# ---- alu_exec_stage ----
[config.mk]
export PLATFORM = sky130hd
export DESIGN_NAME = alu_exec_stage
export DESIGN_NICKNAME = d
export VERILOG_FILES = /design/src/rtl/alu_pkg.sv /design/src/rtl/fast_adder_cla.sv /design/src/rtl/alu_exec_stage.sv
export SDC_FILE = /design/constraint.sdc
export NUM_CORES = 1
export LEC_CHECK = 0
export CORE_MARGIN = 2
export CORE_UTILIZATION = 46
export CTS_CLUSTER_DIAMETER = 50
export DETAILED_ROUTE_END_ITERATION = 6
export PLACE_DENSITY_LB_ADDON = 0.05
export REMOVE_ABC_BUFFERS = 1
export SYNTH_ARGS = -nofsm -noshare
export SYNTH_HDL_FRONTEND = slang
export SYNTH_SLANG_ARGS = --single-unit
[constraint.sdc]
create_clock -name iClk -period 10.9 [get_ports iClk]
set_input_delay 3.27 -clock iClk [delete_from_list [all_inputs] [get_ports iClk]]
set_output_delay 3.27 -clock iClk [all_outputs]
set_load 0.02 [all_outputs]
[src/rtl/alu_pkg.sv]
// Shared opcodes and default datapath width for the MiniSRC execute stage.
package alu_pkg;

  localparam int ALU_WIDTH = 32;

  localparam logic [3:0] ALU_ADD = 4'b0000;
  localparam logic [3:0] ALU_SUB = 4'b0001;
  localparam logic [3:0] ALU_OR  = 4'b0010;
  localparam logic [3:0] ALU_AND = 4'b0011;
  localparam logic [3:0] ALU_DIV = 4'b0100;
  localparam logic [3:0] ALU_MUL = 4'b0101;

endpackage

[src/rtl/fast_adder_cla.sv]
// Carry-lookahead adder: 4-bit groups, with group generate/propagate combined by a second lookahead level.
module fast_adder_cla #(
  parameter int WIDTH = 32
) (
  input  logic [WIDTH-1:0] x_in,
  input  logic [WIDTH-1:0] y_in,
  input  logic             c_in,
  output logic [WIDTH-1:0] sum_out,
  output logic             c_out
);

  localparam int NGRP = WIDTH / 4;

  logic [WIDTH-1:0] p;
  logic [WIDTH-1:0] g;
  logic [WIDTH-1:0] carry;
  logic [NGRP-1:0]  grp_g;
  logic [NGRP-1:0]  grp_p;
  logic [NGRP-1:0]  grp_c;
  logic             gg;
  logic             gp;
  logic             acc;

  always_comb begin
    p     = x_in ^ y_in;
    g     = x_in & y_in;
    grp_g = '0;
    grp_p = '0;
    grp_c = '0;
    carry = '0;
    gg    = 1'b0;
    gp    = 1'b1;
    acc   = 1'b0;

    for (int gi = 0; gi < NGRP; gi++) begin
      gg = 1'b0;
      gp = 1'b1;
      for (int b = 0; b < 4; b++) begin
        gg = g[gi*4+b] | (p[gi*4+b] & gg);
        gp = gp & p[gi*4+b];
      end
      grp_g[gi] = gg;
      grp_p[gi] = gp;
    end

    // Group carry-ins come straight from group G/P and c_in, not from group sums.
    for (int gi = 0; gi < NGRP; gi++) begin
      acc = c_in;
      for (int k = 0; k < gi; k++) begin
        acc = grp_g[k] | (grp_p[k] & acc);
      end
      grp_c[gi] = acc;
    end

    for (int gi = 0; gi < NGRP; gi++) begin
      acc = grp_c[gi];
      for (int b = 0; b < 4; b++) begin
        carry[gi*4+b] = acc;
        acc = g[gi*4+b] | (p[gi*4+b] & acc);
      end
    end

    sum_out = p ^ carry;
    c_out   = grp_g[NGRP-1] | (grp_p[NGRP-1] & grp_c[NGRP-1]);
  end

endmodule

[src/rtl/alu_exec_stage.sv]
// Registered MiniSRC execute stage (B-mux, CLA add/sub, logic ops, optional mul/div into RZ0/RZ1).
// Define ALU_MULDIV_EN to build the signed multiplier and divider; otherwise DIV/MUL act as reserved codes.
module alu_exec_stage
  import alu_pkg::*;
#(
  parameter int WIDTH = ALU_WIDTH
) (
  input  logic             iClk,
  input  logic             iRst,
  input  logic             iEn,
  input  logic [WIDTH-1:0] iA,
  input  logic [WIDTH-1:0] iB,
  input  logic [WIDTH-1:0] iImm,
  input  logic             iBSel,
  input  logic [3:0]       iCtrl,
  output logic [WIDTH-1:0] oC0,
  output logic [WIDTH-1:0] oC1,
  output logic             oZero,
  output logic             oCarry
);

  logic [WIDTH-1:0] bop;
  logic [WIDTH-1:0] add_y;
  logic             add_cin;
  logic [WIDTH-1:0] add_sum;
  logic             add_cout;
  logic [WIDTH-1:0] nxt_c0;
  logic [WIDTH-1:0] nxt_c1;
  logic             nxt_carry;

  assign bop     = iBSel ? iImm : iB;
  assign add_cin = (iCtrl == ALU_SUB);
  assign add_y   = add_cin ? ~bop : bop;

  fast_adder_cla #(.WIDTH(WIDTH)) u_cla (
    .x_in    (iA),
    .y_in    (add_y),
    .c_in    (add_cin),
    .sum_out (add_sum),
    .c_out   (add_cout)
  );

`ifdef ALU_MULDIV_EN
  localparam logic [WIDTH-1:0] MIN_NEG = {1'b1, {(WIDTH-1){1'b0}}};

  logic signed [2*WIDTH-1:0] mul_prod;
  logic signed [WIDTH-1:0]   div_q;
  logic signed [WIDTH-1:0]   div_r;
  logic                      div_special;

  // Zero divisor and MIN/-1 are resolved explicitly, so the divider never sees them.
  always_comb begin
    mul_prod    = $signed(iA) * $signed(bop);
    div_special = (bop == '0) || ((iA == MIN_NEG) && (bop == '1));
    div_q       = '0;
    div_r       = '0;
    if (!div_special) begin
      div_q = $signed(iA) / $signed(bop);
      div_r = $signed(iA) % $signed(bop);
    end
  end
`endif

  always_comb begin
    nxt_c0    = '0;
    nxt_c1    = '0;
    nxt_carry = 1'b0;
    case (iCtrl)
      ALU_ADD, ALU_SUB: begin
        nxt_c0    = add_sum;
        nxt_carry = add_cout;
      end
      ALU_OR:  nxt_c0 = iA | bop;
      ALU_AND: nxt_c0 = iA & bop;
`ifdef ALU_MULDIV_EN
      ALU_DIV: begin
        if (bop == '0) begin
          nxt_c0 = '1;
          nxt_c1 = iA;
        end else if (div_special) begin
          nxt_c0 = MIN_NEG;
        end else begin
          nxt_c0 = div_q;
          nxt_c1 = div_r;
        end
      end
      ALU_MUL: {nxt_c1, nxt_c0} = mul_prod;
`endif
      default: ;
    endcase
  end

  always_ff @(posedge iClk) begin
    if (iRst) begin
      oC0    <= '0;
      oC1    <= '0;
      oZero  <= 1'b1;
      oCarry <= 1'b0;
    end else if (iEn) begin
      oC0    <= nxt_c0;
      oC1    <= nxt_c1;
      oZero  <= (nxt_c0 == '0);
      oCarry <= nxt_carry;
    end
  end

endmodule

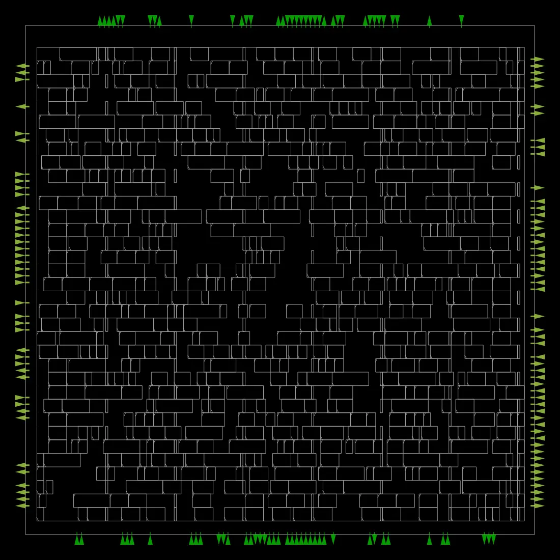
Figure 1: alu_exec_stage, cell placement.
share of cell area taken by flip-flops and latches: 11.7%
Seq cells: 34
core region area: 9330 um2
FP Rows: 35
number of inserted filler cells in the final layout: 851

==> results.txt <==
Latest figures from synthesis and place and route.

The run finished with clean final reports. Of the total synthesized cell area, the portion taken by full adders, half adders and majority gates is 22.7%. All stages included, the depth of the critical timing path comes to 22. The type recorded for the worst min-delay path is flop to flop. STA classifies the critical path endpoint as a flop. The sink count of the clock tree is 34. The number of global-route vias before repair is around 4,100. The TritonCTS buffer count is 5.

The final timing summary puts the cycle share of the worst path at roughly 85%. The path with the worst hold slack has its endpoint at oC0[15]$_SDFFE_PP0P_. Power comes to 504 uW. Of all the cell area in the finished design, the clock network holds under 10%. Across the routed clock network, the largest skew measured is 0 ps. The portion of netlist area occupied by mux cells is around 12%. Multi-input logic gates represent a cell area share of roughly three fifths. The top cell type in the final layout, fill and taps aside, is clkdlybuf4s50_1. The count of endpoints failing setup in the final report is 0.

The half-perimeter wire length after detailed placement is roughly 10,000 um. Grouping stages by cell kind, the critical path spends the most delay in AND-OR/OR-AND gates. Looking at the max-slew report, the worst-margin pin has a slew of roughly 1200 ps. The launch instance of the worst register-to-register path is oZero$_SDFFE_PP1P_. The flip-flop and latch count after synthesis is 34. In this run the number of H-tree levels came out at 2.

The end point of the critical path is oZero$_SDFFE_PP1P_.
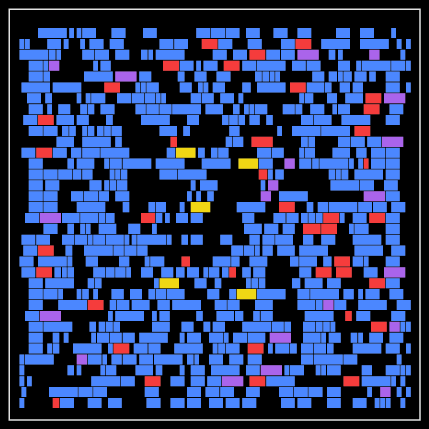
Figure 2: alu_exec_stage, cells by drive strength.
Scale: 4 px per um.
legend:
  _6 and larger:
    colour: yellow
    cells: 5
    share: 0.79%
    most_used: clkbuf_8
  _3 and _4 cells:
    colour: purple
    cells: 20
    share: 3.2%
    most_used: mux2_4
  _0 and _1 cells:
    colour: blue
    cells: 569
    share: 90%
    most_used: clkdlybuf4s50_1
  _2 cells:
    colour: red
    cells: 39
    share: 6.2%
    most_used: mux2_2

-- routing by layer --
layer / vias up / routed length (um) / global-route usage [%]
met3: 11 / 817 / 3.08
li1: 2037 / - / -
met4: 0 / 150 / 6.97
met2: 169 / 6590 / 45.3
met1: 1995 / 5900 / 34.3
met5: - / 0 / 0
-- cell usage after synthesis, drive strengths merged (2+ instances only) --
cell,n
o21ai,20
dfxtp,34
buf,44
fa,23
nor2,41
nor3,11
a211o,2
and4,2
xnor2,8
xor2,33
a21oi,47
ha,32
a21o,10
nor4,5
o2111ai,13
o32ai,2
a22oi,9
mux2i,10
o211ai,7
nor2b,2
or2,2
or4,2
a32oi,4
nor3b,3
nand3,2
or3,4
inv,13
maj3,14
a2111oi,2
nand2,32
nand4b,3
clkbuf,19
nand4,4
mux2,35
o21a,3
-- power breakdown --
group	internal (uW)	leakage (uW)	switching, uW	total (uW)
sequential	129	0.000276	2.55	132
combinational	131	0.00207	148	278
clock	43.0	0.0000438	50.7	93.6
total	303	0.00239	201	504
-- sequential cells by signal, indices dropped and copies added (netlist names) --
signal  cells
oZero       1
oC0        32
oCarry      1

# ---- serial_tx ----
Figure 3. Cell placement (serial_tx).
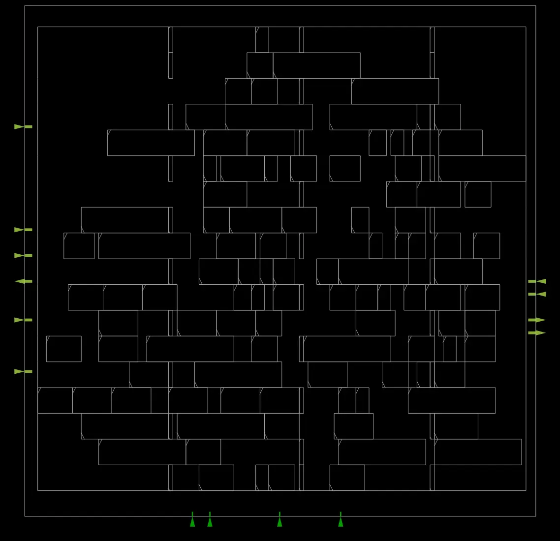
Figure 4. Wires at chosen ports, followed through buffers (serial_tx).
Scale: 4 px per um.
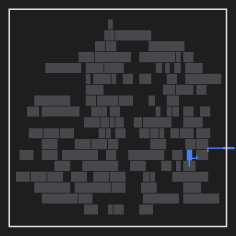
Figure 5. Logic cells by family (serial_tx).
Scale: 10 px per um.
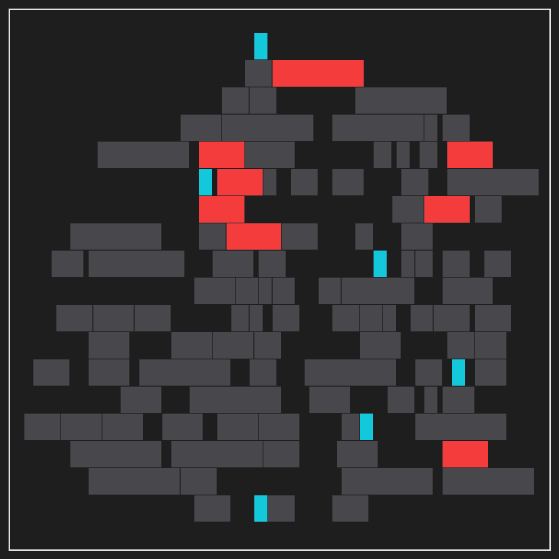
## src/rtl/serial_tx.sv

```systemverilog
// serial_tx: UART-style serializer sending start bit, LSB-first payload and stop bit
module serial_tx #(
    parameter int CLKS_PER_BIT = 4,
    parameter int DATA_BITS    = 8
) (
    input  logic                 clk,
    input  logic                 reset,
    input  logic                 tx_valid,
    input  logic [DATA_BITS-1:0] tx_data,
    output logic                 tx_ready,
    output logic                 tx,
    output logic                 busy
);
    localparam int CW = CLKS_PER_BIT > 1 ? $clog2(CLKS_PER_BIT) : 1;
    localparam int IW = $clog2(DATA_BITS);

    typedef enum logic [1:0] {IDLE, START, DATA, STOP} state_t;

    state_t               state;
    logic [CW-1:0]        cnt;
    logic [IW-1:0]        idx;
    logic [DATA_BITS-1:0] sh;
    logic                 last;

    assign last     = cnt == CW'(CLKS_PER_BIT - 1);
    assign tx_ready = state == IDLE;
    assign busy     = ~tx_ready;

    always_ff @(posedge clk or posedge reset) begin
        if (reset) begin
            state <= IDLE;
            tx    <= 1'b1;
            cnt   <= '0;
            idx   <= '0;
            sh    <= '0;
        end else begin
            case (state)
                IDLE:
                    if (tx_valid) begin
                        state <= START;
                        sh    <= tx_data;
                        cnt   <= '0;
                        tx    <= 1'b0;
                    end else begin
                        tx <= 1'b1;
                    end
                START:
                    if (last) begin
                        state <= DATA;
                        cnt   <= '0;
                        idx   <= '0;
                        tx    <= sh[0];
                    end else begin
                        cnt <= cnt + 1'b1;
                    end
                DATA:
                    if (last) begin
                        cnt <= '0;
                        if (idx == IW'(DATA_BITS - 1)) begin
                            state <= STOP;
                            tx    <= 1'b1;
                        end else begin
                            idx <= idx + 1'b1;
                            sh  <= sh >> 1;
                            tx  <= sh[1];
                        end
                    end else begin
                        cnt <= cnt + 1'b1;
                    end
                STOP:
                    if (last) begin
                        state <= IDLE;
                        cnt   <= '0;
                    end else begin
                        cnt <= cnt + 1'b1;
                    end
                default: state <= IDLE;
            endcase
        end
    end
endmodule

```

## config.mk

```make
export PLATFORM = sky130hd
export DESIGN_NAME = serial_tx
export DESIGN_NICKNAME = d
export VERILOG_FILES = /design/src/rtl/serial_tx.sv
export SDC_FILE = /design/constraint.sdc
export NUM_CORES = 1
export LEC_CHECK = 0
export CORE_UTILIZATION = 34
export DETAILED_ROUTE_END_ITERATION = 8
export GPL_ROUTABILITY_DRIVEN = 1
export HOLD_SLACK_MARGIN = 0.05
export SLEW_MARGIN = 20
export SYNTH_ARGS = -nofsm -noshare
export SYNTH_HDL_FRONTEND = slang
export SYNTH_SLANG_ARGS = --single-unit
```

## constraint.sdc

```tcl
create_clock -name clk -period 1.9 [get_ports clk]
set_input_delay 0.475 -clock clk [delete_from_list [all_inputs] [get_ports clk]]
set_output_delay 0.475 -clock clk [all_outputs]
set_load 0.02 [all_outputs]
```

==> results.txt <==
Latest figures from synthesis and place and route.

The flow ran to the end, and the final reports show no timing, DRC or antenna violations. For this run, the slowest stage of the critical path takes roughly 400 ps. The congestion estimate from routability-driven global placement came to roughly 0.67. The number of OpenROAD warnings is 30. The count of TritonRoute iterations in the first routing pass is 4. The post-CTS setup-driven buffer insertion count is 0. In this run the clock root is driven by a clkbuf_4. After routing the design area is between 1000 and 1500 um2. The cts-stage hold buffer count is 0. The cell-mix breakdown from Yosys lists the compound-gate area share as around 14%. After synthesis, the most frequently instantiated cells are mux2_2, dfrtp_1, ha_1.

The average instance in the mapped netlist occupies 11.5 um2. The growth of design area from synthesis to finish is 33.2%. The finished layout holds 136 standard cells, fillers aside. Counting along the longest clock path gives a buffer depth of 2.
About Figure 3:
core region area: 2520 um2
number of inserted filler cells in the final layout: 252
share of cell area taken by flip-flops and latches: 32.9%

About Figure 4:
legend:
  busy:
    colour: blue
    direction: output
    edge: right
    end_cells: 1
    buffers: 1
    wire: 9.50 um

About Figure 5:
legend:
  fa/ha/maj cells:
    colour: red
    cells: 8
    most_used: ha_1
  inv cells:
    colour: cyan
    cells: 6
    most_used: inv_1

==> sequential cells by signal, summed over array words and instances (netlist names) <==
register and count:
cnt 2, idx 3, sh 8, state 2, tx 1
==> worst max-delay path by stage <==
stage	end	slack [ps]	depth (start not counted)
6_report	busy	30	4
5_1_grt	busy	-0.008	4
4_1_cts	busy	0.002	4
3_5_place_dp	sh[2]$_DFFE_PP0P_	30	5
3_3_place_gp	sh[4]$_DFFE_PP0P_	50	6
2_1_floorplan	sh[0]$_DFFE_PP0P_	20	5
==> layer usage <==
metal	track usage, %	vias up	wire, um
met5	0	-	0
li1	-	333	-
met3	2.82	3	71
met1	18.5	327	896
met2	25.7	15	843
met4	6.58	0	29
==> power groups by stage <==
stage	clock (uW)	combinational (uW)	sequential, uW
6_report	230	1340	624
5_1_grt	252	1490	645
4_1_cts	235	1280	625
3_5_place_dp	0	1280	632
3_3_place_gp	0	1260	621
2_1_floorplan	0	872	627
==> final cells by class <==
type                            instances  area, um2  share of cell area [%]
Clock buffer                            4       36.3                    2.97
Multi-Input combinational cell         56        510                    41.8
Tap cell                               30       37.5                    3.07
Sequential cell                        16        402                    32.9
Timing Repair Buffer                   24        213                    17.4
Inverter                                6       22.5                    1.84

# ---- sipo_deframer ----
Figure 6. Cells by drive strength (sipo_deframer).
Scale: 8 px per um.
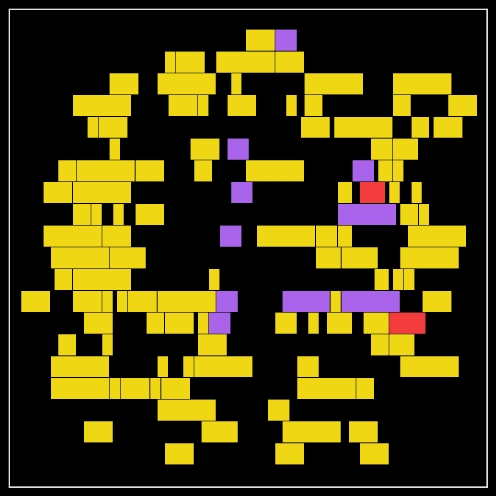
Figure 7. Logic cells by family (sipo_deframer).
Scale: 8 px per um.
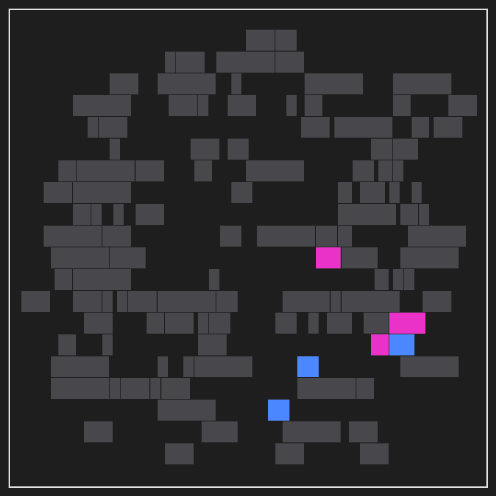
Figure 8. Wires at chosen ports, followed through buffers (sipo_deframer).
Scale: 4 px per um.
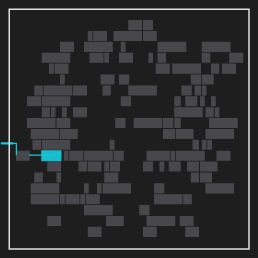
$ cat src/rtl/sipo_deframer.sv
// Serial-to-parallel receive stage: frame-start aligned word assembly with a
// registered valid/ready output and sticky overrun / framing-error flags.
module sipo_deframer #(
  parameter int unsigned WIDTH     = 8,
  parameter bit          MSB_FIRST = 1'b1
) (
  input  logic             clk,
  input  logic             clr,
  input  logic             serial_in,
  input  logic             bit_valid,
  input  logic             frame_start,
  output logic [WIDTH-1:0] data_out,
  output logic             data_valid,
  input  logic             data_ready,
  output logic             overrun,
  output logic             frame_err
);

  localparam int unsigned CW = $clog2(WIDTH + 1);

  typedef enum logic {
    IDLE  = 1'b0,
    SHIFT = 1'b1
  } state_t;

  state_t           state, state_nx;
  logic [WIDTH-1:0] sr, sr_nx, sr_shift, out_nx;
  logic [CW-1:0]    cnt, cnt_nx;
  logic             complete, valid_nx, ovr_nx, ferr_nx;

  // Shift register contents after absorbing the current serial bit.
  always_comb begin
    if (MSB_FIRST) begin
      sr_shift = {sr[WIDTH-2:0], serial_in};
    end else begin
      sr_shift = {serial_in, sr[WIDTH-1:1]};
    end
  end

  // Next-state, word assembly and output-register decisions.
  always_comb begin
    state_nx = state;
    sr_nx    = sr;
    cnt_nx   = cnt;
    complete = 1'b0;
    ferr_nx  = frame_err;
    out_nx   = data_out;
    valid_nx = data_valid;
    ovr_nx   = overrun;

    case (state)
      IDLE: begin
        if (bit_valid && frame_start) begin
          sr_nx    = sr_shift;
          cnt_nx   = CW'(1);
          state_nx = SHIFT;
        end
      end
      SHIFT: begin
        if (bit_valid) begin
          sr_nx = sr_shift;
          if (frame_start) begin
            ferr_nx = 1'b1;
            cnt_nx  = CW'(1);
          end else if (cnt == CW'(WIDTH - 1)) begin
            complete = 1'b1;
            cnt_nx   = '0;
            state_nx = IDLE;
          end else begin
            cnt_nx = cnt + CW'(1);
          end
        end
      end
      default: state_nx = IDLE;
    endcase

    // An accept and a completion on the same edge reload without a bubble.
    if (complete) begin
      if (!data_valid || data_ready) begin
        out_nx   = sr_shift;
        valid_nx = 1'b1;
      end else begin
        ovr_nx = 1'b1;
      end
    end else if (data_valid && data_ready) begin
      valid_nx = 1'b0;
    end
  end

  always_ff @(posedge clk) begin
    if (!clr) begin
      state <= IDLE;
    end else begin
      state <= state_nx;
    end
  end

  always_ff @(posedge clk) begin
    if (!clr) begin
      sr         <= '0;
      cnt        <= '0;
      data_out   <= '0;
      data_valid <= 1'b0;
      overrun    <= 1'b0;
      frame_err  <= 1'b0;
    end else begin
      sr         <= sr_nx;
      cnt        <= cnt_nx;
      data_out   <= out_nx;
      data_valid <= valid_nx;
      overrun    <= ovr_nx;
      frame_err  <= ferr_nx;
    end
  end

endmodule

$ cat config.mk
export PLATFORM = sky130hd
export DESIGN_NAME = sipo_deframer
export DESIGN_NICKNAME = d
export VERILOG_FILES = /design/src/rtl/sipo_deframer.sv
export SDC_FILE = /design/constraint.sdc
export NUM_CORES = 1
export LEC_CHECK = 0
export ABC_CLOCK_PERIOD_IN_PS = 2200
export CAP_MARGIN = 20
export CELL_PAD_IN_SITES_DETAIL_PLACEMENT = 0
export CELL_PAD_IN_SITES_GLOBAL_PLACEMENT = 1
export CORE_UTILIZATION = 30
export DETAILED_ROUTE_END_ITERATION = 10
export PLACE_DENSITY_LB_ADDON = 0.1
export SLEW_MARGIN = 10
export SYNTH_ARGS = -nofsm -noshare
export SYNTH_HDL_FRONTEND = slang
export SYNTH_SLANG_ARGS = --single-unit
$ cat constraint.sdc
create_clock -name clk -period 2.2 [get_ports clk]
set_input_delay 0.66 -clock clk [delete_from_list [all_inputs] [get_ports clk]]
set_output_delay 0.66 -clock clk [all_outputs]
set_load 0.05 [all_outputs]
==> results.txt <==
Latest figures from synthesis and place and route.

The flow ran to the end, and the final reports show no timing, DRC or antenna violations. The count of cells along the worst register-to-register path is 5. The main area contributors are dfxtp_1, mux2i_1, nand2_1, nor2b_1, nand3b_4.

Yosys reports a chip area of ~1000 um2. For this run, design rule violations remaining after detail routing come to 0. The peak per-stage delay on the critical path is 800 ps. The critical-path cell with the highest stage delay is clkdlybuf4s50_1. The final clock period utilization by the worst path is 96.9%. The count of TritonRoute iterations in the first routing pass is 4. The TritonCTS buffer count is 3. The timing report notes that buffer and inverter cells on the critical path total 1. The number of standard cells reported by yosys is approximately 99. The clock transition at the registers of the reported paths is about 130 ps. The largest net degree at the start of global routing is 31.

In the final layout, the share of cells above drive strength 1 is between 10 and 15%. The power report puts the leakage power at approximately 0.00053 uW. The cts-stage hold buffer count is 0. Endpoints with negative setup slack in the final report add up to 0. The post-synth tally of flip-flops with integrated enable is 0.

The final layout contains 126 nets. On the final layout, the worst clock skew is slightly below 7 ps. The min-delay analysis places its worst path in the category flop to flop. The number of warnings reported in the stage logs is 26. The report lists the cells along the critical path as clkdlybuf4s50_1. In this run, power in the clock network comes to about 200 uW. The H-tree depth reported by CTS is 1. The number of fillers in the final layout is between 300 and 400. In the synthesized netlist the async set-or-reset flop fraction comes to 0%.
About Figure 6:
legend:
  _0 and _1 cells:
    colour: yellow
    cells: 106
    share: 90%
    most_used: dfxtp_1
  _2 cells:
    colour: red
    cells: 2
    share: 1.7%
  _3 and _4 cells:
    colour: purple
    cells: 10
    share: 8.5%
    most_used: buf_4
Syn-to-layout area delta: 25.2%
finished layout cell area: 1240 um2

About Figure 7:
legend:
  and/or cells:
    colour: magenta
    cells: 3
  non-inverting ao/oa cells:
    colour: blue
    cells: 3
    most_used: o21a_1

About Figure 8:
legend:
  serial_in:
    colour: cyan
    direction: input
    edge: left
    end_cells: 2
    buffers: 1
    wire: 12.5 um

==> state kept, by name, summed over array words and instances, names as in the netlist <==
signal / cells
frame_err: 1
cnt: 4
data_out: 8
state: 1
sr: 7
overrun: 1
data_valid: 1
==> kinds of logic after synthesis <==
group                      synth area share, %
and+or+nand+nor                           25.1
DFF                                       46.3
muxes                                     15.1
AOI/OAI and AO/OA                         8.44
buffers and inverters                     3.78
adders and majority gates                 1.26
==> cell type report <==
cell class | count | area (um2) | share of cell area [%]
Tap cell | 44 | 55.1 | 4.43
Clock buffer | 4 | 26.3 | 2.11
Inverter | 3 | 11.3 | 0.905
Multi-Input combinational cell | 68 | 495 | 39.8
Sequential cell | 23 | 460 | 37.0
Timing Repair Buffer | 20 | 195 | 15.7
==> metrics by stage <==
step                      setup WS (ps)  instance area (um2)  hold slack [ps]
final                              67.8                 1240              468
after detailed placement           91.0                 1210              452
after floorplan                     603                  993              438
after global routing              0.411                 1240              483
after CTS                          53.3                 1240              470
after global placement             65.5                 1210              446
==> metal layers <==
metal  track usage (%)  routed length (um)
met5                 0                   0
met4              6.98                  30
met3              3.71                  60
met1              15.2                 895
met2              18.6                 801

# ---- vga_pixel_stage ----
Figure 9. I/O pins on the die edge (vga_pixel_stage).
Scale: 4 px per um. Pins as bars across the die edge, other pins in grey.
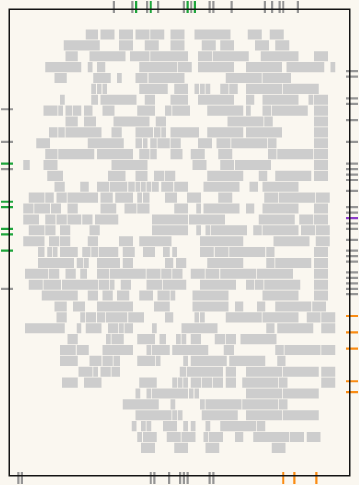
==> src/rtl/vga_pkg.sv <==
// vga_pkg
// Shared constants for the VGA pixel path: pattern-source encodings, colour-bar
// geometry and the sync-polarity helper used to pick idle sync levels.
// Ports: none (package).
package vga_pkg;

  localparam logic [1:0] MODE_SOLID = 2'd0;
  localparam logic [1:0] MODE_BARS  = 2'd1;
  localparam logic [1:0] MODE_CHECK = 2'd2;
  localparam logic [1:0] MODE_GRAD  = 2'd3;

  localparam int BAR_COUNT = 8;
  localparam int BAR_IDX_W = 3;

  // Default sync polarity of the sync generator (active low).
  localparam bit SYNC_ACTIVE_LOW_DEFAULT = 1'b1;

  // Inactive sync level: an active-low sync idles high, an active-high one idles low.
  function automatic logic sync_idle(input bit active_low);
    return active_low;
  endfunction

endpackage

==> src/rtl/vga_pattern_gen.sv <==
// vga_pattern_gen
// Combinational pattern source: maps the current pixel position plus the
// frame-latched mode/level and frame counter to an RGB triple.
// Ports:
//   x, y       in   pixel column / row
//   mode       in   frame-latched pattern select
//   level      in   frame-latched user colour/level
//   frame_cnt  in   frame counter (scrolls the gradient)
//   red/green/blue out  pattern colour, not yet blank-gated
module vga_pattern_gen
  import vga_pkg::*;
#(
  parameter int COLOR_W   = 8,
  parameter int X_W       = 10,
  parameter int Y_W       = 10,
  parameter int BAR_W     = 80,
  parameter int CHK_SHIFT = 5,
  parameter int FRAME_W   = 8
) (
  input  logic [X_W-1:0]     x,
  input  logic [Y_W-1:0]     y,
  input  logic [1:0]         mode,
  input  logic [COLOR_W-1:0] level,
  input  logic [FRAME_W-1:0] frame_cnt,
  output logic [COLOR_W-1:0] red,
  output logic [COLOR_W-1:0] green,
  output logic [COLOR_W-1:0] blue
);

  logic [BAR_IDX_W-1:0] bar_idx;
  logic                 chk_bit;

  // Bar index is the number of bar boundaries already passed; with seven
  // boundaries it naturally tops out at 7 for anything right of the last one.
  always_comb begin
    bar_idx = '0;
    for (int i = 1; i < BAR_COUNT; i++) begin
      if (32'(x) >= 32'(i * BAR_W)) begin
        bar_idx = bar_idx + BAR_IDX_W'(1);
      end
    end
  end

  assign chk_bit = x[CHK_SHIFT] ^ y[CHK_SHIFT];

  always_comb begin
    red   = '0;
    green = '0;
    blue  = '0;
    case (mode)
      MODE_SOLID: begin
        red   = level;
        green = level;
        blue  = level;
      end
      MODE_BARS: begin
        // white, yellow, cyan, green, magenta, red, blue, black
        red   = {COLOR_W{~bar_idx[1]}};
        green = {COLOR_W{~bar_idx[2]}};
        blue  = {COLOR_W{~bar_idx[0]}};
      end
      MODE_CHECK: begin
        if (chk_bit) begin
          red   = level;
          green = level;
          blue  = level;
        end
      end
      MODE_GRAD: begin
        red   = COLOR_W'(x) + COLOR_W'(frame_cnt);
        green = COLOR_W'(y);
        blue  = level;
      end
      default: begin
        red   = '0;
        green = '0;
        blue  = '0;
      end
    endcase
  end

endmodule

==> src/rtl/vga_pixel_stage.sv <==
// vga_pixel_stage
// Pixel output stage: frame-edge detector, per-frame latches for mode/level,
// frame counter, and a fixed two-stage pipeline that keeps RGB, blanking and
// syncs aligned on their way to the DAC/connector.
// Ports:
//   vga_clock, rst            pixel clock, async active-high reset
//   x, y, video_on            pixel position and active-area flag
//   hsync_in, vsync_in        syncs from the generator
//   mode, sw                  requested pattern and colour/level (latched per frame)
//   red, green, blue          pixel colour, zero while blanked
//   hsync_out, vsync_out      syncs delayed two cycles
//   blank_n                   video_on delayed two cycles
//   sync_n                    tied high (no sync-on-green)
//   frame_cnt                 frames since reset, wrapping
module vga_pixel_stage
  import vga_pkg::*;
#(
  parameter int COLOR_W         = 8,
  parameter int X_W             = 10,
  parameter int Y_W             = 10,
  parameter int BAR_W           = 80,
  parameter int CHK_SHIFT       = 5,
  parameter int FRAME_W         = 8,
  parameter bit SYNC_ACTIVE_LOW = SYNC_ACTIVE_LOW_DEFAULT
) (
  input  logic               vga_clock,
  input  logic               rst,
  input  logic [X_W-1:0]     x,
  input  logic [Y_W-1:0]     y,
  input  logic               video_on,
  input  logic               hsync_in,
  input  logic               vsync_in,
  input  logic [1:0]         mode,
  input  logic [COLOR_W-1:0] sw,
  output logic [COLOR_W-1:0] red,
  output logic [COLOR_W-1:0] green,
  output logic [COLOR_W-1:0] blue,
  output logic               hsync_out,
  output logic               vsync_out,
  output logic               blank_n,
  output logic               sync_n,
  output logic [FRAME_W-1:0] frame_cnt
);

  localparam logic SYNC_IDLE = sync_idle(SYNC_ACTIVE_LOW);

  logic [1:0]         mode_q;
  logic [COLOR_W-1:0] sw_q;
  logic               vsync_q;
  logic               armed;
  logic               frame_edge;

  logic [COLOR_W-1:0] pat_red, pat_green, pat_blue;

  logic [COLOR_W-1:0] s1_red, s1_green, s1_blue;
  logic               s1_video, s1_hsync, s1_vsync;

  // armed stays low for the first cycle after reset so that a vsync already
  // active at release (vsync_q still holding the idle level) is not taken as an edge.
  assign frame_edge = armed && (vsync_q != vsync_in) && (vsync_in != SYNC_IDLE);

  always_ff @(posedge vga_clock or posedge rst) begin
    if (rst) begin
      vsync_q   <= SYNC_IDLE;
      armed     <= 1'b0;
      mode_q    <= MODE_SOLID;
      sw_q      <= '0;
      frame_cnt <= '0;
    end else begin
      vsync_q <= vsync_in;
      armed   <= 1'b1;
      if (frame_edge) begin
        mode_q    <= mode;
        sw_q      <= sw;
        frame_cnt <= frame_cnt + FRAME_W'(1);
      end
    end
  end

  vga_pattern_gen #(
    .COLOR_W  (COLOR_W),
    .X_W      (X_W),
    .Y_W      (Y_W),
    .BAR_W    (BAR_W),
    .CHK_SHIFT(CHK_SHIFT),
    .FRAME_W  (FRAME_W)
  ) u_pattern (
    .x        (x),
    .y        (y),
    .mode     (mode_q),
    .level    (sw_q),
    .frame_cnt(frame_cnt),
    .red      (pat_red),
    .green    (pat_green),
    .blue     (pat_blue)
  );

  always_ff @(posedge vga_clock or posedge rst) begin
    if (rst) begin
      s1_red    <= '0;
      s1_green  <= '0;
      s1_blue   <= '0;
      s1_video  <= 1'b0;
      s1_hsync  <= SYNC_IDLE;
      s1_vsync  <= SYNC_IDLE;
      red       <= '0;
      green     <= '0;
      blue      <= '0;
      blank_n   <= 1'b0;
      hsync_out <= SYNC_IDLE;
      vsync_out <= SYNC_IDLE;
    end else begin
      s1_red    <= pat_red;
      s1_green  <= pat_green;
      s1_blue   <= pat_blue;
      s1_video  <= video_on;
      s1_hsync  <= hsync_in;
      s1_vsync  <= vsync_in;
      red       <= s1_video ? s1_red   : '0;
      green     <= s1_video ? s1_green : '0;
      blue      <= s1_video ? s1_blue  : '0;
      blank_n   <= s1_video;
      hsync_out <= s1_hsync;
      vsync_out <= s1_vsync;
    end
  end

  assign sync_n = 1'b1;

endmodule

==> config.mk <==
export PLATFORM = sky130hd
export DESIGN_NAME = vga_pixel_stage
export DESIGN_NICKNAME = d
export VERILOG_FILES = /design/src/rtl/vga_pkg.sv /design/src/rtl/vga_pattern_gen.sv /design/src/rtl/vga_pixel_stage.sv
export SDC_FILE = /design/constraint.sdc
export NUM_CORES = 1
export LEC_CHECK = 0
export CAP_MARGIN = 15
export CELL_PAD_IN_SITES_DETAIL_PLACEMENT = 0
export CELL_PAD_IN_SITES_GLOBAL_PLACEMENT = 1
export CORE_ASPECT_RATIO = 1.4
export CORE_MARGIN = 3
export CORE_UTILIZATION = 40
export DETAILED_ROUTE_END_ITERATION = 8
export PLACE_DENSITY_LB_ADDON = 0.25
export SLEW_MARGIN = 30
export SYNTH_ARGS = -nofsm -noshare
export SYNTH_HDL_FRONTEND = slang
export SYNTH_HIERARCHICAL = 1
export SYNTH_SLANG_ARGS = --single-unit
==> constraint.sdc <==
create_clock -name vga_clock -period 2.74 [get_ports vga_clock]
set_input_delay 0.685 -clock vga_clock [delete_from_list [all_inputs] [get_ports vga_clock]]
set_output_delay 0.685 -clock vga_clock [all_outputs]
set_load 0.01 [all_outputs]
==> results.txt <==
Latest figures from synthesis and place and route.

The flow ran to the end, but the final reports show violations. The checks that failed: negative setup slack. After layout, the worst setup slack is -1030 ps. In this run the power spent charging and discharging nets is a little under 1000 uW.

In the routed design, unresolved DRC markers number 0. The final core utilization is 58.9%. The type of origin of the critical path is a primary input.

0 antenna diodes ended up in the layout. Combinational logic burns between 20% and 30% of the power. The part of the power in the clock network is 31.1%. The layout report gives the register share of total cell area as 37.5%. After its last routability iteration, the placer logged a weighted congestion of 0.839. Sorting the synthesized cells by how often they occur yields dfrtp_1, nand2_1, and2_1. The core region is between 8000 and 9000 um2. In the global route stage, met3 resource usage came out at under 10%.

For this run, the top clock speed supported by timing is approximately 270 MHz. After layout, the design draws a total of between 3000 and 4000 uW. Leaving out the clock tree, the finished layout contains a buffer count of approximately 99. The largest vdd supply drop is between 400 and 500 uV. The worst path uses 138% of the clock period. The largest net degree at the start of global routing is around 57. The final timing report counts setup violations totalling 16.

After synthesis, the chip area reported by Yosys is approximately 3500 um2. Setup repair after global routing could not meet its margin everywhere. Clock tree synthesis selected as its root buffer the cell clkbuf_16. The total via count in the routed design is 2,561.

Summed over all nets, wire length on met3 after detailed routing comes to between 300 and 400 um. CTS saw 73 sinks.
## Picture notes: Figure 9
legend:
  blue:
    colour: orange
    pins: 8
    direction: output
    edge: 5 right, 3 bottom
  video_on:
    colour: purple
    pins: 1
    direction: input
    edge: right
  x:
    colour: green
    pins: 10
    direction: input
    edge: 6 left, 4 top
all pins by edge: 30 right, 18 top, 13 bottom, 10 left
height of the chip: 116 um
number of port buffers: 67

-- worst max-delay path by stage --
| stage | from | to | slack [ps] | cells past startpoint |
|---|---|---|---|---|
| floorplan | x[8] | s1_green[0]$_DFF_PP0_ | -1310 | 20 |
| global placement | x[9] | s1_green[1]$_DFF_PP0_ | -1700 | 19 |
| detailed placement | x[9] | s1_green[3]$_DFF_PP0_ | -1860 | 19 |
| CTS | x[4] | s1_green[4]$_DFF_PP0_ | -1080 | 19 |
| global route | x[5] | s1_green[6]$_DFF_PP0_ | -1160 | 19 |
| finish | x[6] | s1_green[3]$_DFF_PP0_ | -1030 | 19 |
-- cell usage in the layout, fill, tap and decap left out, types with 8 or more instances in the layout --
| cell | netlist | layout |
|---|---|---|
| dfrtp_1 | 69 | 69 |
| clkdlybuf4s50_1 | 0 | 61 |
| nand2_1 | 46 | 43 |
| buf_4 | 3 | 30 |
| and2_1 | 25 | 25 |
| a221o_1 | 14 | 14 |
| ha_1 | 17 | 13 |
| xnor2_1 | 9 | 9 |
| clkbuf_16 | 0 | 9 |
| a21o_1 | 9 | 9 |
| xor2_1 | 9 | 8 |

# ---- uart_rx_115200 ----
Figure 10. Cells by drive strength (uart_rx_115200).
Scale: 8 px per um.
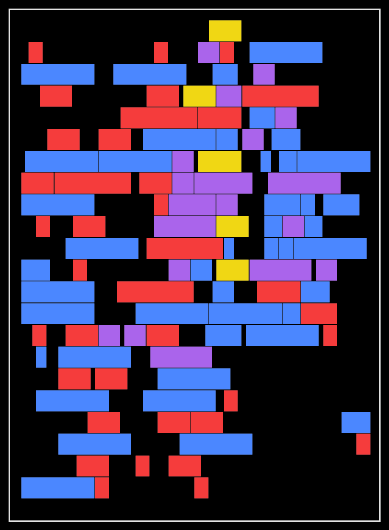
Figure 11. Logic cells by family (uart_rx_115200).
Scale: 8 px per um.
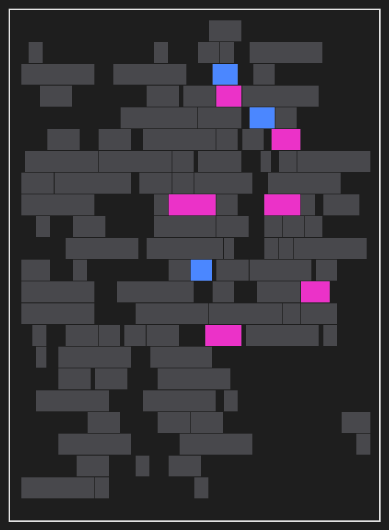
==> src/rtl/uart_rx_115200.sv <==
// uart_rx_115200 -- 8N1 UART receive framer, 115200 baud on the 50 MHz clock.
// Works with the shared baud generator: bps_start requests mid-bit bps_clk
// pulses, and the synchronised line is sampled on those pulses. A good frame
// updates rx_data with a one-cycle rx_valid strobe. A frame whose stop bit
// is low gives a one-cycle frame_err strobe and leaves rx_data unchanged.
//
// state | meaning
// ------+-------------------------------------------------------------
// IDLE  | line idle, waiting for a falling edge; bps_clk ignored
// START | start edge seen, waiting for mid-start-bit sample to confirm
// DATA  | shifting in DATA_BITS data bits, LSB first
// STOP  | waiting for the mid-stop-bit sample, then report and return

module uart_rx_115200 #(
  parameter int DATA_BITS = 8
) (
  input  logic                 clk,
  input  logic                 rst_n,
  input  logic                 rx,
  input  logic                 bps_clk,
  output logic                 bps_start,
  output logic [DATA_BITS-1:0] rx_data,
  output logic                 rx_valid,
  output logic                 frame_err,
  output logic                 busy
);

  localparam int CNT_W = (DATA_BITS > 1) ? $clog2(DATA_BITS) : 1;
  localparam logic [CNT_W-1:0] LAST_BIT = CNT_W'(DATA_BITS - 1);

  typedef enum logic [1:0] {
    S_IDLE  = 2'd0,
    S_START = 2'd1,
    S_DATA  = 2'd2,
    S_STOP  = 2'd3
  } state_t;

  state_t state, state_nxt;

  logic rx_m, rx_s, rx_d;
  logic fall;

  logic [DATA_BITS-1:0] shreg, shreg_nxt;
  logic [CNT_W-1:0]     bit_cnt, bit_cnt_nxt;
  logic [DATA_BITS-1:0] rx_data_nxt;
  logic                 rx_valid_nxt;
  logic                 frame_err_nxt;
  logic                 bps_start_nxt;

  // Two-flop synchroniser plus edge-detect delay; all reset high so that
  // leaving reset with the line idle never looks like a start edge.
  always_ff @(posedge clk or negedge rst_n) begin
    if (!rst_n) begin
      rx_m <= 1'b1;
      rx_s <= 1'b1;
      rx_d <= 1'b1;
    end else begin
      rx_m <= rx;
      rx_s <= rx_m;
      rx_d <= rx_s;
    end
  end

  assign fall = rx_d & ~rx_s;

  // State register and all datapath/output registers.
  always_ff @(posedge clk or negedge rst_n) begin
    if (!rst_n) begin
      state     <= S_IDLE;
      shreg     <= '0;
      bit_cnt   <= '0;
      rx_data   <= '0;
      rx_valid  <= 1'b0;
      frame_err <= 1'b0;
      bps_start <= 1'b0;
    end else begin
      state     <= state_nxt;
      shreg     <= shreg_nxt;
      bit_cnt   <= bit_cnt_nxt;
      rx_data   <= rx_data_nxt;
      rx_valid  <= rx_valid_nxt;
      frame_err <= frame_err_nxt;
      bps_start <= bps_start_nxt;
    end
  end

  // Next-state and next-register logic; the strobes default low so they
  // last exactly one cycle.
  always_comb begin
    state_nxt     = state;
    shreg_nxt     = shreg;
    bit_cnt_nxt   = bit_cnt;
    rx_data_nxt   = rx_data;
    rx_valid_nxt  = 1'b0;
    frame_err_nxt = 1'b0;
    bps_start_nxt = bps_start;

    unique case (state)
      S_IDLE: begin
        bps_start_nxt = 1'b0;
        if (fall) begin
          state_nxt     = S_START;
          bps_start_nxt = 1'b1;
        end
      end

      S_START: begin
        if (bps_clk) begin
          if (!rx_s) begin
            state_nxt   = S_DATA;
            bit_cnt_nxt = '0;
          end else begin
            // Start bit was not low at mid-bit: treat as a glitch and drop
            // the frame silently.
            state_nxt     = S_IDLE;
            bps_start_nxt = 1'b0;
          end
        end
      end

      S_DATA: begin
        if (bps_clk) begin
          shreg_nxt   = {rx_s, shreg[DATA_BITS-1:1]};
          bit_cnt_nxt = bit_cnt + 1'b1;
          if (bit_cnt == LAST_BIT) begin
            state_nxt = S_STOP;
          end
        end
      end

      S_STOP: begin
        if (bps_clk) begin
          if (rx_s) begin
            rx_data_nxt  = shreg;
            rx_valid_nxt = 1'b1;
          end else begin
            frame_err_nxt = 1'b1;
          end
          state_nxt     = S_IDLE;
          bps_start_nxt = 1'b0;
        end
      end

      default: begin
        state_nxt     = S_IDLE;
        bps_start_nxt = 1'b0;
      end
    endcase
  end

  // busy changes on the same edges as bps_start, so both drop together
  // with the result strobe.
  assign busy = (state != S_IDLE);

endmodule

==> config.mk <==
export PLATFORM = sky130hd
export DESIGN_NAME = uart_rx_115200
export DESIGN_NICKNAME = d
export VERILOG_FILES = /design/src/rtl/uart_rx_115200.sv
export SDC_FILE = /design/constraint.sdc
export NUM_CORES = 1
export LEC_CHECK = 0
export CORE_ASPECT_RATIO = 1.4
export CORE_UTILIZATION = 41
export CTS_BUF_LIST = sky130_fd_sc_hd__clkbuf_4 sky130_fd_sc_hd__clkbuf_8
export CTS_CLUSTER_SIZE = 40
export DETAILED_ROUTE_END_ITERATION = 16
export GPL_ROUTABILITY_DRIVEN = 0
export GPL_TIMING_DRIVEN = 0
export PLACE_DENSITY = 0.64
export SLEW_MARGIN = 15
export SYNTH_ARGS = -nofsm -noshare
export SYNTH_HDL_FRONTEND = slang
export SYNTH_SLANG_ARGS = --single-unit
==> constraint.sdc <==
create_clock -name clk -period 1.2 [get_ports clk]
set_input_delay 0.24 -clock clk [delete_from_list [all_inputs] [get_ports clk]]
set_output_delay 0.24 -clock clk [all_outputs]
set_load 0.01 [all_outputs]
==> results.txt <==
Latest figures from synthesis and place and route.

The flow ran to the end, but the final reports show violations. The final reports fail on negative setup slack. Per the run report, area growth between synthesis and finish was 31.2%. Together, buffers and inverters on the worst path number 2.

The number of OpenROAD warnings is 29. The type of origin of the critical path is a flop. The number of sequential cells is 27. The total negative setup slack is -1120 ps. The parity-gate share of the synthesized area counting xor and xnor cells is 0%.

Setup slack on the critical path of the routed design comes to -272 ps. Summed over all layers, the routed wires come to around 2100 um. The layout report lists the multi-input gate area as 485 um2.

Recorded from the global router log, the overflow total was 0. The number of instances resized during post-cts repair is approximately 43. In this run the critical register-to-register path is captured at bit_cnt[2]$_DFFE_PN0P_. The number of buffers on the longest clock path is 2. The internal portion of the total power is ~2000 uW. Per the detail_route report, vias per standard cell equal between 4 and 5.

From the final report, the count of setup violators was given as 18. The clock-net power is around 380 uW.
## Picture notes: Figure 10
legend:
  _0 and _1 cells:
    colour: blue
    cells: 44
    share: 42%
    most_used: dfrtp_1
  _6 and larger:
    colour: yellow
    cells: 5
    share: 4.8%
    most_used: buf_6
  _3 and _4 cells:
    colour: purple
    cells: 19
    share: 18%
    most_used: buf_4
  _2 cells:
    colour: red
    cells: 37
    share: 35%
    most_used: mux2_2

## Picture notes: Figure 11
legend:
  and/or cells:
    colour: magenta
    cells: 6
  non-inverting ao/oa cells:
    colour: blue
    cells: 3
most common library cell in the layout ignoring fill and taps: dfrtp_1
combinational share of cell area: 33.1%
number of standard cells in the final layout excluding fillers: 141

## layout by cell type (no fill, tap or decap), drive strengths merged
cell / n
nor4b: 1
inv: 2
mux2: 16
a21oi: 3
ha: 2
nand3b: 1
clkdlybuf4s50: 1
nor2b: 3
dfrtp: 24
nor4: 3
nand4: 2
clkbuf: 8
nor3b: 1
and4b: 2
a31o: 1
o211ai: 1
or2: 1
dlymetal6s2s: 1
dfstp: 3
buf: 21
clkinv: 1
a211o: 1
dlygate4sd3: 1
nand2: 1
a21o: 1
and4bb: 3
## routing by layer
metal	vias to the layer above	GRT usage, %
li1	334	-
met1	357	18.6
met2	11	25.4
met3	2	2.54
met4	0	6.62
met5	-	0
## worst min-delay path by stage
| stage | cells past startpoint | end | slack (ps) |
|---|---|---|---|
| 5_1_grt | 1 | rx_m$_DFF_PN1_ | 320 |
| 3_5_place_dp | 1 | bit_cnt[0]$_DFFE_PN0P_ | 290 |
| 6_report | 1 | rx_m$_DFF_PN1_ | 320 |
| 2_1_floorplan | 0 | asynchronous set/reset pin | -60 |
| 3_3_place_gp | 0 | rx_s$_DFF_PN1_ | 350 |
| 4_1_cts | 1 | rx_m$_DFF_PN1_ | 320 |

# ---- rom_in_loader ----
Figure 12. Logic cells by family (rom_in_loader).
Scale: 4 px per um.
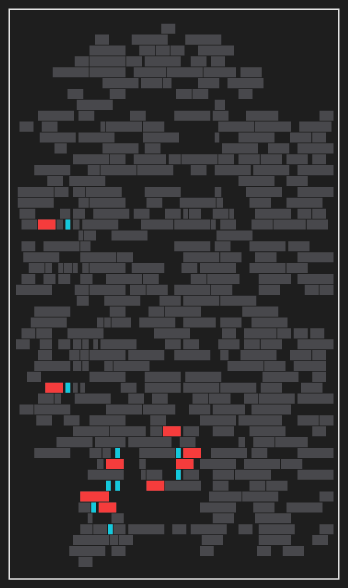
Figure 13. Cells by drive strength (rom_in_loader).
Scale: 4 px per um.
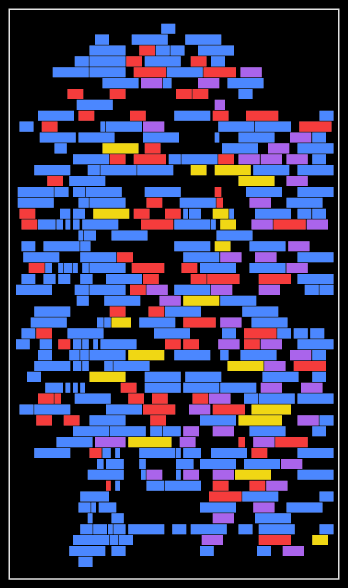
Figure 14. Cell placement (rom_in_loader).
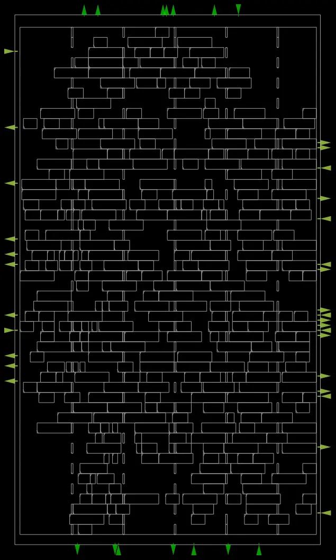
$ cat config.mk
export PLATFORM = sky130hd
export DESIGN_NAME = rom_in_loader
export DESIGN_NICKNAME = d
export VERILOG_FILES = /design/src/rtl/fft_pkg.sv /design/src/rtl/sample_fifo.sv /design/src/rtl/rom_in_loader.sv
export SDC_FILE = /design/constraint.sdc
export NUM_CORES = 1
export LEC_CHECK = 0
export CORE_ASPECT_RATIO = 1.75
export CORE_UTILIZATION = 44
export DETAILED_ROUTE_END_ITERATION = 12
export GPL_TIMING_DRIVEN = 0
export HOLD_SLACK_MARGIN = 0.1
export PLACE_DENSITY_LB_ADDON = 0.2
export SLEW_MARGIN = 25
export SYNTH_ARGS = -nofsm -noshare
export SYNTH_HDL_FRONTEND = slang
export SYNTH_SLANG_ARGS = --single-unit
export TNS_END_PERCENT = 30
$ cat constraint.sdc
create_clock -name clk -period 3.12 [get_ports clk]
set_input_delay 0.468 -clock clk [delete_from_list [all_inputs] [get_ports clk]]
set_output_delay 0.468 -clock clk [all_outputs]
set_load 0.02 [all_outputs]
$ cat src/rtl/fft_pkg.sv
// Shared types and helpers for the FFT input/output sequencers.
// Holds the loader FSM encoding, the sample FIFO geometry and the address bit-reversal.
package fft_pkg;

  typedef enum logic [1:0] {
    IDLE  = 2'd0,
    RUN   = 2'd1,
    DRAIN = 2'd2
  } state_t;

  localparam int FIFO_DEPTH   = 4;
  localparam int FIFO_PTR_W   = $clog2(FIFO_DEPTH);
  localparam int FIFO_CNT_W   = $clog2(FIFO_DEPTH + 1);
  localparam int BITREV_MAX_W = 16;

  // Reverses the low `width` bits of v; bits above `width` come back as zero.
  function automatic logic [BITREV_MAX_W-1:0] bitrev(input logic [BITREV_MAX_W-1:0] v,
                                                      input int width);
    logic [BITREV_MAX_W-1:0] src;
    logic [BITREV_MAX_W-1:0] res;
    src = v;
    res = {BITREV_MAX_W{1'b0}};
    for (int i = 0; i < BITREV_MAX_W; i++) begin
      if (i < width) begin
        res = {res[BITREV_MAX_W-2:0], src[0]};
        src = src >> 1;
      end else begin
        res = res;
      end
    end
    return res;
  endfunction

endpackage

$ cat src/rtl/sample_fifo.sv
// Four-entry show-ahead FIFO of (sample, slot index) pairs between the ROM
// read pipeline and the FFT input handshake; exposes its fill count.
module sample_fifo
  import fft_pkg::*;
#(
  parameter int WIDTH = 18
) (
  input  logic                  clk,
  input  logic                  rst_n,
  input  logic                  push,
  input  logic [WIDTH-1:0]      push_data,
  input  logic                  pop,
  output logic [WIDTH-1:0]      head,
  output logic [FIFO_CNT_W-1:0] count,
  output logic                  empty
);

  logic [WIDTH-1:0]      mem_r [FIFO_DEPTH];
  logic [FIFO_PTR_W-1:0] wr_ptr_r;
  logic [FIFO_PTR_W-1:0] rd_ptr_r;
  logic [FIFO_CNT_W-1:0] count_r;
  logic                  push_ok_s;
  logic                  pop_ok_s;

  assign push_ok_s = push && (count_r != FIFO_CNT_W'(FIFO_DEPTH));
  assign pop_ok_s  = pop && (count_r != {FIFO_CNT_W{1'b0}});

  // Storage, pointers and occupancy; simultaneous push and pop leave the count unchanged.
  always_ff @(posedge clk or negedge rst_n) begin
    if (!rst_n) begin
      for (int i = 0; i < FIFO_DEPTH; i++) begin
        mem_r[i] <= {WIDTH{1'b0}};
      end
      wr_ptr_r <= {FIFO_PTR_W{1'b0}};
      rd_ptr_r <= {FIFO_PTR_W{1'b0}};
      count_r  <= {FIFO_CNT_W{1'b0}};
    end else begin
      if (push_ok_s) begin
        mem_r[wr_ptr_r] <= push_data;
        wr_ptr_r        <= wr_ptr_r + FIFO_PTR_W'(1);
      end
      if (pop_ok_s) begin
        rd_ptr_r <= rd_ptr_r + FIFO_PTR_W'(1);
      end
      case ({push_ok_s, pop_ok_s})
        2'b10:   count_r <= count_r + FIFO_CNT_W'(1);
        2'b01:   count_r <= count_r - FIFO_CNT_W'(1);
        default: count_r <= count_r;
      endcase
    end
  end

  assign head  = mem_r[rd_ptr_r];
  assign count = count_r;
  assign empty = (count_r == {FIFO_CNT_W{1'b0}});

endmodule

$ cat src/rtl/rom_in_loader.sv
// Streams one FFT input frame out of ROM_IN, optionally in bit-reversed address
// order, absorbing the one-cycle ROM latency and downstream backpressure.
module rom_in_loader
  import fft_pkg::*;
#(
  parameter int DATA_WIDTH  = 9,
  parameter int ADDR_WIDTH  = 9,
  parameter int BIT_REVERSE = 1
) (
  input  logic                  clk,
  input  logic                  rst_n,
  input  logic                  start,
  output logic [ADDR_WIDTH-1:0] rom_addr,
  input  logic [DATA_WIDTH-1:0] rom_q,
  output logic [DATA_WIDTH-1:0] data_out,
  output logic [ADDR_WIDTH-1:0] data_index,
  output logic                  data_valid,
  input  logic                  data_ready,
  output logic                  busy,
  output logic                  done
);

  localparam int ENTRY_W = DATA_WIDTH + ADDR_WIDTH;
  localparam int OCC_W   = FIFO_CNT_W + 1;
  localparam logic [ADDR_WIDTH-1:0] LAST_K = {ADDR_WIDTH{1'b1}};

  state_t                  state_r;
  state_t                  state_nxt_s;
  logic [ADDR_WIDTH-1:0]   k_r;
  logic [ADDR_WIDTH-1:0]   rom_addr_r;
  logic [ADDR_WIDTH-1:0]   a_idx_r;
  logic [ADDR_WIDTH-1:0]   q_idx_r;
  logic                    a_v_r;
  logic                    q_v_r;
  logic                    busy_r;
  logic                    done_r;
  logic                    issue_s;
  logic                    done_set_s;
  logic                    room_s;
  logic                    xfer_s;
  logic                    last_xfer_s;
  logic [ADDR_WIDTH-1:0]   issue_addr_s;
  logic [OCC_W-1:0]        occupancy_s;
  logic [ENTRY_W-1:0]      head_s;
  logic [FIFO_CNT_W-1:0]   fifo_count_s;
  logic                    fifo_empty_s;

  // In-flight reads are counted against the FIFO so that every push is guaranteed a slot.
  assign occupancy_s = OCC_W'(fifo_count_s) + OCC_W'(a_v_r) + OCC_W'(q_v_r);
  assign room_s      = (occupancy_s < OCC_W'(FIFO_DEPTH));
  assign xfer_s      = !fifo_empty_s && data_ready;
  assign last_xfer_s = xfer_s && (head_s[ADDR_WIDTH-1:0] == LAST_K);

  // ROM address for the current issue slot.
  always_comb begin
    issue_addr_s = k_r;
    if (BIT_REVERSE != 0) begin
      issue_addr_s = ADDR_WIDTH'(bitrev(BITREV_MAX_W'(k_r), ADDR_WIDTH));
    end else begin
      issue_addr_s = k_r;
    end
  end

  // FSM state register.
  always_ff @(posedge clk or negedge rst_n) begin
    if (!rst_n) begin
      state_r <= IDLE;
    end else begin
      state_r <= state_nxt_s;
    end
  end

  // FSM next-state logic.
  always_comb begin
    state_nxt_s = state_r;
    case (state_r)
      IDLE:    state_nxt_s = start ? RUN : IDLE;
      RUN:     state_nxt_s = (issue_s && (k_r == LAST_K)) ? DRAIN : RUN;
      DRAIN:   state_nxt_s = last_xfer_s ? IDLE : DRAIN;
      default: state_nxt_s = IDLE;
    endcase
  end

  // FSM outputs: when to issue a ROM read and when the frame completes.
  always_comb begin
    issue_s    = 1'b0;
    done_set_s = 1'b0;
    case (state_r)
      IDLE:    issue_s    = start;
      RUN:     issue_s    = room_s;
      DRAIN:   done_set_s = last_xfer_s;
      default: begin
        issue_s    = 1'b0;
        done_set_s = 1'b0;
      end
    endcase
  end

  // Issue counter and the two-stage read pipeline; the address holds while stalled.
  always_ff @(posedge clk or negedge rst_n) begin
    if (!rst_n) begin
      k_r        <= {ADDR_WIDTH{1'b0}};
      rom_addr_r <= {ADDR_WIDTH{1'b0}};
      a_idx_r    <= {ADDR_WIDTH{1'b0}};
      a_v_r      <= 1'b0;
      q_idx_r    <= {ADDR_WIDTH{1'b0}};
      q_v_r      <= 1'b0;
    end else begin
      if (issue_s) begin
        k_r        <= k_r + ADDR_WIDTH'(1);
        rom_addr_r <= issue_addr_s;
        a_idx_r    <= k_r;
        a_v_r      <= 1'b1;
      end else begin
        a_v_r <= 1'b0;
      end
      q_v_r   <= a_v_r;
      q_idx_r <= a_idx_r;
    end
  end

  // Frame status flags.
  always_ff @(posedge clk or negedge rst_n) begin
    if (!rst_n) begin
      busy_r <= 1'b0;
      done_r <= 1'b0;
    end else begin
      busy_r <= (state_nxt_s != IDLE);
      done_r <= done_set_s;
    end
  end

  sample_fifo #(
    .WIDTH(ENTRY_W)
  ) u_fifo (
    .clk      (clk),
    .rst_n    (rst_n),
    .push     (q_v_r),
    .push_data({rom_q, q_idx_r}),
    .pop      (xfer_s),
    .head     (head_s),
    .count    (fifo_count_s),
    .empty    (fifo_empty_s)
  );

  assign rom_addr   = rom_addr_r;
  assign data_out   = head_s[ENTRY_W-1:ADDR_WIDTH];
  assign data_index = head_s[ADDR_WIDTH-1:0];
  assign data_valid = !fifo_empty_s;
  assign busy       = busy_r;
  assign done       = done_r;

endmodule

==> results.txt <==
Latest figures from synthesis and place and route.

The flow ran to the end, and the final reports show no timing, DRC or antenna violations. The top cell type by area accounts for a little under three fifths of the synthesized area. After detailed routing, the average wire length per cell comes to 19.0 um.

The combinational power is roughly 3400 uW. TritonCTS built the clock tree. For hold timing, the worst endpoint is q_v_r$_DFF_PN0_.

The total via count in the routed design is around 2,600. The number of flip-flops under the largest register name is 72. In this run, placement finished with an instance count of 470. TritonCTS created 9 clock buffers. The number of OpenROAD warnings is 29. The class of the most critical setup path is flop to output port.

The number of buffers on the longest clock path is 2. The flip-flop and latch count after synthesis is 112. Setup repair after global routing left no endpoint under its margin. Hold analysis shows the worst path with a depth of 0. The H-tree depth reported by CTS is 3. The worst min-delay path startpoint is a_v_r$_DFF_PN0_.

Warnings reported by Yosys during synthesis add up to 0. The post-synth tally of flip-flops with integrated enable is 0. The count of endpoints failing setup in the final report is 0. The worst-case max-slew headroom was logged as approximately half. The net count of the finished layout is between 300 and 400. The pre-antenna-repair detailed-routing pass consisted of 4 iterations.
## Picture notes: Figure 12
legend:
  inv cells:
    colour: cyan
    cells: 9
    most_used: inv_1
  fa/ha/maj cells:
    colour: red
    cells: 9
    most_used: ha_1
number of standard cells in the final layout excluding fillers: 487
most common library cell in the layout ignoring fill and taps: dfrtp_1
combinational share of cell area: 34.4%

## Picture notes: Figure 13
legend:
  _2 cells:
    colour: red
    cells: 68
    share: 19%
    most_used: mux2_2
  _3 and _4 cells:
    colour: purple
    cells: 46
    share: 13%
    most_used: mux2_4
  _0 and _1 cells:
    colour: blue
    cells: 225
    share: 63%
    most_used: dfrtp_1
  _6 and larger:
    colour: yellow
    cells: 18
    share: 5.0%
    most_used: clkbuf_16

## Picture notes: Figure 14
final cell utilization of the core: 54.2%
share of cell area taken by flip-flops and latches: 47.8%

[metrics by stage]
stage | worst slack (ps) | power, uW
floorplan | 1190 | 4930
global placement | -2590 | 5950
detailed placement | 466 | 6070
CTS | 87.9 | 7310
global route | 7.68 | 7650
finish | 145 | 7210
[routing by layer]
metal  wire length [um]  vias to the layer above  track usage [%]
met2               4980                       50             30.5
met3                249                        8             3.33
met4                148                        0             7.20
li1                   -                     1181                -
met1               3890                     1401             21.2
met5                  0                        -                0
[cell type report]
type,instances,area [um2],share of cell area [%]
Clock inverter,3,65.1,1.11
Multi-Input combinational cell,166,2020,34.4
Sequential cell,112,2800,47.8
Clock buffer,13,250,4.26
Timing Repair Buffer,44,459,7.83
Tap cell,130,163,2.77
Buffer,10,75.1,1.28
Inverter,9,33.8,0.576
[worst max-delay path, delay by kind of cell (launching register included)]
kind                   cells  cell delay (ps)
buffers and inverters      3             1440
muxes                      1              410
DFF                        1              320
[kinds of logic after synthesis]
| group | synth area share, % |
|---|---|
| compound gates | 2.51 |
| xor+xnor | 2.31 |
| fa+ha+maj | 2.44 |
| buf+inv | 2.21 |
| flops | 56.8 |
| mux | 30.4 |
| simple gates | 3.27 |

# ---- maxnet_ctrl_flat ----
==> config.mk <==
export PLATFORM = sky130hd
export DESIGN_NAME = maxnet_ctrl_flat
export DESIGN_NICKNAME = d
export VERILOG_FILES = /design/src/rtl/maxnet_ctrl_if.sv /design/src/rtl/maxnet_ctrl.sv /design/src/flat_wrapper.sv
export SDC_FILE = /design/constraint.sdc
export NUM_CORES = 1
export LEC_CHECK = 0
export CORE_ASPECT_RATIO = 2
export CORE_UTILIZATION = 41
export DETAILED_ROUTE_END_ITERATION = 7
export HOLD_SLACK_MARGIN = 0.02
export PLACE_DENSITY = 0.78
export SLEW_MARGIN = 40
export SYNTH_ARGS = -nofsm -noshare
export SYNTH_HDL_FRONTEND = slang
export SYNTH_SLANG_ARGS = --single-unit
==> constraint.sdc <==
create_clock -name clk -period 2.9 [get_ports clk]
set_clock_uncertainty 0.1 [all_clocks]
set_input_delay 0.435 -clock clk [delete_from_list [all_inputs] [get_ports clk]]
set_output_delay 0.435 -clock clk [all_outputs]
set_load 0.005 [all_outputs]
==> src/rtl/maxnet_ctrl_if.sv <==
// rtl/maxnet_ctrl_if.sv - host and PLU-facing signal bundle for the MAXNET iteration controller
interface maxnet_ctrl_if;
    logic        start;
    logic [31:0] x1, x2, x3, x4;
    logic        plu_done;
    logic [31:0] plu_out;
    logic        plu_start;
    logic [31:0] a1, a2, a3, a4;
    logic [31:0] w1, w2, w3, w4;
    logic        busy;
    logic        done;
    logic [1:0]  winner;
    logic        winner_valid;
    logic        timeout;
    logic [7:0]  iter_count;

    modport slave (
        input  start, x1, x2, x3, x4, plu_done, plu_out,
        output plu_start, a1, a2, a3, a4, w1, w2, w3, w4,
               busy, done, winner, winner_valid, timeout, iter_count
    );

    modport master (
        output start, x1, x2, x3, x4, plu_done, plu_out,
        input  plu_start, a1, a2, a3, a4, w1, w2, w3, w4,
               busy, done, winner, winner_valid, timeout, iter_count
    );
endinterface

==> src/rtl/maxnet_ctrl.sv <==
// rtl/maxnet_ctrl.sv - MAXNET winner-take-all iteration controller driving the PLU
module maxnet_ctrl #(
    parameter logic [31:0] EPS      = 32'h3E000000,
    parameter int          MAX_ITER = 32
) (
    input  logic          clk,
    input  logic          rst,
    maxnet_ctrl_if.slave  bus
);
    localparam logic [31:0] ONE     = 32'h3F800000;
    localparam logic [31:0] NEG_EPS = {1'b1, EPS[30:0]};

    typedef enum logic [2:0] {IDLE, LOAD, ISSUE, WAIT, CHECK, FIN} state_t;

    state_t          state;
    logic [1:0]      k;
    logic [3:0][31:0] act;
    logic [3:0][31:0] nxt;
    logic [3:0][31:0] w_row;
    logic            plu_start_q, busy_q, done_q, winner_valid_q, timeout_q;
    logic [1:0]      winner_q;
    logic [7:0]      iter_q;
    logic [7:0]      iter_next;
    logic [3:0]      nz;
    logic [2:0]      nz_cnt;
    logic [1:0]      win_idx;
    logic [31:0]     relu_out;

    assign relu_out  = bus.plu_out[31] ? 32'h0 : bus.plu_out;
    assign iter_next = iter_q + 8'd1;

    // Weight row is a pure decode of k; gated by busy so it reads zero when idle.
    always_comb begin
        for (int j = 0; j < 4; j++) begin
            w_row[j] = '0;
            if (busy_q)
                w_row[j] = (k == 2'(j)) ? ONE : NEG_EPS;
        end
    end

    // Survivor count over the freshly computed vector; win_idx is meaningful only when count is 1.
    always_comb begin
        nz_cnt  = '0;
        win_idx = '0;
        nz      = '0;
        for (int j = 0; j < 4; j++) begin
            nz[j]  = |nxt[j][30:0];
            nz_cnt = nz_cnt + {2'b00, nz[j]};
            if (nz[j])
                win_idx = 2'(j);
        end
    end

    always_ff @(posedge clk) begin
        if (!rst) begin
            state          <= IDLE;
            k              <= '0;
            act            <= '0;
            nxt            <= '0;
            plu_start_q    <= 1'b0;
            busy_q         <= 1'b0;
            done_q         <= 1'b0;
            winner_q       <= '0;
            winner_valid_q <= 1'b0;
            timeout_q      <= 1'b0;
            iter_q         <= '0;
        end else begin
            plu_start_q <= 1'b0;
            done_q      <= 1'b0;
            case (state)
                IDLE: begin
                    if (bus.start) begin
                        busy_q <= 1'b1;
                        state  <= LOAD;
                    end
                end
                LOAD: begin
                    act            <= {bus.x4, bus.x3, bus.x2, bus.x1};
                    iter_q         <= '0;
                    winner_q       <= '0;
                    winner_valid_q <= 1'b0;
                    timeout_q      <= 1'b0;
                    k              <= '0;
                    plu_start_q    <= 1'b1;
                    state          <= ISSUE;
                end
                ISSUE: state <= WAIT;
                WAIT: begin
                    if (bus.plu_done) begin
                        nxt[k] <= relu_out;
                        if (k != 2'd3) begin
                            k           <= k + 2'd1;
                            plu_start_q <= 1'b1;
                            state       <= ISSUE;
                        end else begin
                            state <= CHECK;
                        end
                    end
                end
                CHECK: begin
                    act    <= nxt;
                    iter_q <= iter_next;
                    if (nz_cnt <= 3'd1) begin
                        winner_q       <= (nz_cnt == 3'd1) ? win_idx : 2'd0;
                        winner_valid_q <= (nz_cnt == 3'd1);
                        done_q         <= 1'b1;
                        state          <= FIN;
                    end else if (iter_next == 8'(MAX_ITER)) begin
                        timeout_q <= 1'b1;
                        done_q    <= 1'b1;
                        state     <= FIN;
                    end else begin
                        k           <= '0;
                        plu_start_q <= 1'b1;
                        state       <= ISSUE;
                    end
                end
                FIN: begin
                    busy_q <= 1'b0;
                    state  <= IDLE;
                end
                default: state <= IDLE;
            endcase
        end
    end

    assign bus.plu_start    = plu_start_q;
    assign bus.busy         = busy_q;
    assign bus.done         = done_q;
    assign bus.winner       = winner_q;
    assign bus.winner_valid = winner_valid_q;
    assign bus.timeout      = timeout_q;
    assign bus.iter_count   = iter_q;
    assign bus.a1           = act[0];
    assign bus.a2           = act[1];
    assign bus.a3           = act[2];
    assign bus.a4           = act[3];
    assign bus.w1           = w_row[0];
    assign bus.w2           = w_row[1];
    assign bus.w3           = w_row[2];
    assign bus.w4           = w_row[3];
endmodule
==> src/flat_wrapper.sv <==
// flat-port wrapper written by rule: the top's interface ports become plain ports
module maxnet_ctrl_flat 
#(
    parameter logic [31:0] EPS      = 32'h3E000000,
    parameter int          MAX_ITER = 32
)
  (clk, rst, bus_start, bus_x1, bus_x2, bus_x3, bus_x4, bus_plu_done, bus_plu_out, bus_plu_start, bus_a1, bus_a2, bus_a3, bus_a4, bus_w1, bus_w2, bus_w3, bus_w4, bus_busy, bus_done, bus_winner, bus_winner_valid, bus_timeout, bus_iter_count);
  maxnet_ctrl_if bus_i ();
  input  logic clk;
  input  logic rst;
  input wire logic [$bits(bus_i.start)-1:0] bus_start;
  input wire logic [$bits(bus_i.x1)-1:0] bus_x1;
  input wire logic [$bits(bus_i.x2)-1:0] bus_x2;
  input wire logic [$bits(bus_i.x3)-1:0] bus_x3;
  input wire logic [$bits(bus_i.x4)-1:0] bus_x4;
  input wire logic [$bits(bus_i.plu_done)-1:0] bus_plu_done;
  input wire logic [$bits(bus_i.plu_out)-1:0] bus_plu_out;
  output wire logic [$bits(bus_i.plu_start)-1:0] bus_plu_start;
  output wire logic [$bits(bus_i.a1)-1:0] bus_a1;
  output wire logic [$bits(bus_i.a2)-1:0] bus_a2;
  output wire logic [$bits(bus_i.a3)-1:0] bus_a3;
  output wire logic [$bits(bus_i.a4)-1:0] bus_a4;
  output wire logic [$bits(bus_i.w1)-1:0] bus_w1;
  output wire logic [$bits(bus_i.w2)-1:0] bus_w2;
  output wire logic [$bits(bus_i.w3)-1:0] bus_w3;
  output wire logic [$bits(bus_i.w4)-1:0] bus_w4;
  output wire logic [$bits(bus_i.busy)-1:0] bus_busy;
  output wire logic [$bits(bus_i.done)-1:0] bus_done;
  output wire logic [$bits(bus_i.winner)-1:0] bus_winner;
  output wire logic [$bits(bus_i.winner_valid)-1:0] bus_winner_valid;
  output wire logic [$bits(bus_i.timeout)-1:0] bus_timeout;
  output wire logic [$bits(bus_i.iter_count)-1:0] bus_iter_count;
  assign bus_i.start = bus_start;
  assign bus_i.x1 = bus_x1;
  assign bus_i.x2 = bus_x2;
  assign bus_i.x3 = bus_x3;
  assign bus_i.x4 = bus_x4;
  assign bus_i.plu_done = bus_plu_done;
  assign bus_i.plu_out = bus_plu_out;
  assign bus_plu_start = bus_i.plu_start;
  assign bus_a1 = bus_i.a1;
  assign bus_a2 = bus_i.a2;
  assign bus_a3 = bus_i.a3;
  assign bus_a4 = bus_i.a4;
  assign bus_w1 = bus_i.w1;
  assign bus_w2 = bus_i.w2;
  assign bus_w3 = bus_i.w3;
  assign bus_w4 = bus_i.w4;
  assign bus_busy = bus_i.busy;
  assign bus_done = bus_i.done;
  assign bus_winner = bus_i.winner;
  assign bus_winner_valid = bus_i.winner_valid;
  assign bus_timeout = bus_i.timeout;
  assign bus_iter_count = bus_i.iter_count;
  maxnet_ctrl #(.EPS(EPS), .MAX_ITER(MAX_ITER)) u_core (.clk(clk), .rst(rst), .bus(bus_i));
endmodule
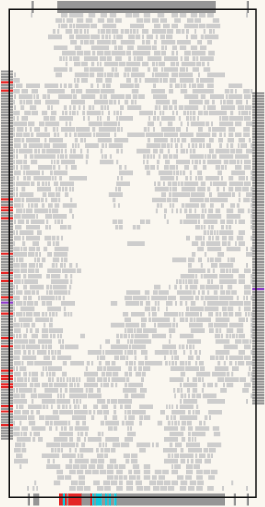
Figure 15: maxnet_ctrl_flat, I/O pins on the die edge.
Scale: 2 px per um. Pins as bars across the die edge, other pins in grey.
legend:
  bus_winner:
    colour: purple
    pins: 2
    direction: output
    edge: 1 left, 1 right
  bus_a4:
    colour: red
    pins: 32
    direction: output
    edge: 21 left, 11 bottom
  bus_iter_count:
    colour: cyan
    pins: 8
    direction: output
    edge: bottom
all pins by edge: 136 left, 115 right, 96 bottom, 88 top
height of the chip: 243 um
number of port buffers: 338
die span in x: 123 um

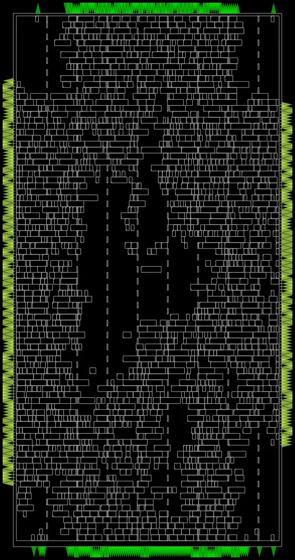
Figure 16: maxnet_ctrl_flat, cell placement.
number of inserted filler cells in the final layout: 2,615
core region area: 28,700 um2
number of standard cells in the final layout excluding fillers: 2,136
Seq cells: 272
tap cell count: 360

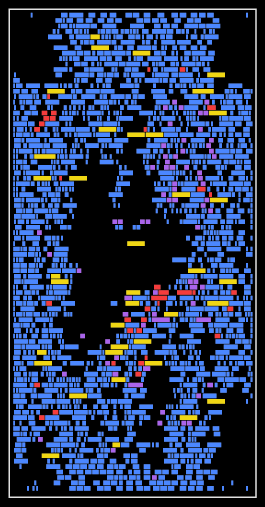
Figure 17: maxnet_ctrl_flat, cells by drive strength.
Scale: 2 px per um.
legend:
  _0 and _1 cells:
    colour: blue
    cells: 1,632
    share: 92%
    most_used: nand2_1
  _3 and _4 cells:
    colour: purple
    cells: 70
    share: 3.9%
    most_used: buf_4
  _2 cells:
    colour: red
    cells: 36
    share: 2.0%
    most_used: nor2b_2
  _6 and larger:
    colour: yellow
    cells: 37
    share: 2.1%
    most_used: clkbuf_16

==> results.txt <==
Latest figures from synthesis and place and route.

The power dissipated in sequential cells is between 4000 and 5000 uW. After synthesis, flip-flops and latches occupy 45.6% of the total area. The initial antenna violation count is 0. The finished design was reported to have a net count of 1,931.

The number of ports placed on the die boundary is ~440. Per the final timing report, the hold violations number 0. The count of endpoints failing setup in the final report is 3. Counting plain and timing-repair buffers in the layout gives about 400. Per the detail_route report, the via count comes to between 10,000 and 15,000.

The critical path in the final layout is reported with a setup slack of -19.1 ps. In the global route stage, overall resource usage came out at between 20% and 30%. The checks that failed: negative setup slack. The run finished, with violations left.

From synthesis to final layout, the design area changed by 34.4%. The area of placed instances is ~15,000 um2.
-- final timing paths --
path	to	slack [ps]
worst max-delay path	u_core.bus.winner[1]$_SDFFE_PN0P_	-20
worst min-delay path	u_core.bus.a2[14]$_SDFFE_PN0P_	350
worst max register to register	u_core.bus.winner[1]$_SDFFE_PN0P_	-20
worst min register to register	u_core.bus.a2[14]$_SDFFE_PN0P_	350
-- placed cells by master, fill, tap and decap left out, types with 8 or more instances in the layout --
master | netlist | final
nand2_1 | 347 | 347
clkdlybuf4s50_1 | 0 | 338
dfxtp_1 | 272 | 271
a21oi_1 | 218 | 214
conb_1 | 1 | 96
a22oi_1 | 90 | 90
buf_4 | 132 | 58
nor2_1 | 54 | 54
nor3_1 | 47 | 45
o22ai_1 | 39 | 39
nor4_1 | 31 | 28
nor2b_1 | 36 | 26
clkbuf_16 | 0 | 25
nor2b_2 | 1 | 11
o21ai_0 | 11 | 11
and2_1 | 10 | 9
nand3_1 | 9 | 9
a21oi_2 | 4 | 8

# ---- node_packet_sender_flat ----
Figure 18. Logic cells by family (node_packet_sender_flat).
Scale: 3 px per um.
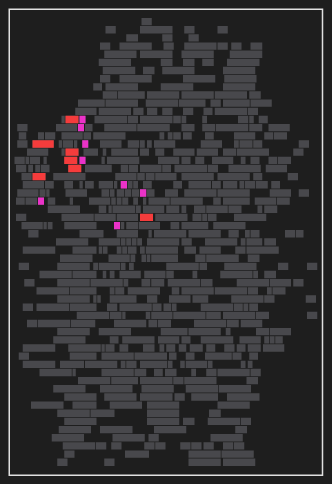
Figure 19. Wires at chosen ports, followed through buffers (node_packet_sender_flat).
Scale: 2 px per um.
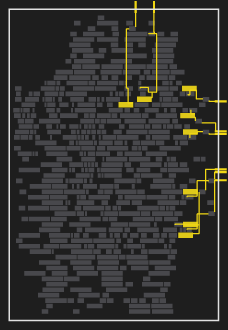
Figure 20. Cell placement (node_packet_sender_flat).
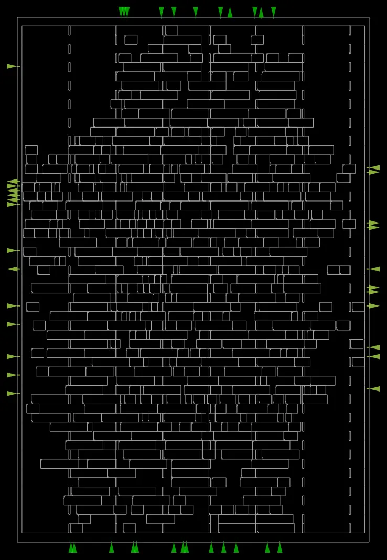
--- src/rtl/node_packet_sender_if.sv ---
// Node-to-sender packet port plus the 8-bit free/put/payload router link.
// master = node/router side, slave = node_packet_sender.
interface node_packet_sender_if #(
   parameter int unsigned DEPTH = 4
) ();
   localparam int unsigned OW = $clog2(DEPTH) + 1;

   logic          enq;
   logic [31:0]   pkt_in;
   logic          full;
   logic [OW-1:0] occupancy;
   logic          free_outbound;
   logic          put_outbound;
   logic [7:0]    payload_outbound;

   modport master (
      output enq, pkt_in, free_outbound,
      input  full, occupancy, put_outbound, payload_outbound
   );

   modport slave (
      input  enq, pkt_in, free_outbound,
      output full, occupancy, put_outbound, payload_outbound
   );
endinterface

--- src/rtl/node_packet_sender.sv ---
// Node transmit stage: packet FIFO feeding a 4-byte LSB-first serializer onto the router link.
// Defining NODE_SENDER_STATS_EN adds saturating pkts_sent / pkts_dropped counters.
module node_packet_sender #(
   parameter int unsigned DEPTH = 4
) (
   input  logic                i_clk,
   input  logic                i_rst_b,
   node_packet_sender_if.slave if_bus
`ifdef NODE_SENDER_STATS_EN
   ,
   output logic [15:0]         o_pkts_sent,
   output logic [15:0]         o_pkts_dropped
`endif
);
   localparam int unsigned   PW       = $clog2(DEPTH);
   localparam int unsigned   OW       = PW + 1;
   localparam logic [OW-1:0] FULL_OCC = OW'(DEPTH);

   typedef enum logic [1:0] {StIdle, StSend, StGap} state_t;

   state_t        r_state, w_state_nxt;
   logic [31:0]   r_mem [DEPTH];
   logic [PW-1:0] r_wptr, r_rptr;
   logic [OW-1:0] r_occ, w_occ_nxt;
   // Byte0 goes straight to the link on pop, so only bytes 1..3 are held here.
   logic [23:0]   r_shift, w_shift_nxt;
   logic [1:0]    r_cnt, w_cnt_nxt;
   logic          r_put, w_put_nxt;
   logic [7:0]    r_payload, w_payload_nxt;
   logic [31:0]   w_head;
   logic          w_full, w_enq_ok, w_drop, w_pop, w_sent;

   assign w_head   = r_mem[r_rptr];
   assign w_full   = (r_occ == FULL_OCC);
   assign w_enq_ok = if_bus.enq && !w_full;
   assign w_drop   = if_bus.enq && w_full;
   // A rejected enqueue freezes the whole FIFO for that cycle, including the pop.
   assign w_pop    = (r_state == StIdle) && (r_occ != '0) && if_bus.free_outbound && !w_drop;

   always_comb begin
      w_state_nxt   = r_state;
      w_shift_nxt   = r_shift;
      w_cnt_nxt     = r_cnt;
      w_put_nxt     = r_put;
      w_payload_nxt = r_payload;
      w_sent        = 1'b0;
      unique case (r_state)
         StIdle: begin
            if (w_pop) begin
               w_shift_nxt   = w_head[31:8];
               w_payload_nxt = w_head[7:0];
               w_put_nxt     = 1'b1;
               w_cnt_nxt     = 2'd0;
               w_state_nxt   = StSend;
            end
         end
         StSend: begin
            if (r_cnt == 2'd3) begin
               w_put_nxt   = 1'b0;
               w_sent      = 1'b1;
               w_state_nxt = StGap;
            end else begin
               w_payload_nxt = r_shift[7:0];
               w_shift_nxt   = r_shift >> 8;
               w_cnt_nxt     = r_cnt + 2'd1;
            end
         end
         StGap:   w_state_nxt = StIdle;
         default: w_state_nxt = StIdle;
      endcase
   end

   always_comb begin
      w_occ_nxt = r_occ;
      if (w_enq_ok && !w_pop) begin
         w_occ_nxt = r_occ + OW'(1);
      end else if (!w_enq_ok && w_pop) begin
         w_occ_nxt = r_occ - OW'(1);
      end
   end

   always_ff @(posedge i_clk) begin
      if (!i_rst_b) begin
         r_state   <= StIdle;
         r_wptr    <= '0;
         r_rptr    <= '0;
         r_occ     <= '0;
         r_shift   <= '0;
         r_cnt     <= '0;
         r_put     <= 1'b0;
         r_payload <= '0;
      end else begin
         r_state   <= w_state_nxt;
         r_occ     <= w_occ_nxt;
         r_shift   <= w_shift_nxt;
         r_cnt     <= w_cnt_nxt;
         r_put     <= w_put_nxt;
         r_payload <= w_payload_nxt;
         if (w_enq_ok) r_wptr <= r_wptr + PW'(1);
         if (w_pop)    r_rptr <= r_rptr + PW'(1);
      end
   end

   always_ff @(posedge i_clk) begin
      if (w_enq_ok) r_mem[r_wptr] <= if_bus.pkt_in;
   end

   assign if_bus.full             = w_full;
   assign if_bus.occupancy        = r_occ;
   assign if_bus.put_outbound     = r_put;
   assign if_bus.payload_outbound = r_payload;

`ifdef NODE_SENDER_STATS_EN
   logic [15:0] r_pkts_sent, r_pkts_dropped;

   always_ff @(posedge i_clk) begin
      if (!i_rst_b) begin
         r_pkts_sent    <= '0;
         r_pkts_dropped <= '0;
      end else begin
         if (w_sent && r_pkts_sent != 16'hFFFF)    r_pkts_sent    <= r_pkts_sent + 16'd1;
         if (w_drop && r_pkts_dropped != 16'hFFFF) r_pkts_dropped <= r_pkts_dropped + 16'd1;
      end
   end

   assign o_pkts_sent    = r_pkts_sent;
   assign o_pkts_dropped = r_pkts_dropped;
`endif
endmodule
--- src/flat_wrapper.sv ---
// flat-port wrapper written by rule: the top's interface ports become plain ports
module node_packet_sender_flat 
#(
   parameter int unsigned DEPTH = 4
)
  (i_clk, i_rst_b, if_bus_enq, if_bus_pkt_in, if_bus_free_outbound, if_bus_full, if_bus_occupancy, if_bus_put_outbound, if_bus_payload_outbound);
  node_packet_sender_if #(.DEPTH(DEPTH)) if_bus_i ();
  input  logic i_clk;
  input  logic i_rst_b;
  input wire logic [$bits(if_bus_i.enq)-1:0] if_bus_enq;
  input wire logic [$bits(if_bus_i.pkt_in)-1:0] if_bus_pkt_in;
  input wire logic [$bits(if_bus_i.free_outbound)-1:0] if_bus_free_outbound;
  output wire logic [$bits(if_bus_i.full)-1:0] if_bus_full;
  output wire logic [$bits(if_bus_i.occupancy)-1:0] if_bus_occupancy;
  output wire logic [$bits(if_bus_i.put_outbound)-1:0] if_bus_put_outbound;
  output wire logic [$bits(if_bus_i.payload_outbound)-1:0] if_bus_payload_outbound;
  assign if_bus_i.enq = if_bus_enq;
  assign if_bus_i.pkt_in = if_bus_pkt_in;
  assign if_bus_i.free_outbound = if_bus_free_outbound;
  assign if_bus_full = if_bus_i.full;
  assign if_bus_occupancy = if_bus_i.occupancy;
  assign if_bus_put_outbound = if_bus_i.put_outbound;
  assign if_bus_payload_outbound = if_bus_i.payload_outbound;
  node_packet_sender #(.DEPTH(DEPTH)) u_core (.i_clk(i_clk), .i_rst_b(i_rst_b), .if_bus(if_bus_i));
endmodule
--- config.mk ---
export PLATFORM = sky130hd
export DESIGN_NAME = node_packet_sender_flat
export DESIGN_NICKNAME = d
export VERILOG_FILES = /design/src/rtl/node_packet_sender_if.sv /design/src/rtl/node_packet_sender.sv /design/src/flat_wrapper.sv
export SDC_FILE = /design/constraint.sdc
export NUM_CORES = 1
export LEC_CHECK = 0
export CORE_ASPECT_RATIO = 1.5
export CORE_UTILIZATION = 45
export DETAILED_ROUTE_END_ITERATION = 8
export GPL_TIMING_DRIVEN = 1
export HOLD_SLACK_MARGIN = 0.08
export PLACE_DENSITY = 0.75
export SLEW_MARGIN = 20
export SYNTH_ARGS = -nofsm -noshare
export SYNTH_HDL_FRONTEND = slang
export SYNTH_SLANG_ARGS = --single-unit
--- constraint.sdc ---
create_clock -name i_clk -period 3.1 [get_ports i_clk]
set_input_delay 0.31 -clock i_clk [delete_from_list [all_inputs] [get_ports i_clk]]
set_output_delay 0.31 -clock i_clk [all_outputs]
set_load 0.01 [all_outputs]
==> results.txt <==
Latest figures from synthesis and place and route.

The flow ran to the end, and the final reports show no timing, DRC or antenna violations. Between clock sinks in the finished design, the worst skew comes to around 6.6 ps. The sort of element at the end of the critical path is a flop.

Timing analysis after detailed placement gives a worst setup slack of between 300 and 400 ps. Yosys stat counts approximately 440 cells in the synthesized netlist. The count of cells along the worst register-to-register path is 8. The routed design uses 7660 um of met2 wire. The transition at the pin with the smallest max-transition slack is between 800 and 900 ps. The floorplan die height is 155 um. In the global route stage, met2 resource usage came out at about a third. Per the OpenROAD power report, leakage power amounts to between 0.002 and 0.003 uW. In this run the power density over the cells is 857 nW/um2. The worst hold path was traced through 2 stages. The sequential share of power is 44.8%. CTS built an H-tree with a depth of 4. The clock latency reported for the late side of the worst-skew pair is 420 ps. STA lists the startpoint of the worst hold path as u_core.r_shift[17]$_SDFFE_PN0P_. The half-perimeter wire length after detailed placement is about 8600 um. The initial antenna violation count is 0. Routing resource usage on met1 recorded by global route was between 20% and 30%.
About Figure 18:
legend:
  fa/ha/maj cells:
    colour: red
    cells: 7
    most_used: ha_1
  and/or cells:
    colour: magenta
    cells: 8
    most_used: and2_1

About Figure 19:
legend:
  if_bus_payload_outbound:
    colour: yellow
    direction: output
    edge: 6 right, 2 top
    end_cells: 8
    buffers: 8
    wire: 271 um

About Figure 20:
Seq cells: 174
tap cell count: 199
number of standard cells in the final layout excluding fillers: 700
core region area: 15,100 um2

-- layout make-up --
type                            count  area share [%]
Sequential cell                   174            58.0
Tap cell                          199            3.03
Clock inverter                     10           0.975
Multi-Input combinational cell    227            24.2
Inverter                            6           0.335
Timing Repair Buffer               62            7.43
Clock buffer                       22            6.03
-- how the worst max path moves through the flow --
stage / from / to / cells after the start
2_1_floorplan: u_core.if_bus.occupancy[2]$_SDFFE_PN0P_ / u_core.if_bus.occupancy[2]$_SDFFE_PN0P_ / 11
3_3_place_gp: if_bus_enq / u_core.if_bus.occupancy[2]$_SDFFE_PN0P_ / 10
3_5_place_dp: if_bus_enq / u_core.if_bus.occupancy[2]$_SDFFE_PN0P_ / 10
4_1_cts: u_core.if_bus.occupancy[0]$_SDFFE_PN0P_ / u_core.if_bus.occupancy[2]$_SDFFE_PN0P_ / 8
5_1_grt: u_core.if_bus.occupancy[0]$_SDFFE_PN0P_ / u_core.if_bus.occupancy[2]$_SDFFE_PN0P_ / 8
6_report: u_core.if_bus.occupancy[0]$_SDFFE_PN0P_ / u_core.if_bus.occupancy[2]$_SDFFE_PN0P_ / 8

# ---- nsum_inv ----
Figure 21. I/O pins on the die edge (nsum_inv).
Scale: 8 px per um. Pins as bars across the die edge, other pins in grey.
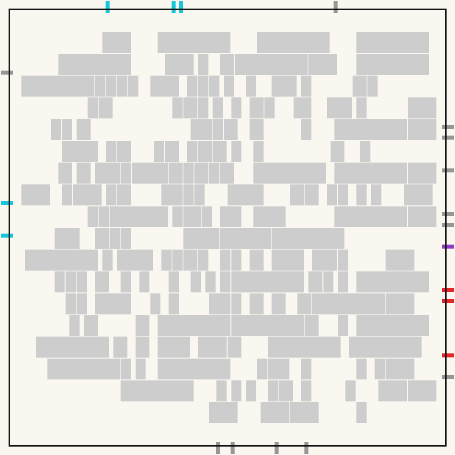
Figure 22. Cell placement (nsum_inv).
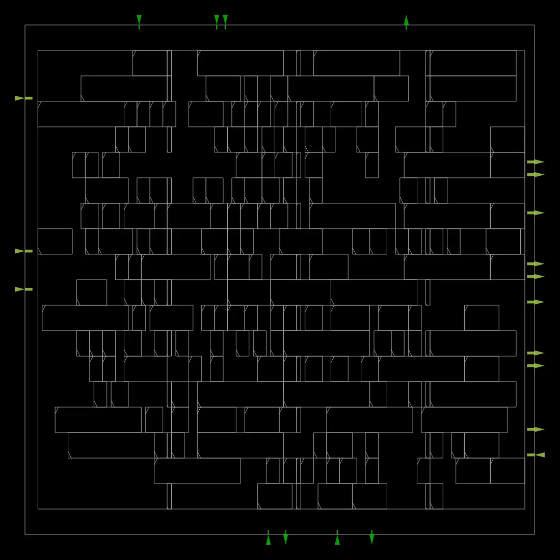
==> config.mk <==
export PLATFORM = sky130hd
export DESIGN_NAME = nsum_inv
export DESIGN_NICKNAME = d
export VERILOG_FILES = /design/src/rtl/nsum_inv.sv
export SDC_FILE = /design/constraint.sdc
export NUM_CORES = 1
export LEC_CHECK = 0
export ABC_AREA = 1
export CAP_MARGIN = 15
export CORE_UTILIZATION = 50
export CTS_CLUSTER_SIZE = 30
export DETAILED_ROUTE_END_ITERATION = 10
export PLACE_DENSITY = 0.72
export RECOVER_POWER = 25
export SYNTH_ARGS = -nofsm -noshare
export SYNTH_HDL_FRONTEND = slang
export SYNTH_SLANG_ARGS = --single-unit
==> constraint.sdc <==
create_clock -name clk -period 3.9 [get_ports clk]
set_input_delay 0.975 -clock clk [delete_from_list [all_inputs] [get_ports clk]]
set_output_delay 0.975 -clock clk [all_outputs]
set_load 0.03 [all_outputs]
==> src/rtl/nsum_inv.sv <==
// Iterative inverse N-sum: recovers the largest N with N(N+1)/2 <= S and the remainder.
// Optional zero-bubble job chaining when NSUM_INV_PIPE_EN is defined.
module nsum_inv #(
    parameter int SUM_W = 5,
    parameter int N_W   = 3
) (
    input  logic             clk,
    input  logic             rst_n,
    input  logic [SUM_W-1:0] s_in,
    input  logic             s_valid,
    output logic             s_ready,
    output logic [N_W-1:0]   n_out,
    output logic [SUM_W-1:0] rem_out,
    output logic             exact,
    output logic             ovf,
    output logic             out_valid,
    input  logic             out_ready
);

    localparam int CW = (SUM_W > N_W + 1) ? SUM_W : N_W + 1;

    localparam logic [N_W:0] NMAX  = {1'b0, {N_W{1'b1}}};
    localparam logic [N_W:0] I_END = {1'b1, {N_W{1'b0}}};
    localparam logic [N_W:0] I_ONE = {{N_W{1'b0}}, 1'b1};

    localparam logic [1:0] IDLE = 2'd0;
    localparam logic [1:0] RUN  = 2'd1;
    localparam logic [1:0] DONE = 2'd2;

    logic [1:0]       state_q,     state_d;
    logic [SUM_W-1:0] rem_q,       rem_d;
    logic [N_W:0]     i_q,         i_d;
    logic [N_W-1:0]   n_q,         n_d;
    logic [N_W-1:0]   n_out_q,     n_out_d;
    logic [SUM_W-1:0] rem_out_q,   rem_out_d;
    logic             exact_q,     exact_d;
    logic             ovf_q,       ovf_d;
    logic             out_valid_q, out_valid_d;

    logic [CW-1:0] rem_ext;
    logic [CW-1:0] i_ext;
    logic          fits;
    logic          accept;

    // Compare in a common width so neither operand wraps.
    assign rem_ext = CW'(rem_q);
    assign i_ext   = CW'(i_q);
    assign fits    = (rem_ext >= i_ext);

`ifdef NSUM_INV_PIPE_EN
    assign s_ready = (state_q == IDLE) || ((state_q == DONE) && out_ready);
`else
    assign s_ready = (state_q == IDLE);
`endif

    assign accept = s_valid && s_ready;

    always_comb begin
        // NOTE: every signal gets a default first so no path leaves one unassigned (no latches).
        state_d     = state_q;
        rem_d       = rem_q;
        i_d         = i_q;
        n_d         = n_q;
        n_out_d     = n_out_q;
        rem_out_d   = rem_out_q;
        exact_d     = exact_q;
        ovf_d       = ovf_q;
        out_valid_d = out_valid_q;

        case (state_q)
            IDLE: begin
                if (accept) begin
                    rem_d   = s_in;
                    i_d     = I_ONE;
                    n_d     = '0;
                    state_d = RUN;
                end
            end
            RUN: begin
                if (fits && (i_q <= NMAX)) begin
                    // rem >= i guarantees i fits in SUM_W bits, so the cast is lossless.
                    rem_d = rem_q - SUM_W'(i_q);
                    n_d   = i_q[N_W-1:0];
                    i_d   = i_q + I_ONE;
                end else begin
                    n_out_d     = n_q;
                    rem_out_d   = rem_q;
                    exact_d     = (rem_q == '0);
                    ovf_d       = (i_q == I_END) && fits;
                    out_valid_d = 1'b1;
                    state_d     = DONE;
                end
            end
            DONE: begin
                if (out_ready) begin
                    out_valid_d = 1'b0;
                    state_d     = IDLE;
`ifdef NSUM_INV_PIPE_EN
                    if (accept) begin
                        rem_d   = s_in;
                        i_d     = I_ONE;
                        n_d     = '0;
                        state_d = RUN;
                    end
`endif
                end
            end
            default: state_d = IDLE;
        endcase
    end

    // NOTE: sequential state uses non-blocking assignments so all registers update together.
    always_ff @(posedge clk or negedge rst_n) begin
        if (!rst_n) begin
            state_q     <= IDLE;
            rem_q       <= '0;
            i_q         <= '0;
            n_q         <= '0;
            n_out_q     <= '0;
            rem_out_q   <= '0;
            exact_q     <= 1'b0;
            ovf_q       <= 1'b0;
            out_valid_q <= 1'b0;
        end else begin
            state_q     <= state_d;
            rem_q       <= rem_d;
            i_q         <= i_d;
            n_q         <= n_d;
            n_out_q     <= n_out_d;
            rem_out_q   <= rem_out_d;
            exact_q     <= exact_d;
            ovf_q       <= ovf_d;
            out_valid_q <= out_valid_d;
        end
    end

    assign n_out     = n_out_q;
    assign rem_out   = rem_out_q;
    assign exact     = exact_q;
    assign ovf       = ovf_q;
    assign out_valid = out_valid_q;

endmodule

==> results.txt <==
Latest figures from synthesis and place and route.

The flow ran to the end, and the final reports show no timing, DRC or antenna violations. Per the hold report, the tightest min-delay path originates at n_out[2]$_DFFE_PN0P_. Summed over all nets, the switching power comes to between 600 and 700 uW.

In this run the biggest area consumer among cell types represents between 40% and 50% of the synthesized area. The routed metal-1 wirelength is ~1200 um. Tracing the worst setup path back leads to its startpoint at state_q[1]$_DFFE_PN0P_. Looking at the cell usage after synthesis, the top flip-flop cell is dfrtp_1. The class of the most critical setup path is flop to output port. The capture point of the critical path was reported as s_ready. The total negative setup slack is 0 ps. After synthesis, the chip area reported by Yosys is 1370 um2.

The global routing usage on met1 is 26.7%. In this run the mean area of a mapped cell was approximately 8.2 um2. The post-CTS setup-driven buffer insertion count is 0. The remaining routing DRC violations is 0. Together, buffers and inverters on the worst path number 1.
Notes on Figure 21 above:
legend:
  s_in:
    colour: cyan
    pins: 5
    direction: input
    edge: 3 top, 2 left
  ovf:
    colour: purple
    pins: 1
    direction: output
    edge: right
  n_out:
    colour: red
    pins: 3
    direction: output
    edge: right

Notes on Figure 22 above:
core region area: 2540 um2
FP Rows: 18
Seq cells: 25
final cell utilization of the core: 62.8%

## cell families after synthesis
| group | share of synthesized area, % |
|---|---|
| AND/OR/NAND/NOR | 33.3 |
| flip-flops | 45.6 |
| buffers and inverters | 7.20 |
| AND-OR/OR-AND | 5.74 |
| adder cells (fa/ha/maj) | 6.93 |
| XOR/XNOR | 1.28 |
## layout make-up
class	count	area [um2]	share of cell area (%)
Multi-Input combinational cell	124	648	40.5
Sequential cell	25	626	39.1
Timing Repair Buffer	22	211	13.2
Inverter	13	48.8	3.05
Tap cell	30	37.5	2.35
Clock buffer	3	22.5	1.41
Clock inverter	1	5.00	0.313
## through the flow
stage               setup slack (ps)  area (um2)  power (uW)  utilization [%]  hold slack, ps
floorplan                       2100        1370        1110                -             476
global placement                1600        1570        1270             61.6             455
detailed placement              1570        1570        1300             61.6             458
CTS                             1360        1600        1410             62.7             491
global route                    1260        1600        1550             62.8             508
finish                          1370        1600        1400             62.8             488
## sequential cells by signal, summed over array words and instances, names as in the netlist
name / cells
rem_ext: 5
rem_out: 5
i_q: 4
n_out: 3
n_q: 3
state_q: 2
exact: 1
out_valid: 1
ovf: 1

# ---- computer_mc_flat ----
Figure 23. I/O pins on the die edge (computer_mc_flat).
Scale: 4 px per um. Pins as bars across the die edge, other pins in grey.
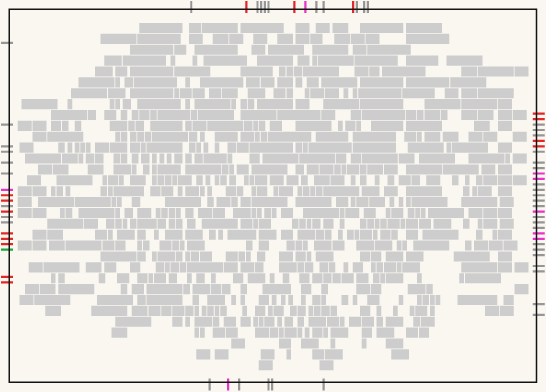
Figure 24. Cells by drive strength (computer_mc_flat).
Scale: 4 px per um.
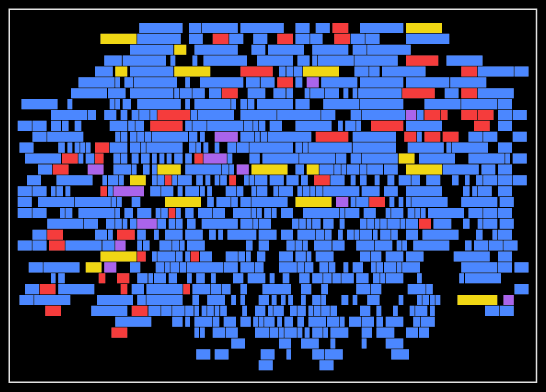
===== config.mk =====
export PLATFORM = sky130hd
export DESIGN_NAME = computer_mc_flat
export DESIGN_NICKNAME = d
export VERILOG_FILES = /design/src/rtl/computer_mc_if.sv /design/src/rtl/computer_mc.sv /design/src/flat_wrapper.sv
export SDC_FILE = /design/constraint.sdc
export NUM_CORES = 1
export LEC_CHECK = 0
export CORE_ASPECT_RATIO = 0.7
export CORE_MARGIN = 1.5
export CORE_UTILIZATION = 52
export DETAILED_ROUTE_END_ITERATION = 10
export GPL_ROUTABILITY_DRIVEN = 0
export GPL_TIMING_DRIVEN = 0
export MAX_ROUTING_LAYER = met4
export PLACE_DENSITY = 0.86
export SLEW_MARGIN = 20
export SYNTH_ARGS = -nofsm -noshare
export SYNTH_HDL_FRONTEND = slang
export SYNTH_SLANG_ARGS = --single-unit

===== constraint.sdc =====
create_clock -name clk -period 4.45 [get_ports clk]
set_clock_uncertainty 0.15 [all_clocks]
set_input_delay 0.445 -clock clk [delete_from_list [all_inputs] [get_ports clk]]
set_output_delay 0.445 -clock clk [all_outputs]
set_load 0.01 [all_outputs]

===== src/rtl/computer_mc_if.sv =====
// rtl/computer_mc_if.sv - memory, status and debug bundle for the computer_mc core
//
// Purpose: groups the instruction-memory port, the data-memory request
// handshake and the status/debug outputs of computer_mc.
// Ports (master = core side):
//   imem_addr  out  PC_W       instruction address (the PC)
//   imem_data  in   7+DATA_W   {opcode[6:0], literal}, combinational from imem_addr
//   dmem_req   out  1          data request, high only in MEM
//   dmem_we    out  1          1 = write, 0 = read
//   dmem_addr  out  DATA_W     data address
//   dmem_wdata out  DATA_W     write data
//   dmem_ack   in   1          completes the request in the cycle it is high
//   dmem_rdata in   DATA_W     read data, valid with dmem_ack
//   halted     out  1          core is in HALT
//   err        out  1          sticky stack overflow/underflow indication
//   dbg_a/b    out  DATA_W     current regA / regB
interface computer_mc_if #(
  parameter int DATA_W = 8,
  parameter int PC_W   = 7
);
  logic [PC_W-1:0]     imem_addr;
  logic [6+DATA_W:0]   imem_data;
  logic                dmem_req;
  logic                dmem_we;
  logic [DATA_W-1:0]   dmem_addr;
  logic [DATA_W-1:0]   dmem_wdata;
  logic                dmem_ack;
  logic [DATA_W-1:0]   dmem_rdata;
  logic                halted;
  logic                err;
  logic [DATA_W-1:0]   dbg_a;
  logic [DATA_W-1:0]   dbg_b;

  modport master (
    output imem_addr, input imem_data,
    output dmem_req, dmem_we, dmem_addr, dmem_wdata,
    input  dmem_ack, dmem_rdata,
    output halted, err, dbg_a, dbg_b
  );

  modport slave (
    input  imem_addr, output imem_data,
    input  dmem_req, dmem_we, dmem_addr, dmem_wdata,
    output dmem_ack, dmem_rdata,
    input  halted, err, dbg_a, dbg_b
  );
endinterface


===== src/rtl/computer_mc.sv =====
// rtl/computer_mc.sv - multi-cycle accumulator core with call stack
//
// Purpose: FETCH/EXEC/MEM/HALT multi-cycle core. Non-memory instructions take
// 2 cycles, loads/stores 3 + wait cycles.
// Ports: clk, rst_n (async, active-low), bus (computer_mc_if.master).
//
// Opcode map (op[6:0]):
//   000_ooo_s  ALU, A <= A op (s ? lit : B); ooo: 0 ADD 1 SUB 2 AND 3 OR 4 XOR
//   001000_d   MOV d,lit        (d: 0 = A, 1 = B)
//   0010010    MOV A,B    0010011 MOV B,A
//   010000_d   LOAD d,[lit]     010001_d  STORE d,[lit]
//   0110_ccc   jump to lit; ccc: 0 always 1 Z 2 !Z 3 C 4 !C 5 N 6 V 7 never
//   1111101 CALL   1111110 RET   1111111 HALT   anything else: NOP
// SUB sets C on borrow; logic ops clear C and V.
module computer_mc #(
  parameter int DATA_W      = 8,
  parameter int PC_W        = 7,
  parameter int STACK_DEPTH = 4
) (
  input  logic          clk,
  input  logic          rst_n,
  computer_mc_if.master bus
);
  localparam int SP_W = $clog2(STACK_DEPTH) + 1;
  localparam int IR_W = 7 + DATA_W;

  typedef enum logic [1:0] {FETCH, EXEC, MEM, HALT} state_t;
  state_t state, state_nxt;

  logic [IR_W-1:0]   ir;
  logic [PC_W-1:0]   pc;
  logic [DATA_W-1:0] reg_a, reg_b;
  logic              flag_z, flag_n, flag_c, flag_v;
  logic [PC_W-1:0]   stack [STACK_DEPTH];
  logic [SP_W-1:0]   sp;
  logic              err_q;
  logic              mem_we_q;
  logic [DATA_W-1:0] mem_addr_q, mem_wdata_q;
  logic              req, halt_o;

  // decode
  logic [6:0]        opcode;
  logic [DATA_W-1:0] lit;
  logic [PC_W-1:0]   lit_pc, pc_inc;
  logic [SP_W-1:0]   sp_m1;
  logic is_alu, is_mov_lit, is_mov_reg, is_load, is_store, is_mem;
  logic is_jump, is_call, is_ret, is_halt, stack_full, stack_empty, fault;

  assign opcode      = ir[IR_W-1:DATA_W];
  assign lit         = ir[DATA_W-1:0];
  assign lit_pc      = PC_W'(lit);
  assign pc_inc      = pc + PC_W'(1);
  assign sp_m1       = sp - SP_W'(1);
  assign is_alu      = (opcode[6:4] == 3'b000) && (opcode[3:1] <= 3'd4);
  assign is_mov_lit  = (opcode[6:1] == 6'b001000);
  assign is_mov_reg  = (opcode[6:1] == 6'b001001);
  assign is_load     = (opcode[6:1] == 6'b010000);
  assign is_store    = (opcode[6:1] == 6'b010001);
  assign is_mem      = is_load | is_store;
  assign is_jump     = (opcode[6:3] == 4'b0110);
  assign is_call     = (opcode == 7'b1111101);
  assign is_ret      = (opcode == 7'b1111110);
  assign is_halt     = (opcode == 7'b1111111);
  assign stack_full  = (sp == SP_W'(STACK_DEPTH));
  assign stack_empty = (sp == '0);
  assign fault       = (is_call && stack_full) || (is_ret && stack_empty);

  // ALU, carry/overflow taken at DATA_W
  logic [DATA_W-1:0] alu_b, alu_y;
  logic [DATA_W:0]   sum, diff;
  logic              alu_c, alu_v, take;

  assign alu_b = opcode[0] ? lit : reg_b;
  assign sum   = {1'b0, reg_a} + {1'b0, alu_b};
  assign diff  = {1'b0, reg_a} - {1'b0, alu_b};

  always_comb begin
    alu_y = sum[DATA_W-1:0];
    alu_c = sum[DATA_W];
    alu_v = (reg_a[DATA_W-1] == alu_b[DATA_W-1]) && (sum[DATA_W-1] != reg_a[DATA_W-1]);
    case (opcode[3:1])
      3'd1: begin
        alu_y = diff[DATA_W-1:0];
        alu_c = diff[DATA_W];
        alu_v = (reg_a[DATA_W-1] != alu_b[DATA_W-1]) && (diff[DATA_W-1] != reg_a[DATA_W-1]);
      end
      3'd2: begin alu_y = reg_a & alu_b; alu_c = 1'b0; alu_v = 1'b0; end
      3'd3: begin alu_y = reg_a | alu_b; alu_c = 1'b0; alu_v = 1'b0; end
      3'd4: begin alu_y = reg_a ^ alu_b; alu_c = 1'b0; alu_v = 1'b0; end
      default: ;
    endcase
  end

  always_comb begin
    take = 1'b0;
    case (opcode[2:0])
      3'd0: take = 1'b1;
      3'd1: take = flag_z;
      3'd2: take = ~flag_z;
      3'd3: take = flag_c;
      3'd4: take = ~flag_c;
      3'd5: take = flag_n;
      3'd6: take = flag_v;
      default: take = 1'b0;
    endcase
  end

  // FSM: state register
  always_ff @(posedge clk or negedge rst_n) begin
    if (!rst_n) state <= FETCH;
    else        state <= state_nxt;
  end

  // FSM: next state
  always_comb begin
    state_nxt = state;
    case (state)
      FETCH: state_nxt = EXEC;
      EXEC: begin
        if (is_halt || fault) state_nxt = HALT;
        else if (is_mem)      state_nxt = MEM;
        else                  state_nxt = FETCH;
      end
      MEM:     if (bus.dmem_ack) state_nxt = FETCH;
      default: state_nxt = HALT;
    endcase
  end

  // FSM: outputs; req comes straight from state so reset drops it at once
  always_comb begin
    req    = 1'b0;
    halt_o = 1'b0;
    case (state)
      MEM:     req    = 1'b1;
      HALT:    halt_o = 1'b1;
      default: ;
    endcase
  end

  // datapath
  always_ff @(posedge clk or negedge rst_n) begin
    if (!rst_n) begin
      ir          <= '0;
      pc          <= '0;
      reg_a       <= '0;
      reg_b       <= '0;
      {flag_z, flag_n, flag_c, flag_v} <= 4'b0;
      sp          <= '0;
      err_q       <= 1'b0;
      mem_we_q    <= 1'b0;
      mem_addr_q  <= '0;
      mem_wdata_q <= '0;
    end else begin
      case (state)
        FETCH: ir <= bus.imem_data;
        EXEC: begin
          if (is_mem) begin
            // memory ops only latch the request; PC moves on ack
            mem_addr_q  <= lit;
            mem_wdata_q <= opcode[0] ? reg_b : reg_a;
            mem_we_q    <= is_store;
          end else if (fault) begin
            err_q <= 1'b1;
          end else if (!is_halt) begin
            if (is_alu) begin
              reg_a  <= alu_y;
              flag_z <= (alu_y == '0);
              flag_n <= alu_y[DATA_W-1];
              flag_c <= alu_c;
              flag_v <= alu_v;
            end
            if (is_mov_lit) begin
              if (opcode[0]) reg_b <= lit;
              else           reg_a <= lit;
            end
            if (is_mov_reg) begin
              if (opcode[0]) reg_b <= reg_a;
              else           reg_a <= reg_b;
            end
            if (is_call) begin
              pc <= lit_pc;
              sp <= sp + SP_W'(1);
            end else if (is_ret) begin
              pc <= stack[sp_m1[SP_W-2:0]];
              sp <= sp_m1;
            end else if (is_jump && take) begin
              pc <= lit_pc;
            end else begin
              pc <= pc_inc;
            end
          end
        end
        MEM: begin
          if (bus.dmem_ack) begin
            pc <= pc_inc;
            if (is_load) begin
              if (opcode[0]) reg_b <= bus.dmem_rdata;
              else           reg_a <= bus.dmem_rdata;
            end
          end
        end
        default: ;
      endcase
    end
  end

  // return-address storage; only sp needs reset
  always_ff @(posedge clk) begin
    if (state == EXEC && is_call && !stack_full)
      stack[sp[SP_W-2:0]] <= pc_inc;
  end

  assign bus.imem_addr  = pc;
  assign bus.dmem_req   = req;
  assign bus.dmem_we    = mem_we_q;
  assign bus.dmem_addr  = mem_addr_q;
  assign bus.dmem_wdata = mem_wdata_q;
  assign bus.halted     = halt_o;
  assign bus.err        = err_q;
  assign bus.dbg_a      = reg_a;
  assign bus.dbg_b      = reg_b;
endmodule


===== src/flat_wrapper.sv =====
// flat-port wrapper written by rule: the top's interface ports become plain ports
module computer_mc_flat 
#(
  parameter int DATA_W      = 8,
  parameter int PC_W        = 7,
  parameter int STACK_DEPTH = 4
)
  (clk, rst_n, bus_imem_addr, bus_imem_data, bus_dmem_req, bus_dmem_we, bus_dmem_addr, bus_dmem_wdata, bus_dmem_ack, bus_dmem_rdata, bus_halted, bus_err, bus_dbg_a, bus_dbg_b);
  computer_mc_if #(.DATA_W(DATA_W), .PC_W(PC_W)) bus_i ();
  input  logic clk;
  input  logic rst_n;
  output wire logic [$bits(bus_i.imem_addr)-1:0] bus_imem_addr;
  input wire logic [$bits(bus_i.imem_data)-1:0] bus_imem_data;
  output wire logic [$bits(bus_i.dmem_req)-1:0] bus_dmem_req;
  output wire logic [$bits(bus_i.dmem_we)-1:0] bus_dmem_we;
  output wire logic [$bits(bus_i.dmem_addr)-1:0] bus_dmem_addr;
  output wire logic [$bits(bus_i.dmem_wdata)-1:0] bus_dmem_wdata;
  input wire logic [$bits(bus_i.dmem_ack)-1:0] bus_dmem_ack;
  input wire logic [$bits(bus_i.dmem_rdata)-1:0] bus_dmem_rdata;
  output wire logic [$bits(bus_i.halted)-1:0] bus_halted;
  output wire logic [$bits(bus_i.err)-1:0] bus_err;
  output wire logic [$bits(bus_i.dbg_a)-1:0] bus_dbg_a;
  output wire logic [$bits(bus_i.dbg_b)-1:0] bus_dbg_b;
  assign bus_imem_addr = bus_i.imem_addr;
  assign bus_i.imem_data = bus_imem_data;
  assign bus_dmem_req = bus_i.dmem_req;
  assign bus_dmem_we = bus_i.dmem_we;
  assign bus_dmem_addr = bus_i.dmem_addr;
  assign bus_dmem_wdata = bus_i.dmem_wdata;
  assign bus_i.dmem_ack = bus_dmem_ack;
  assign bus_i.dmem_rdata = bus_dmem_rdata;
  assign bus_halted = bus_i.halted;
  assign bus_err = bus_i.err;
  assign bus_dbg_a = bus_i.dbg_a;
  assign bus_dbg_b = bus_i.dbg_b;
  computer_mc #(.DATA_W(DATA_W), .PC_W(PC_W), .STACK_DEPTH(STACK_DEPTH)) u_core (.clk(clk), .rst_n(rst_n), .bus(bus_i));
endmodule

==> results.txt <==
Latest figures from synthesis and place and route.

The flow ran to the end, and the final reports show no timing, DRC or antenna violations. The critical path maximum fanout is 19. According to the dpl log, the detail-placed design has an HPWL of around 13,000 um. In the final report, the number of pins over their slew limit comes to 0. The largest net degree at the start of global routing is around 47.

In the synthesized netlist the async set-or-reset flop fraction comes to a little over two thirds. The count of TritonRoute iterations in the first routing pass is 6. The number of endpoints with negative hold slack in the final report is 0. Of the post-synthesis cell area, the dominant cell type holds between 20% and 30%.

The relative max-transition margin is a little over a third. In this run the number of cells on the critical path is 10. The DRC violation total left in the routed layout is recorded as 0. The part of the power in the clock network is 11.9%.

Data on the critical path is required at its endpoint by ~4600 ps. The count of input and output buffers is just under 70.
## Picture notes: Figure 23
legend:
  bus_dmem_we:
    colour: green
    pins: 1
    direction: output
    edge: left
  bus_dbg_b:
    colour: magenta
    pins: 8
    direction: output
    edge: 5 right, 1 left, 1 top, 1 bottom
  bus_imem_data:
    colour: red
    pins: 15
    direction: input
    edge: 8 left, 4 right, 3 top

## Picture notes: Figure 24
legend:
  _6 and larger:
    colour: yellow
    cells: 17
    share: 2.5%
    most_used: clkbuf_16
  _3 and _4 cells:
    colour: purple
    cells: 12
    share: 1.7%
  _2 cells:
    colour: red
    cells: 48
    share: 7.0%
    most_used: mux2_2
  _0 and _1 cells:
    colour: blue
    cells: 609
    share: 89%
    most_used: clkdlybuf4s50_1

## worst max path at each step
stage	start	to	slack, ps
floorplan	u_core.ir[8]$_DFFE_PN0P_	u_core.flag_z$_DFFE_PN0P_	1120
global placement	u_core.ir[8]$_DFFE_PN0P_	u_core.flag_z$_DFFE_PN0P_	380
detailed placement	u_core.ir[8]$_DFFE_PN0P_	u_core.flag_z$_DFFE_PN0P_	250
CTS	u_core.ir[8]$_DFFE_PN0P_	u_core.flag_z$_DFFE_PN0P_	200
global route	u_core.ir[8]$_DFFE_PN0P_	u_core.flag_z$_DFFE_PN0P_	190
finish	u_core.ir[8]$_DFFE_PN0P_	u_core.flag_z$_DFFE_PN0P_	390
## area by class of cell
class	count	area, um2
fillers	888	3920
multi-input cells	440	3250
flip-flops and latches	93	2470
repair buffers	70	716
clock buffers	9	225
well taps	153	191
inverters	39	146
plain buffers	28	141
clock inverters	7	67.6
## logic make-up after synthesis
kind of cell,Yosys count,share of synthesized area [%]
AOI/OAI and AO/OA,169,19.4
and+or+nand+nor,168,13.8
DFF,93,41.1
buffers and inverters,68,4.86
muxes,49,10.1
adders and majority gates,40,8.59
xor gates and xnor gates,14,2.04

# ---- uart_rx ----
[config.mk]
export PLATFORM = sky130hd
export DESIGN_NAME = uart_rx
export DESIGN_NICKNAME = d
export VERILOG_FILES = /design/src/rtl/uart_rx.sv
export SDC_FILE = /design/constraint.sdc
export NUM_CORES = 1
export LEC_CHECK = 0
export CAP_MARGIN = 20
export CORE_MARGIN = 3
export CORE_UTILIZATION = 60
export CTS_CLUSTER_DIAMETER = 60
export CTS_CLUSTER_SIZE = 30
export DETAILED_ROUTE_END_ITERATION = 8
export PLACE_DENSITY = 0.83
export SLEW_MARGIN = 10
export SYNTH_ARGS = -nofsm -noshare
export SYNTH_HDL_FRONTEND = slang
export SYNTH_SLANG_ARGS = --single-unit
[constraint.sdc]
create_clock -name clk -period 5.2 [get_ports clk]
set_clock_uncertainty 0.2 [all_clocks]
set_input_delay 1.04 -clock clk [delete_from_list [all_inputs] [get_ports clk]]
set_output_delay 1.04 -clock clk [all_outputs]
set_load 0.02 [all_outputs]
[src/rtl/uart_rx.sv]
// 8N1 UART receiver with mid-bit sampling and a level valid/ack handshake.
// Define UART_RX_PARITY_EN to expect an even parity bit between data and stop.
module uart_rx #(
  parameter  int CLKS_PER_BIT = 868,
  localparam int CNT_W        = $clog2(CLKS_PER_BIT)
) (
  input  logic       clk,
  input  logic       rst,
  input  logic       rx,
  input  logic       ack,
  output logic [7:0] data,
  output logic       valid,
  output logic       busy,
  output logic       frame_err,
  output logic       overrun,
  output logic       parity_err
);

  localparam logic [CNT_W-1:0] HALF = CNT_W'(CLKS_PER_BIT/2 - 1);
  localparam logic [CNT_W-1:0] LAST = CNT_W'(CLKS_PER_BIT - 1);

  typedef enum logic [2:0] {WAIT_IDLE, IDLE, START, DATA, PARITY, STOP} state_t;

  state_t           state, state_n;
  logic [1:0]       sync;
  logic             rx_s;
  logic [CNT_W-1:0] cnt, cnt_n;
  logic [2:0]       bit_idx, bit_n;
  logic [7:0]       shift, shift_n, data_n;
  logic             valid_n, ovr_n, ferr_n, perr_n;
  logic             pbad;

  assign rx_s = sync[1];
  assign busy = (state != IDLE) && (state != WAIT_IDLE);

`ifdef UART_RX_PARITY_EN
  logic pbad_n, perr;
  assign parity_err = perr;
  always_ff @(posedge clk or negedge rst)
    if (!rst) begin
      pbad <= 1'b0;
      perr <= 1'b0;
    end else begin
      pbad <= pbad_n;
      perr <= perr_n;
    end
`else
  assign pbad       = 1'b0;
  assign parity_err = 1'b0;
`endif

  always_ff @(posedge clk or negedge rst)
    if (!rst) begin
      sync      <= 2'b11;
      state     <= WAIT_IDLE;
      cnt       <= '0;
      bit_idx   <= '0;
      shift     <= '0;
      data      <= '0;
      valid     <= 1'b0;
      overrun   <= 1'b0;
      frame_err <= 1'b0;
    end else begin
      sync      <= {sync[0], rx};
      state     <= state_n;
      cnt       <= cnt_n;
      bit_idx   <= bit_n;
      shift     <= shift_n;
      data      <= data_n;
      valid     <= valid_n;
      overrun   <= ovr_n;
      frame_err <= ferr_n;
    end

  always_comb begin
    state_n = state;
    cnt_n   = cnt;
    bit_n   = bit_idx;
    shift_n = shift;
    data_n  = data;
    valid_n = valid;
    ovr_n   = overrun;
    ferr_n  = 1'b0;
    perr_n  = 1'b0;
`ifdef UART_RX_PARITY_EN
    pbad_n  = pbad;
`endif
    if (ack) begin
      valid_n = 1'b0;
      ovr_n   = 1'b0;
    end
    case (state)
      WAIT_IDLE: if (rx_s) state_n = IDLE;
      IDLE: if (!rx_s) begin
        cnt_n   = '0;
        state_n = START;
      end
      START: if (cnt == HALF) begin
        // a line back high at mid-start was noise, not a frame
        cnt_n   = '0;
        bit_n   = '0;
        state_n = rx_s ? IDLE : DATA;
      end else cnt_n = cnt + 1'b1;
      DATA: if (cnt == LAST) begin
        cnt_n   = '0;
        shift_n = {rx_s, shift[7:1]};
        bit_n   = bit_idx + 3'd1;
`ifdef UART_RX_PARITY_EN
        if (bit_idx == 3'd7) state_n = PARITY;
`else
        if (bit_idx == 3'd7) state_n = STOP;
`endif
      end else cnt_n = cnt + 1'b1;
`ifdef UART_RX_PARITY_EN
      PARITY: if (cnt == LAST) begin
        cnt_n   = '0;
        pbad_n  = ^{shift, rx_s};
        state_n = STOP;
      end else cnt_n = cnt + 1'b1;
`endif
      STOP: if (cnt == LAST) begin
        cnt_n  = '0;
        perr_n = pbad;
        if (!rx_s) begin
          ferr_n  = 1'b1;
          state_n = WAIT_IDLE;
        end else begin
          state_n = IDLE;
          if (!pbad) begin
            // an ack this cycle frees the slot, so the new byte is not an overrun
            if (valid && !ack) ovr_n = 1'b1;
            else begin
              data_n  = shift;
              valid_n = 1'b1;
            end
          end
        end
      end else cnt_n = cnt + 1'b1;
      default: state_n = WAIT_IDLE;
    endcase
  end

endmodule

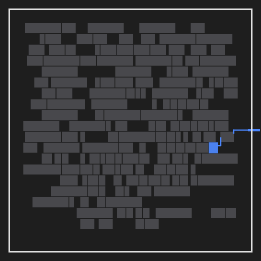
Figure 25: uart_rx, wires at chosen ports, followed through buffers.
Scale: 4 px per um.
legend:
  busy:
    colour: blue
    direction: output
    edge: right
    end_cells: 1
    buffers: 1
    wire: 7.80 um

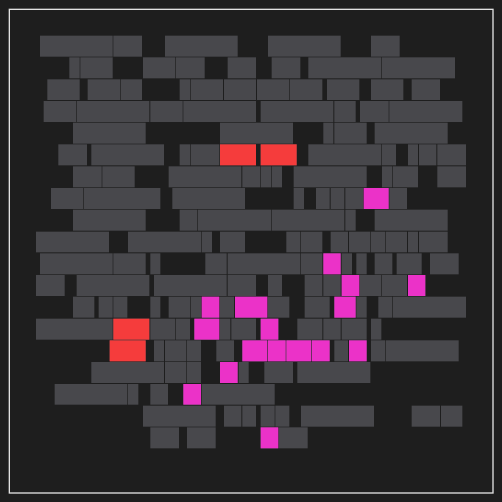
Figure 26: uart_rx, logic cells by family.
Scale: 8 px per um.
legend:
  fa/ha/maj cells:
    colour: red
    cells: 4
    most_used: ha_1
  and/or cells:
    colour: magenta
    cells: 17
combinational share of cell area: 38.9%
most common library cell in the layout ignoring fill and taps: dfrtp_1
number of standard cells in the final layout excluding fillers: 203

==> results.txt <==
Latest figures from synthesis and place and route.

The flow ran to the end, and the final reports show no timing, DRC or antenna violations. Global routing consumed, over all layers together, 20.6% of the routing resources. STA reports a reg2reg setup slack of roughly 2600 ps. The registers of the reported paths see a clock transition of 110 ps. The launch point of the critical path was reported as state[1]$_DFFE_PN0P_.

The top-area cell type share of the netlist area is around half. The end point of the critical path is busy. The total negative setup slack is 0 ps. The number of instances resized during post-cts repair is 0. Before antenna repair, the detailed router went through 4 iterations. The end-of-flow timing check tallies setup violations at 0. The tool warning count for the run is 27. The post-layout net count is roughly 180.

The number of flip-flops under the largest register name is 10. The report counts max-capacitance violations totalling 0. 0 antenna diodes ended up in the layout. The number of placement rows is 19.

The type recorded for the worst min-delay path is flop to flop. The CTS report gives the tree buffer count as 5. The top cell types in the final layout, fill and taps aside, are dfrtp_1, clkdlybuf4s50_1, mux2_2. Per the post-synthesis stats, the area per cell is 11.3 um2. Hold analysis lists the worst path endpoint as sync[1]$_DFF_PN1_. The Yosys chip area is ~1800 um2. The worst-case hold slack is 162 ps. The post-CTS setup-driven buffer insertion count is 0. The standby leakage power is roughly 0.00091 uW. The placed cell count is around 200. The count of cells along the worst register-to-register path is 4. After Yosys synthesis, XOR and XNOR cells account for less than 1% of the synthesized area.
-- worst max-delay path, cell delays in order (launching register included) --
cell,delay (ps)
dfrtp_1,500
or2_2,330
clkdlybuf4s50_1,530
-- power by group --
group,leakage [uW],switching [uW],internal [uW],total [uW]
logic,0.000391,40.0,51.2,91.2
clock network,0.0000281,87.2,49.8,137
registers,0.000491,46.6,316,363
total,0.000910,174,417,591
-- cells by family after synthesis --
kind of cell               Yosys count
adders and majority gates            4
xor gates and xnor gates             1
buffers and inverters               17
AOI/OAI and AO/OA                   25
other                                1
DFF                                 37
muxes                               18
and+or+nand+nor                     54
-- metal layers --
metal | routed length (um) | global-route usage [%] | vias to the layer above
li1 | - | - | 601
met2 | 1560 | 31.2 | 47
met1 | 1420 | 28.3 | 612
met4 | 40 | 7.28 | 0
met3 | 228 | 5.83 | 4
met5 | 0 | 0 | -
-- area by class of cell --
| type | instances | area, um2 |
|---|---|---|
| clock buffer | 6 | 41.3 |
| clock inverter | 1 | 5.00 |
| fill | 190 | 810 |
| inverter | 9 | 33.8 |
| multi-input combinational | 103 | 767 |
| sequential | 37 | 928 |
| tap | 31 | 38.8 |
| timing repair buffer | 16 | 158 |


## Gallery

Wires at chosen ports, followed through buffers.
image #1
Scale: 1.5 px per um.
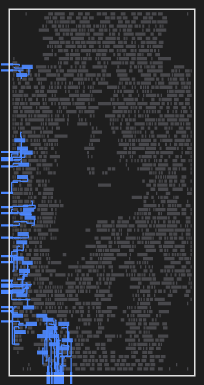
image #2
Scale: 2 px per um.
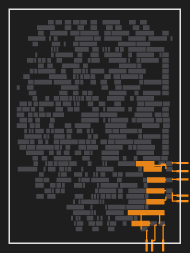
image #3
Scale: 2 px per um.
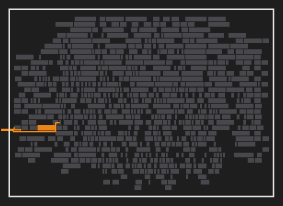
image #4
Scale: 3 px per um.
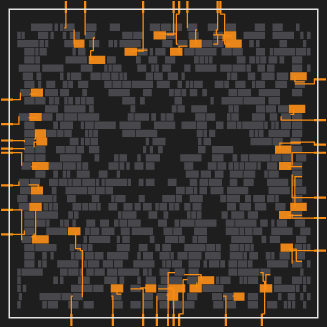
image #5
Scale: 4 px per um.
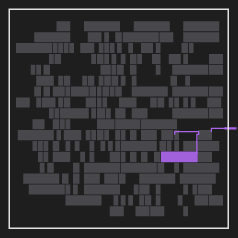
image #6
Scale: 4 px per um.
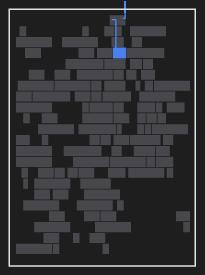
The one with the most cells is image #1.
Image #1 is maxnet_ctrl_flat.
Image #4 is alu_exec_stage.
Image #3 is computer_mc_flat.
Image #2 is vga_pixel_stage.
Image #6 is uart_rx_115200.
Image #5 is nsum_inv.

Key to image #4:
legend:
  iB:
    colour: orange
    direction: input
    edge: 9 bottom, 8 left, 8 top, 7 right
    end_cells: 32
    buffers: 32
    wire: 485 um


==> gallery <==
I/O pins on the die edge.
picture 1
Scale: 8 px per um. Pins as bars across the die edge, other pins in grey.
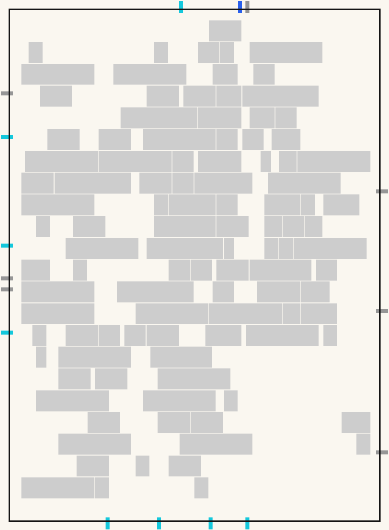
picture 2
Scale: 10 px per um. Pins as bars across the die edge, other pins in grey.
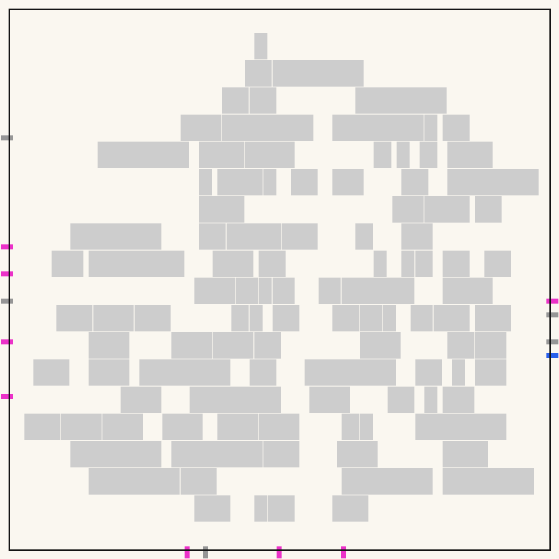
picture 3
Scale: 4 px per um. Pins as bars across the die edge, other pins in grey.
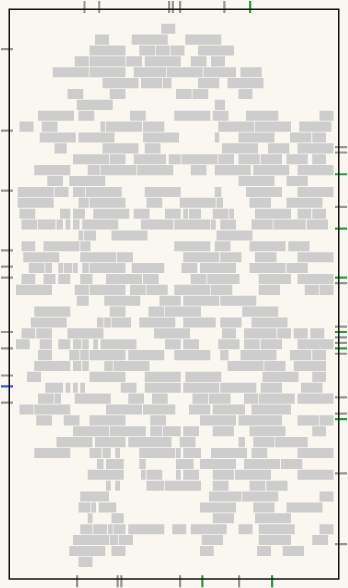
picture 4
Scale: 8 px per um. Pins as bars across the die edge, other pins in grey.
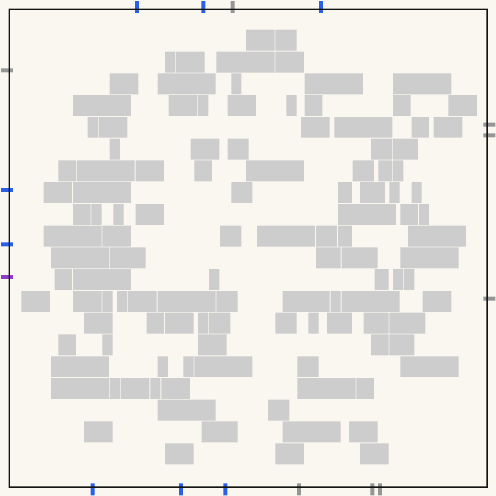
picture 5
Scale: 8 px per um. Pins as bars across the die edge, other pins in grey.
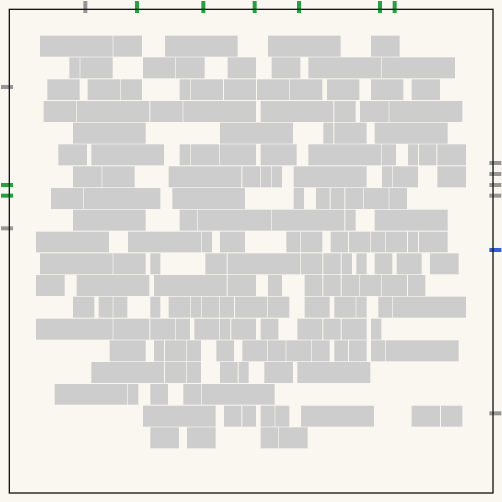
picture 6
Scale: 3 px per um. Pins as bars across the die edge, other pins in grey.
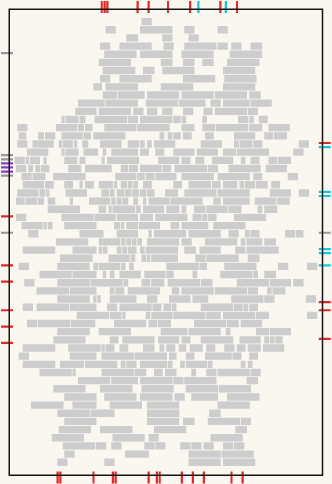
Of these, largest die: picture 6
| picture | from |
|---|---|
| picture 5 | uart_rx |
| picture 2 | serial_tx |
| picture 1 | uart_rx_115200 |
| picture 6 | node_packet_sender_flat |
| picture 3 | rom_in_loader |
| picture 4 | sipo_deframer |

Key to picture 3:
legend:
  rom_q:
    colour: green
    pins: 9
    direction: input
    edge: 6 right, 2 bottom, 1 top
  busy:
    colour: blue
    pins: 1
    direction: output
    edge: left
all pins by edge: 18 right, 11 left, 7 top, 7 bottom

Power and IR drop assume default switching activity.
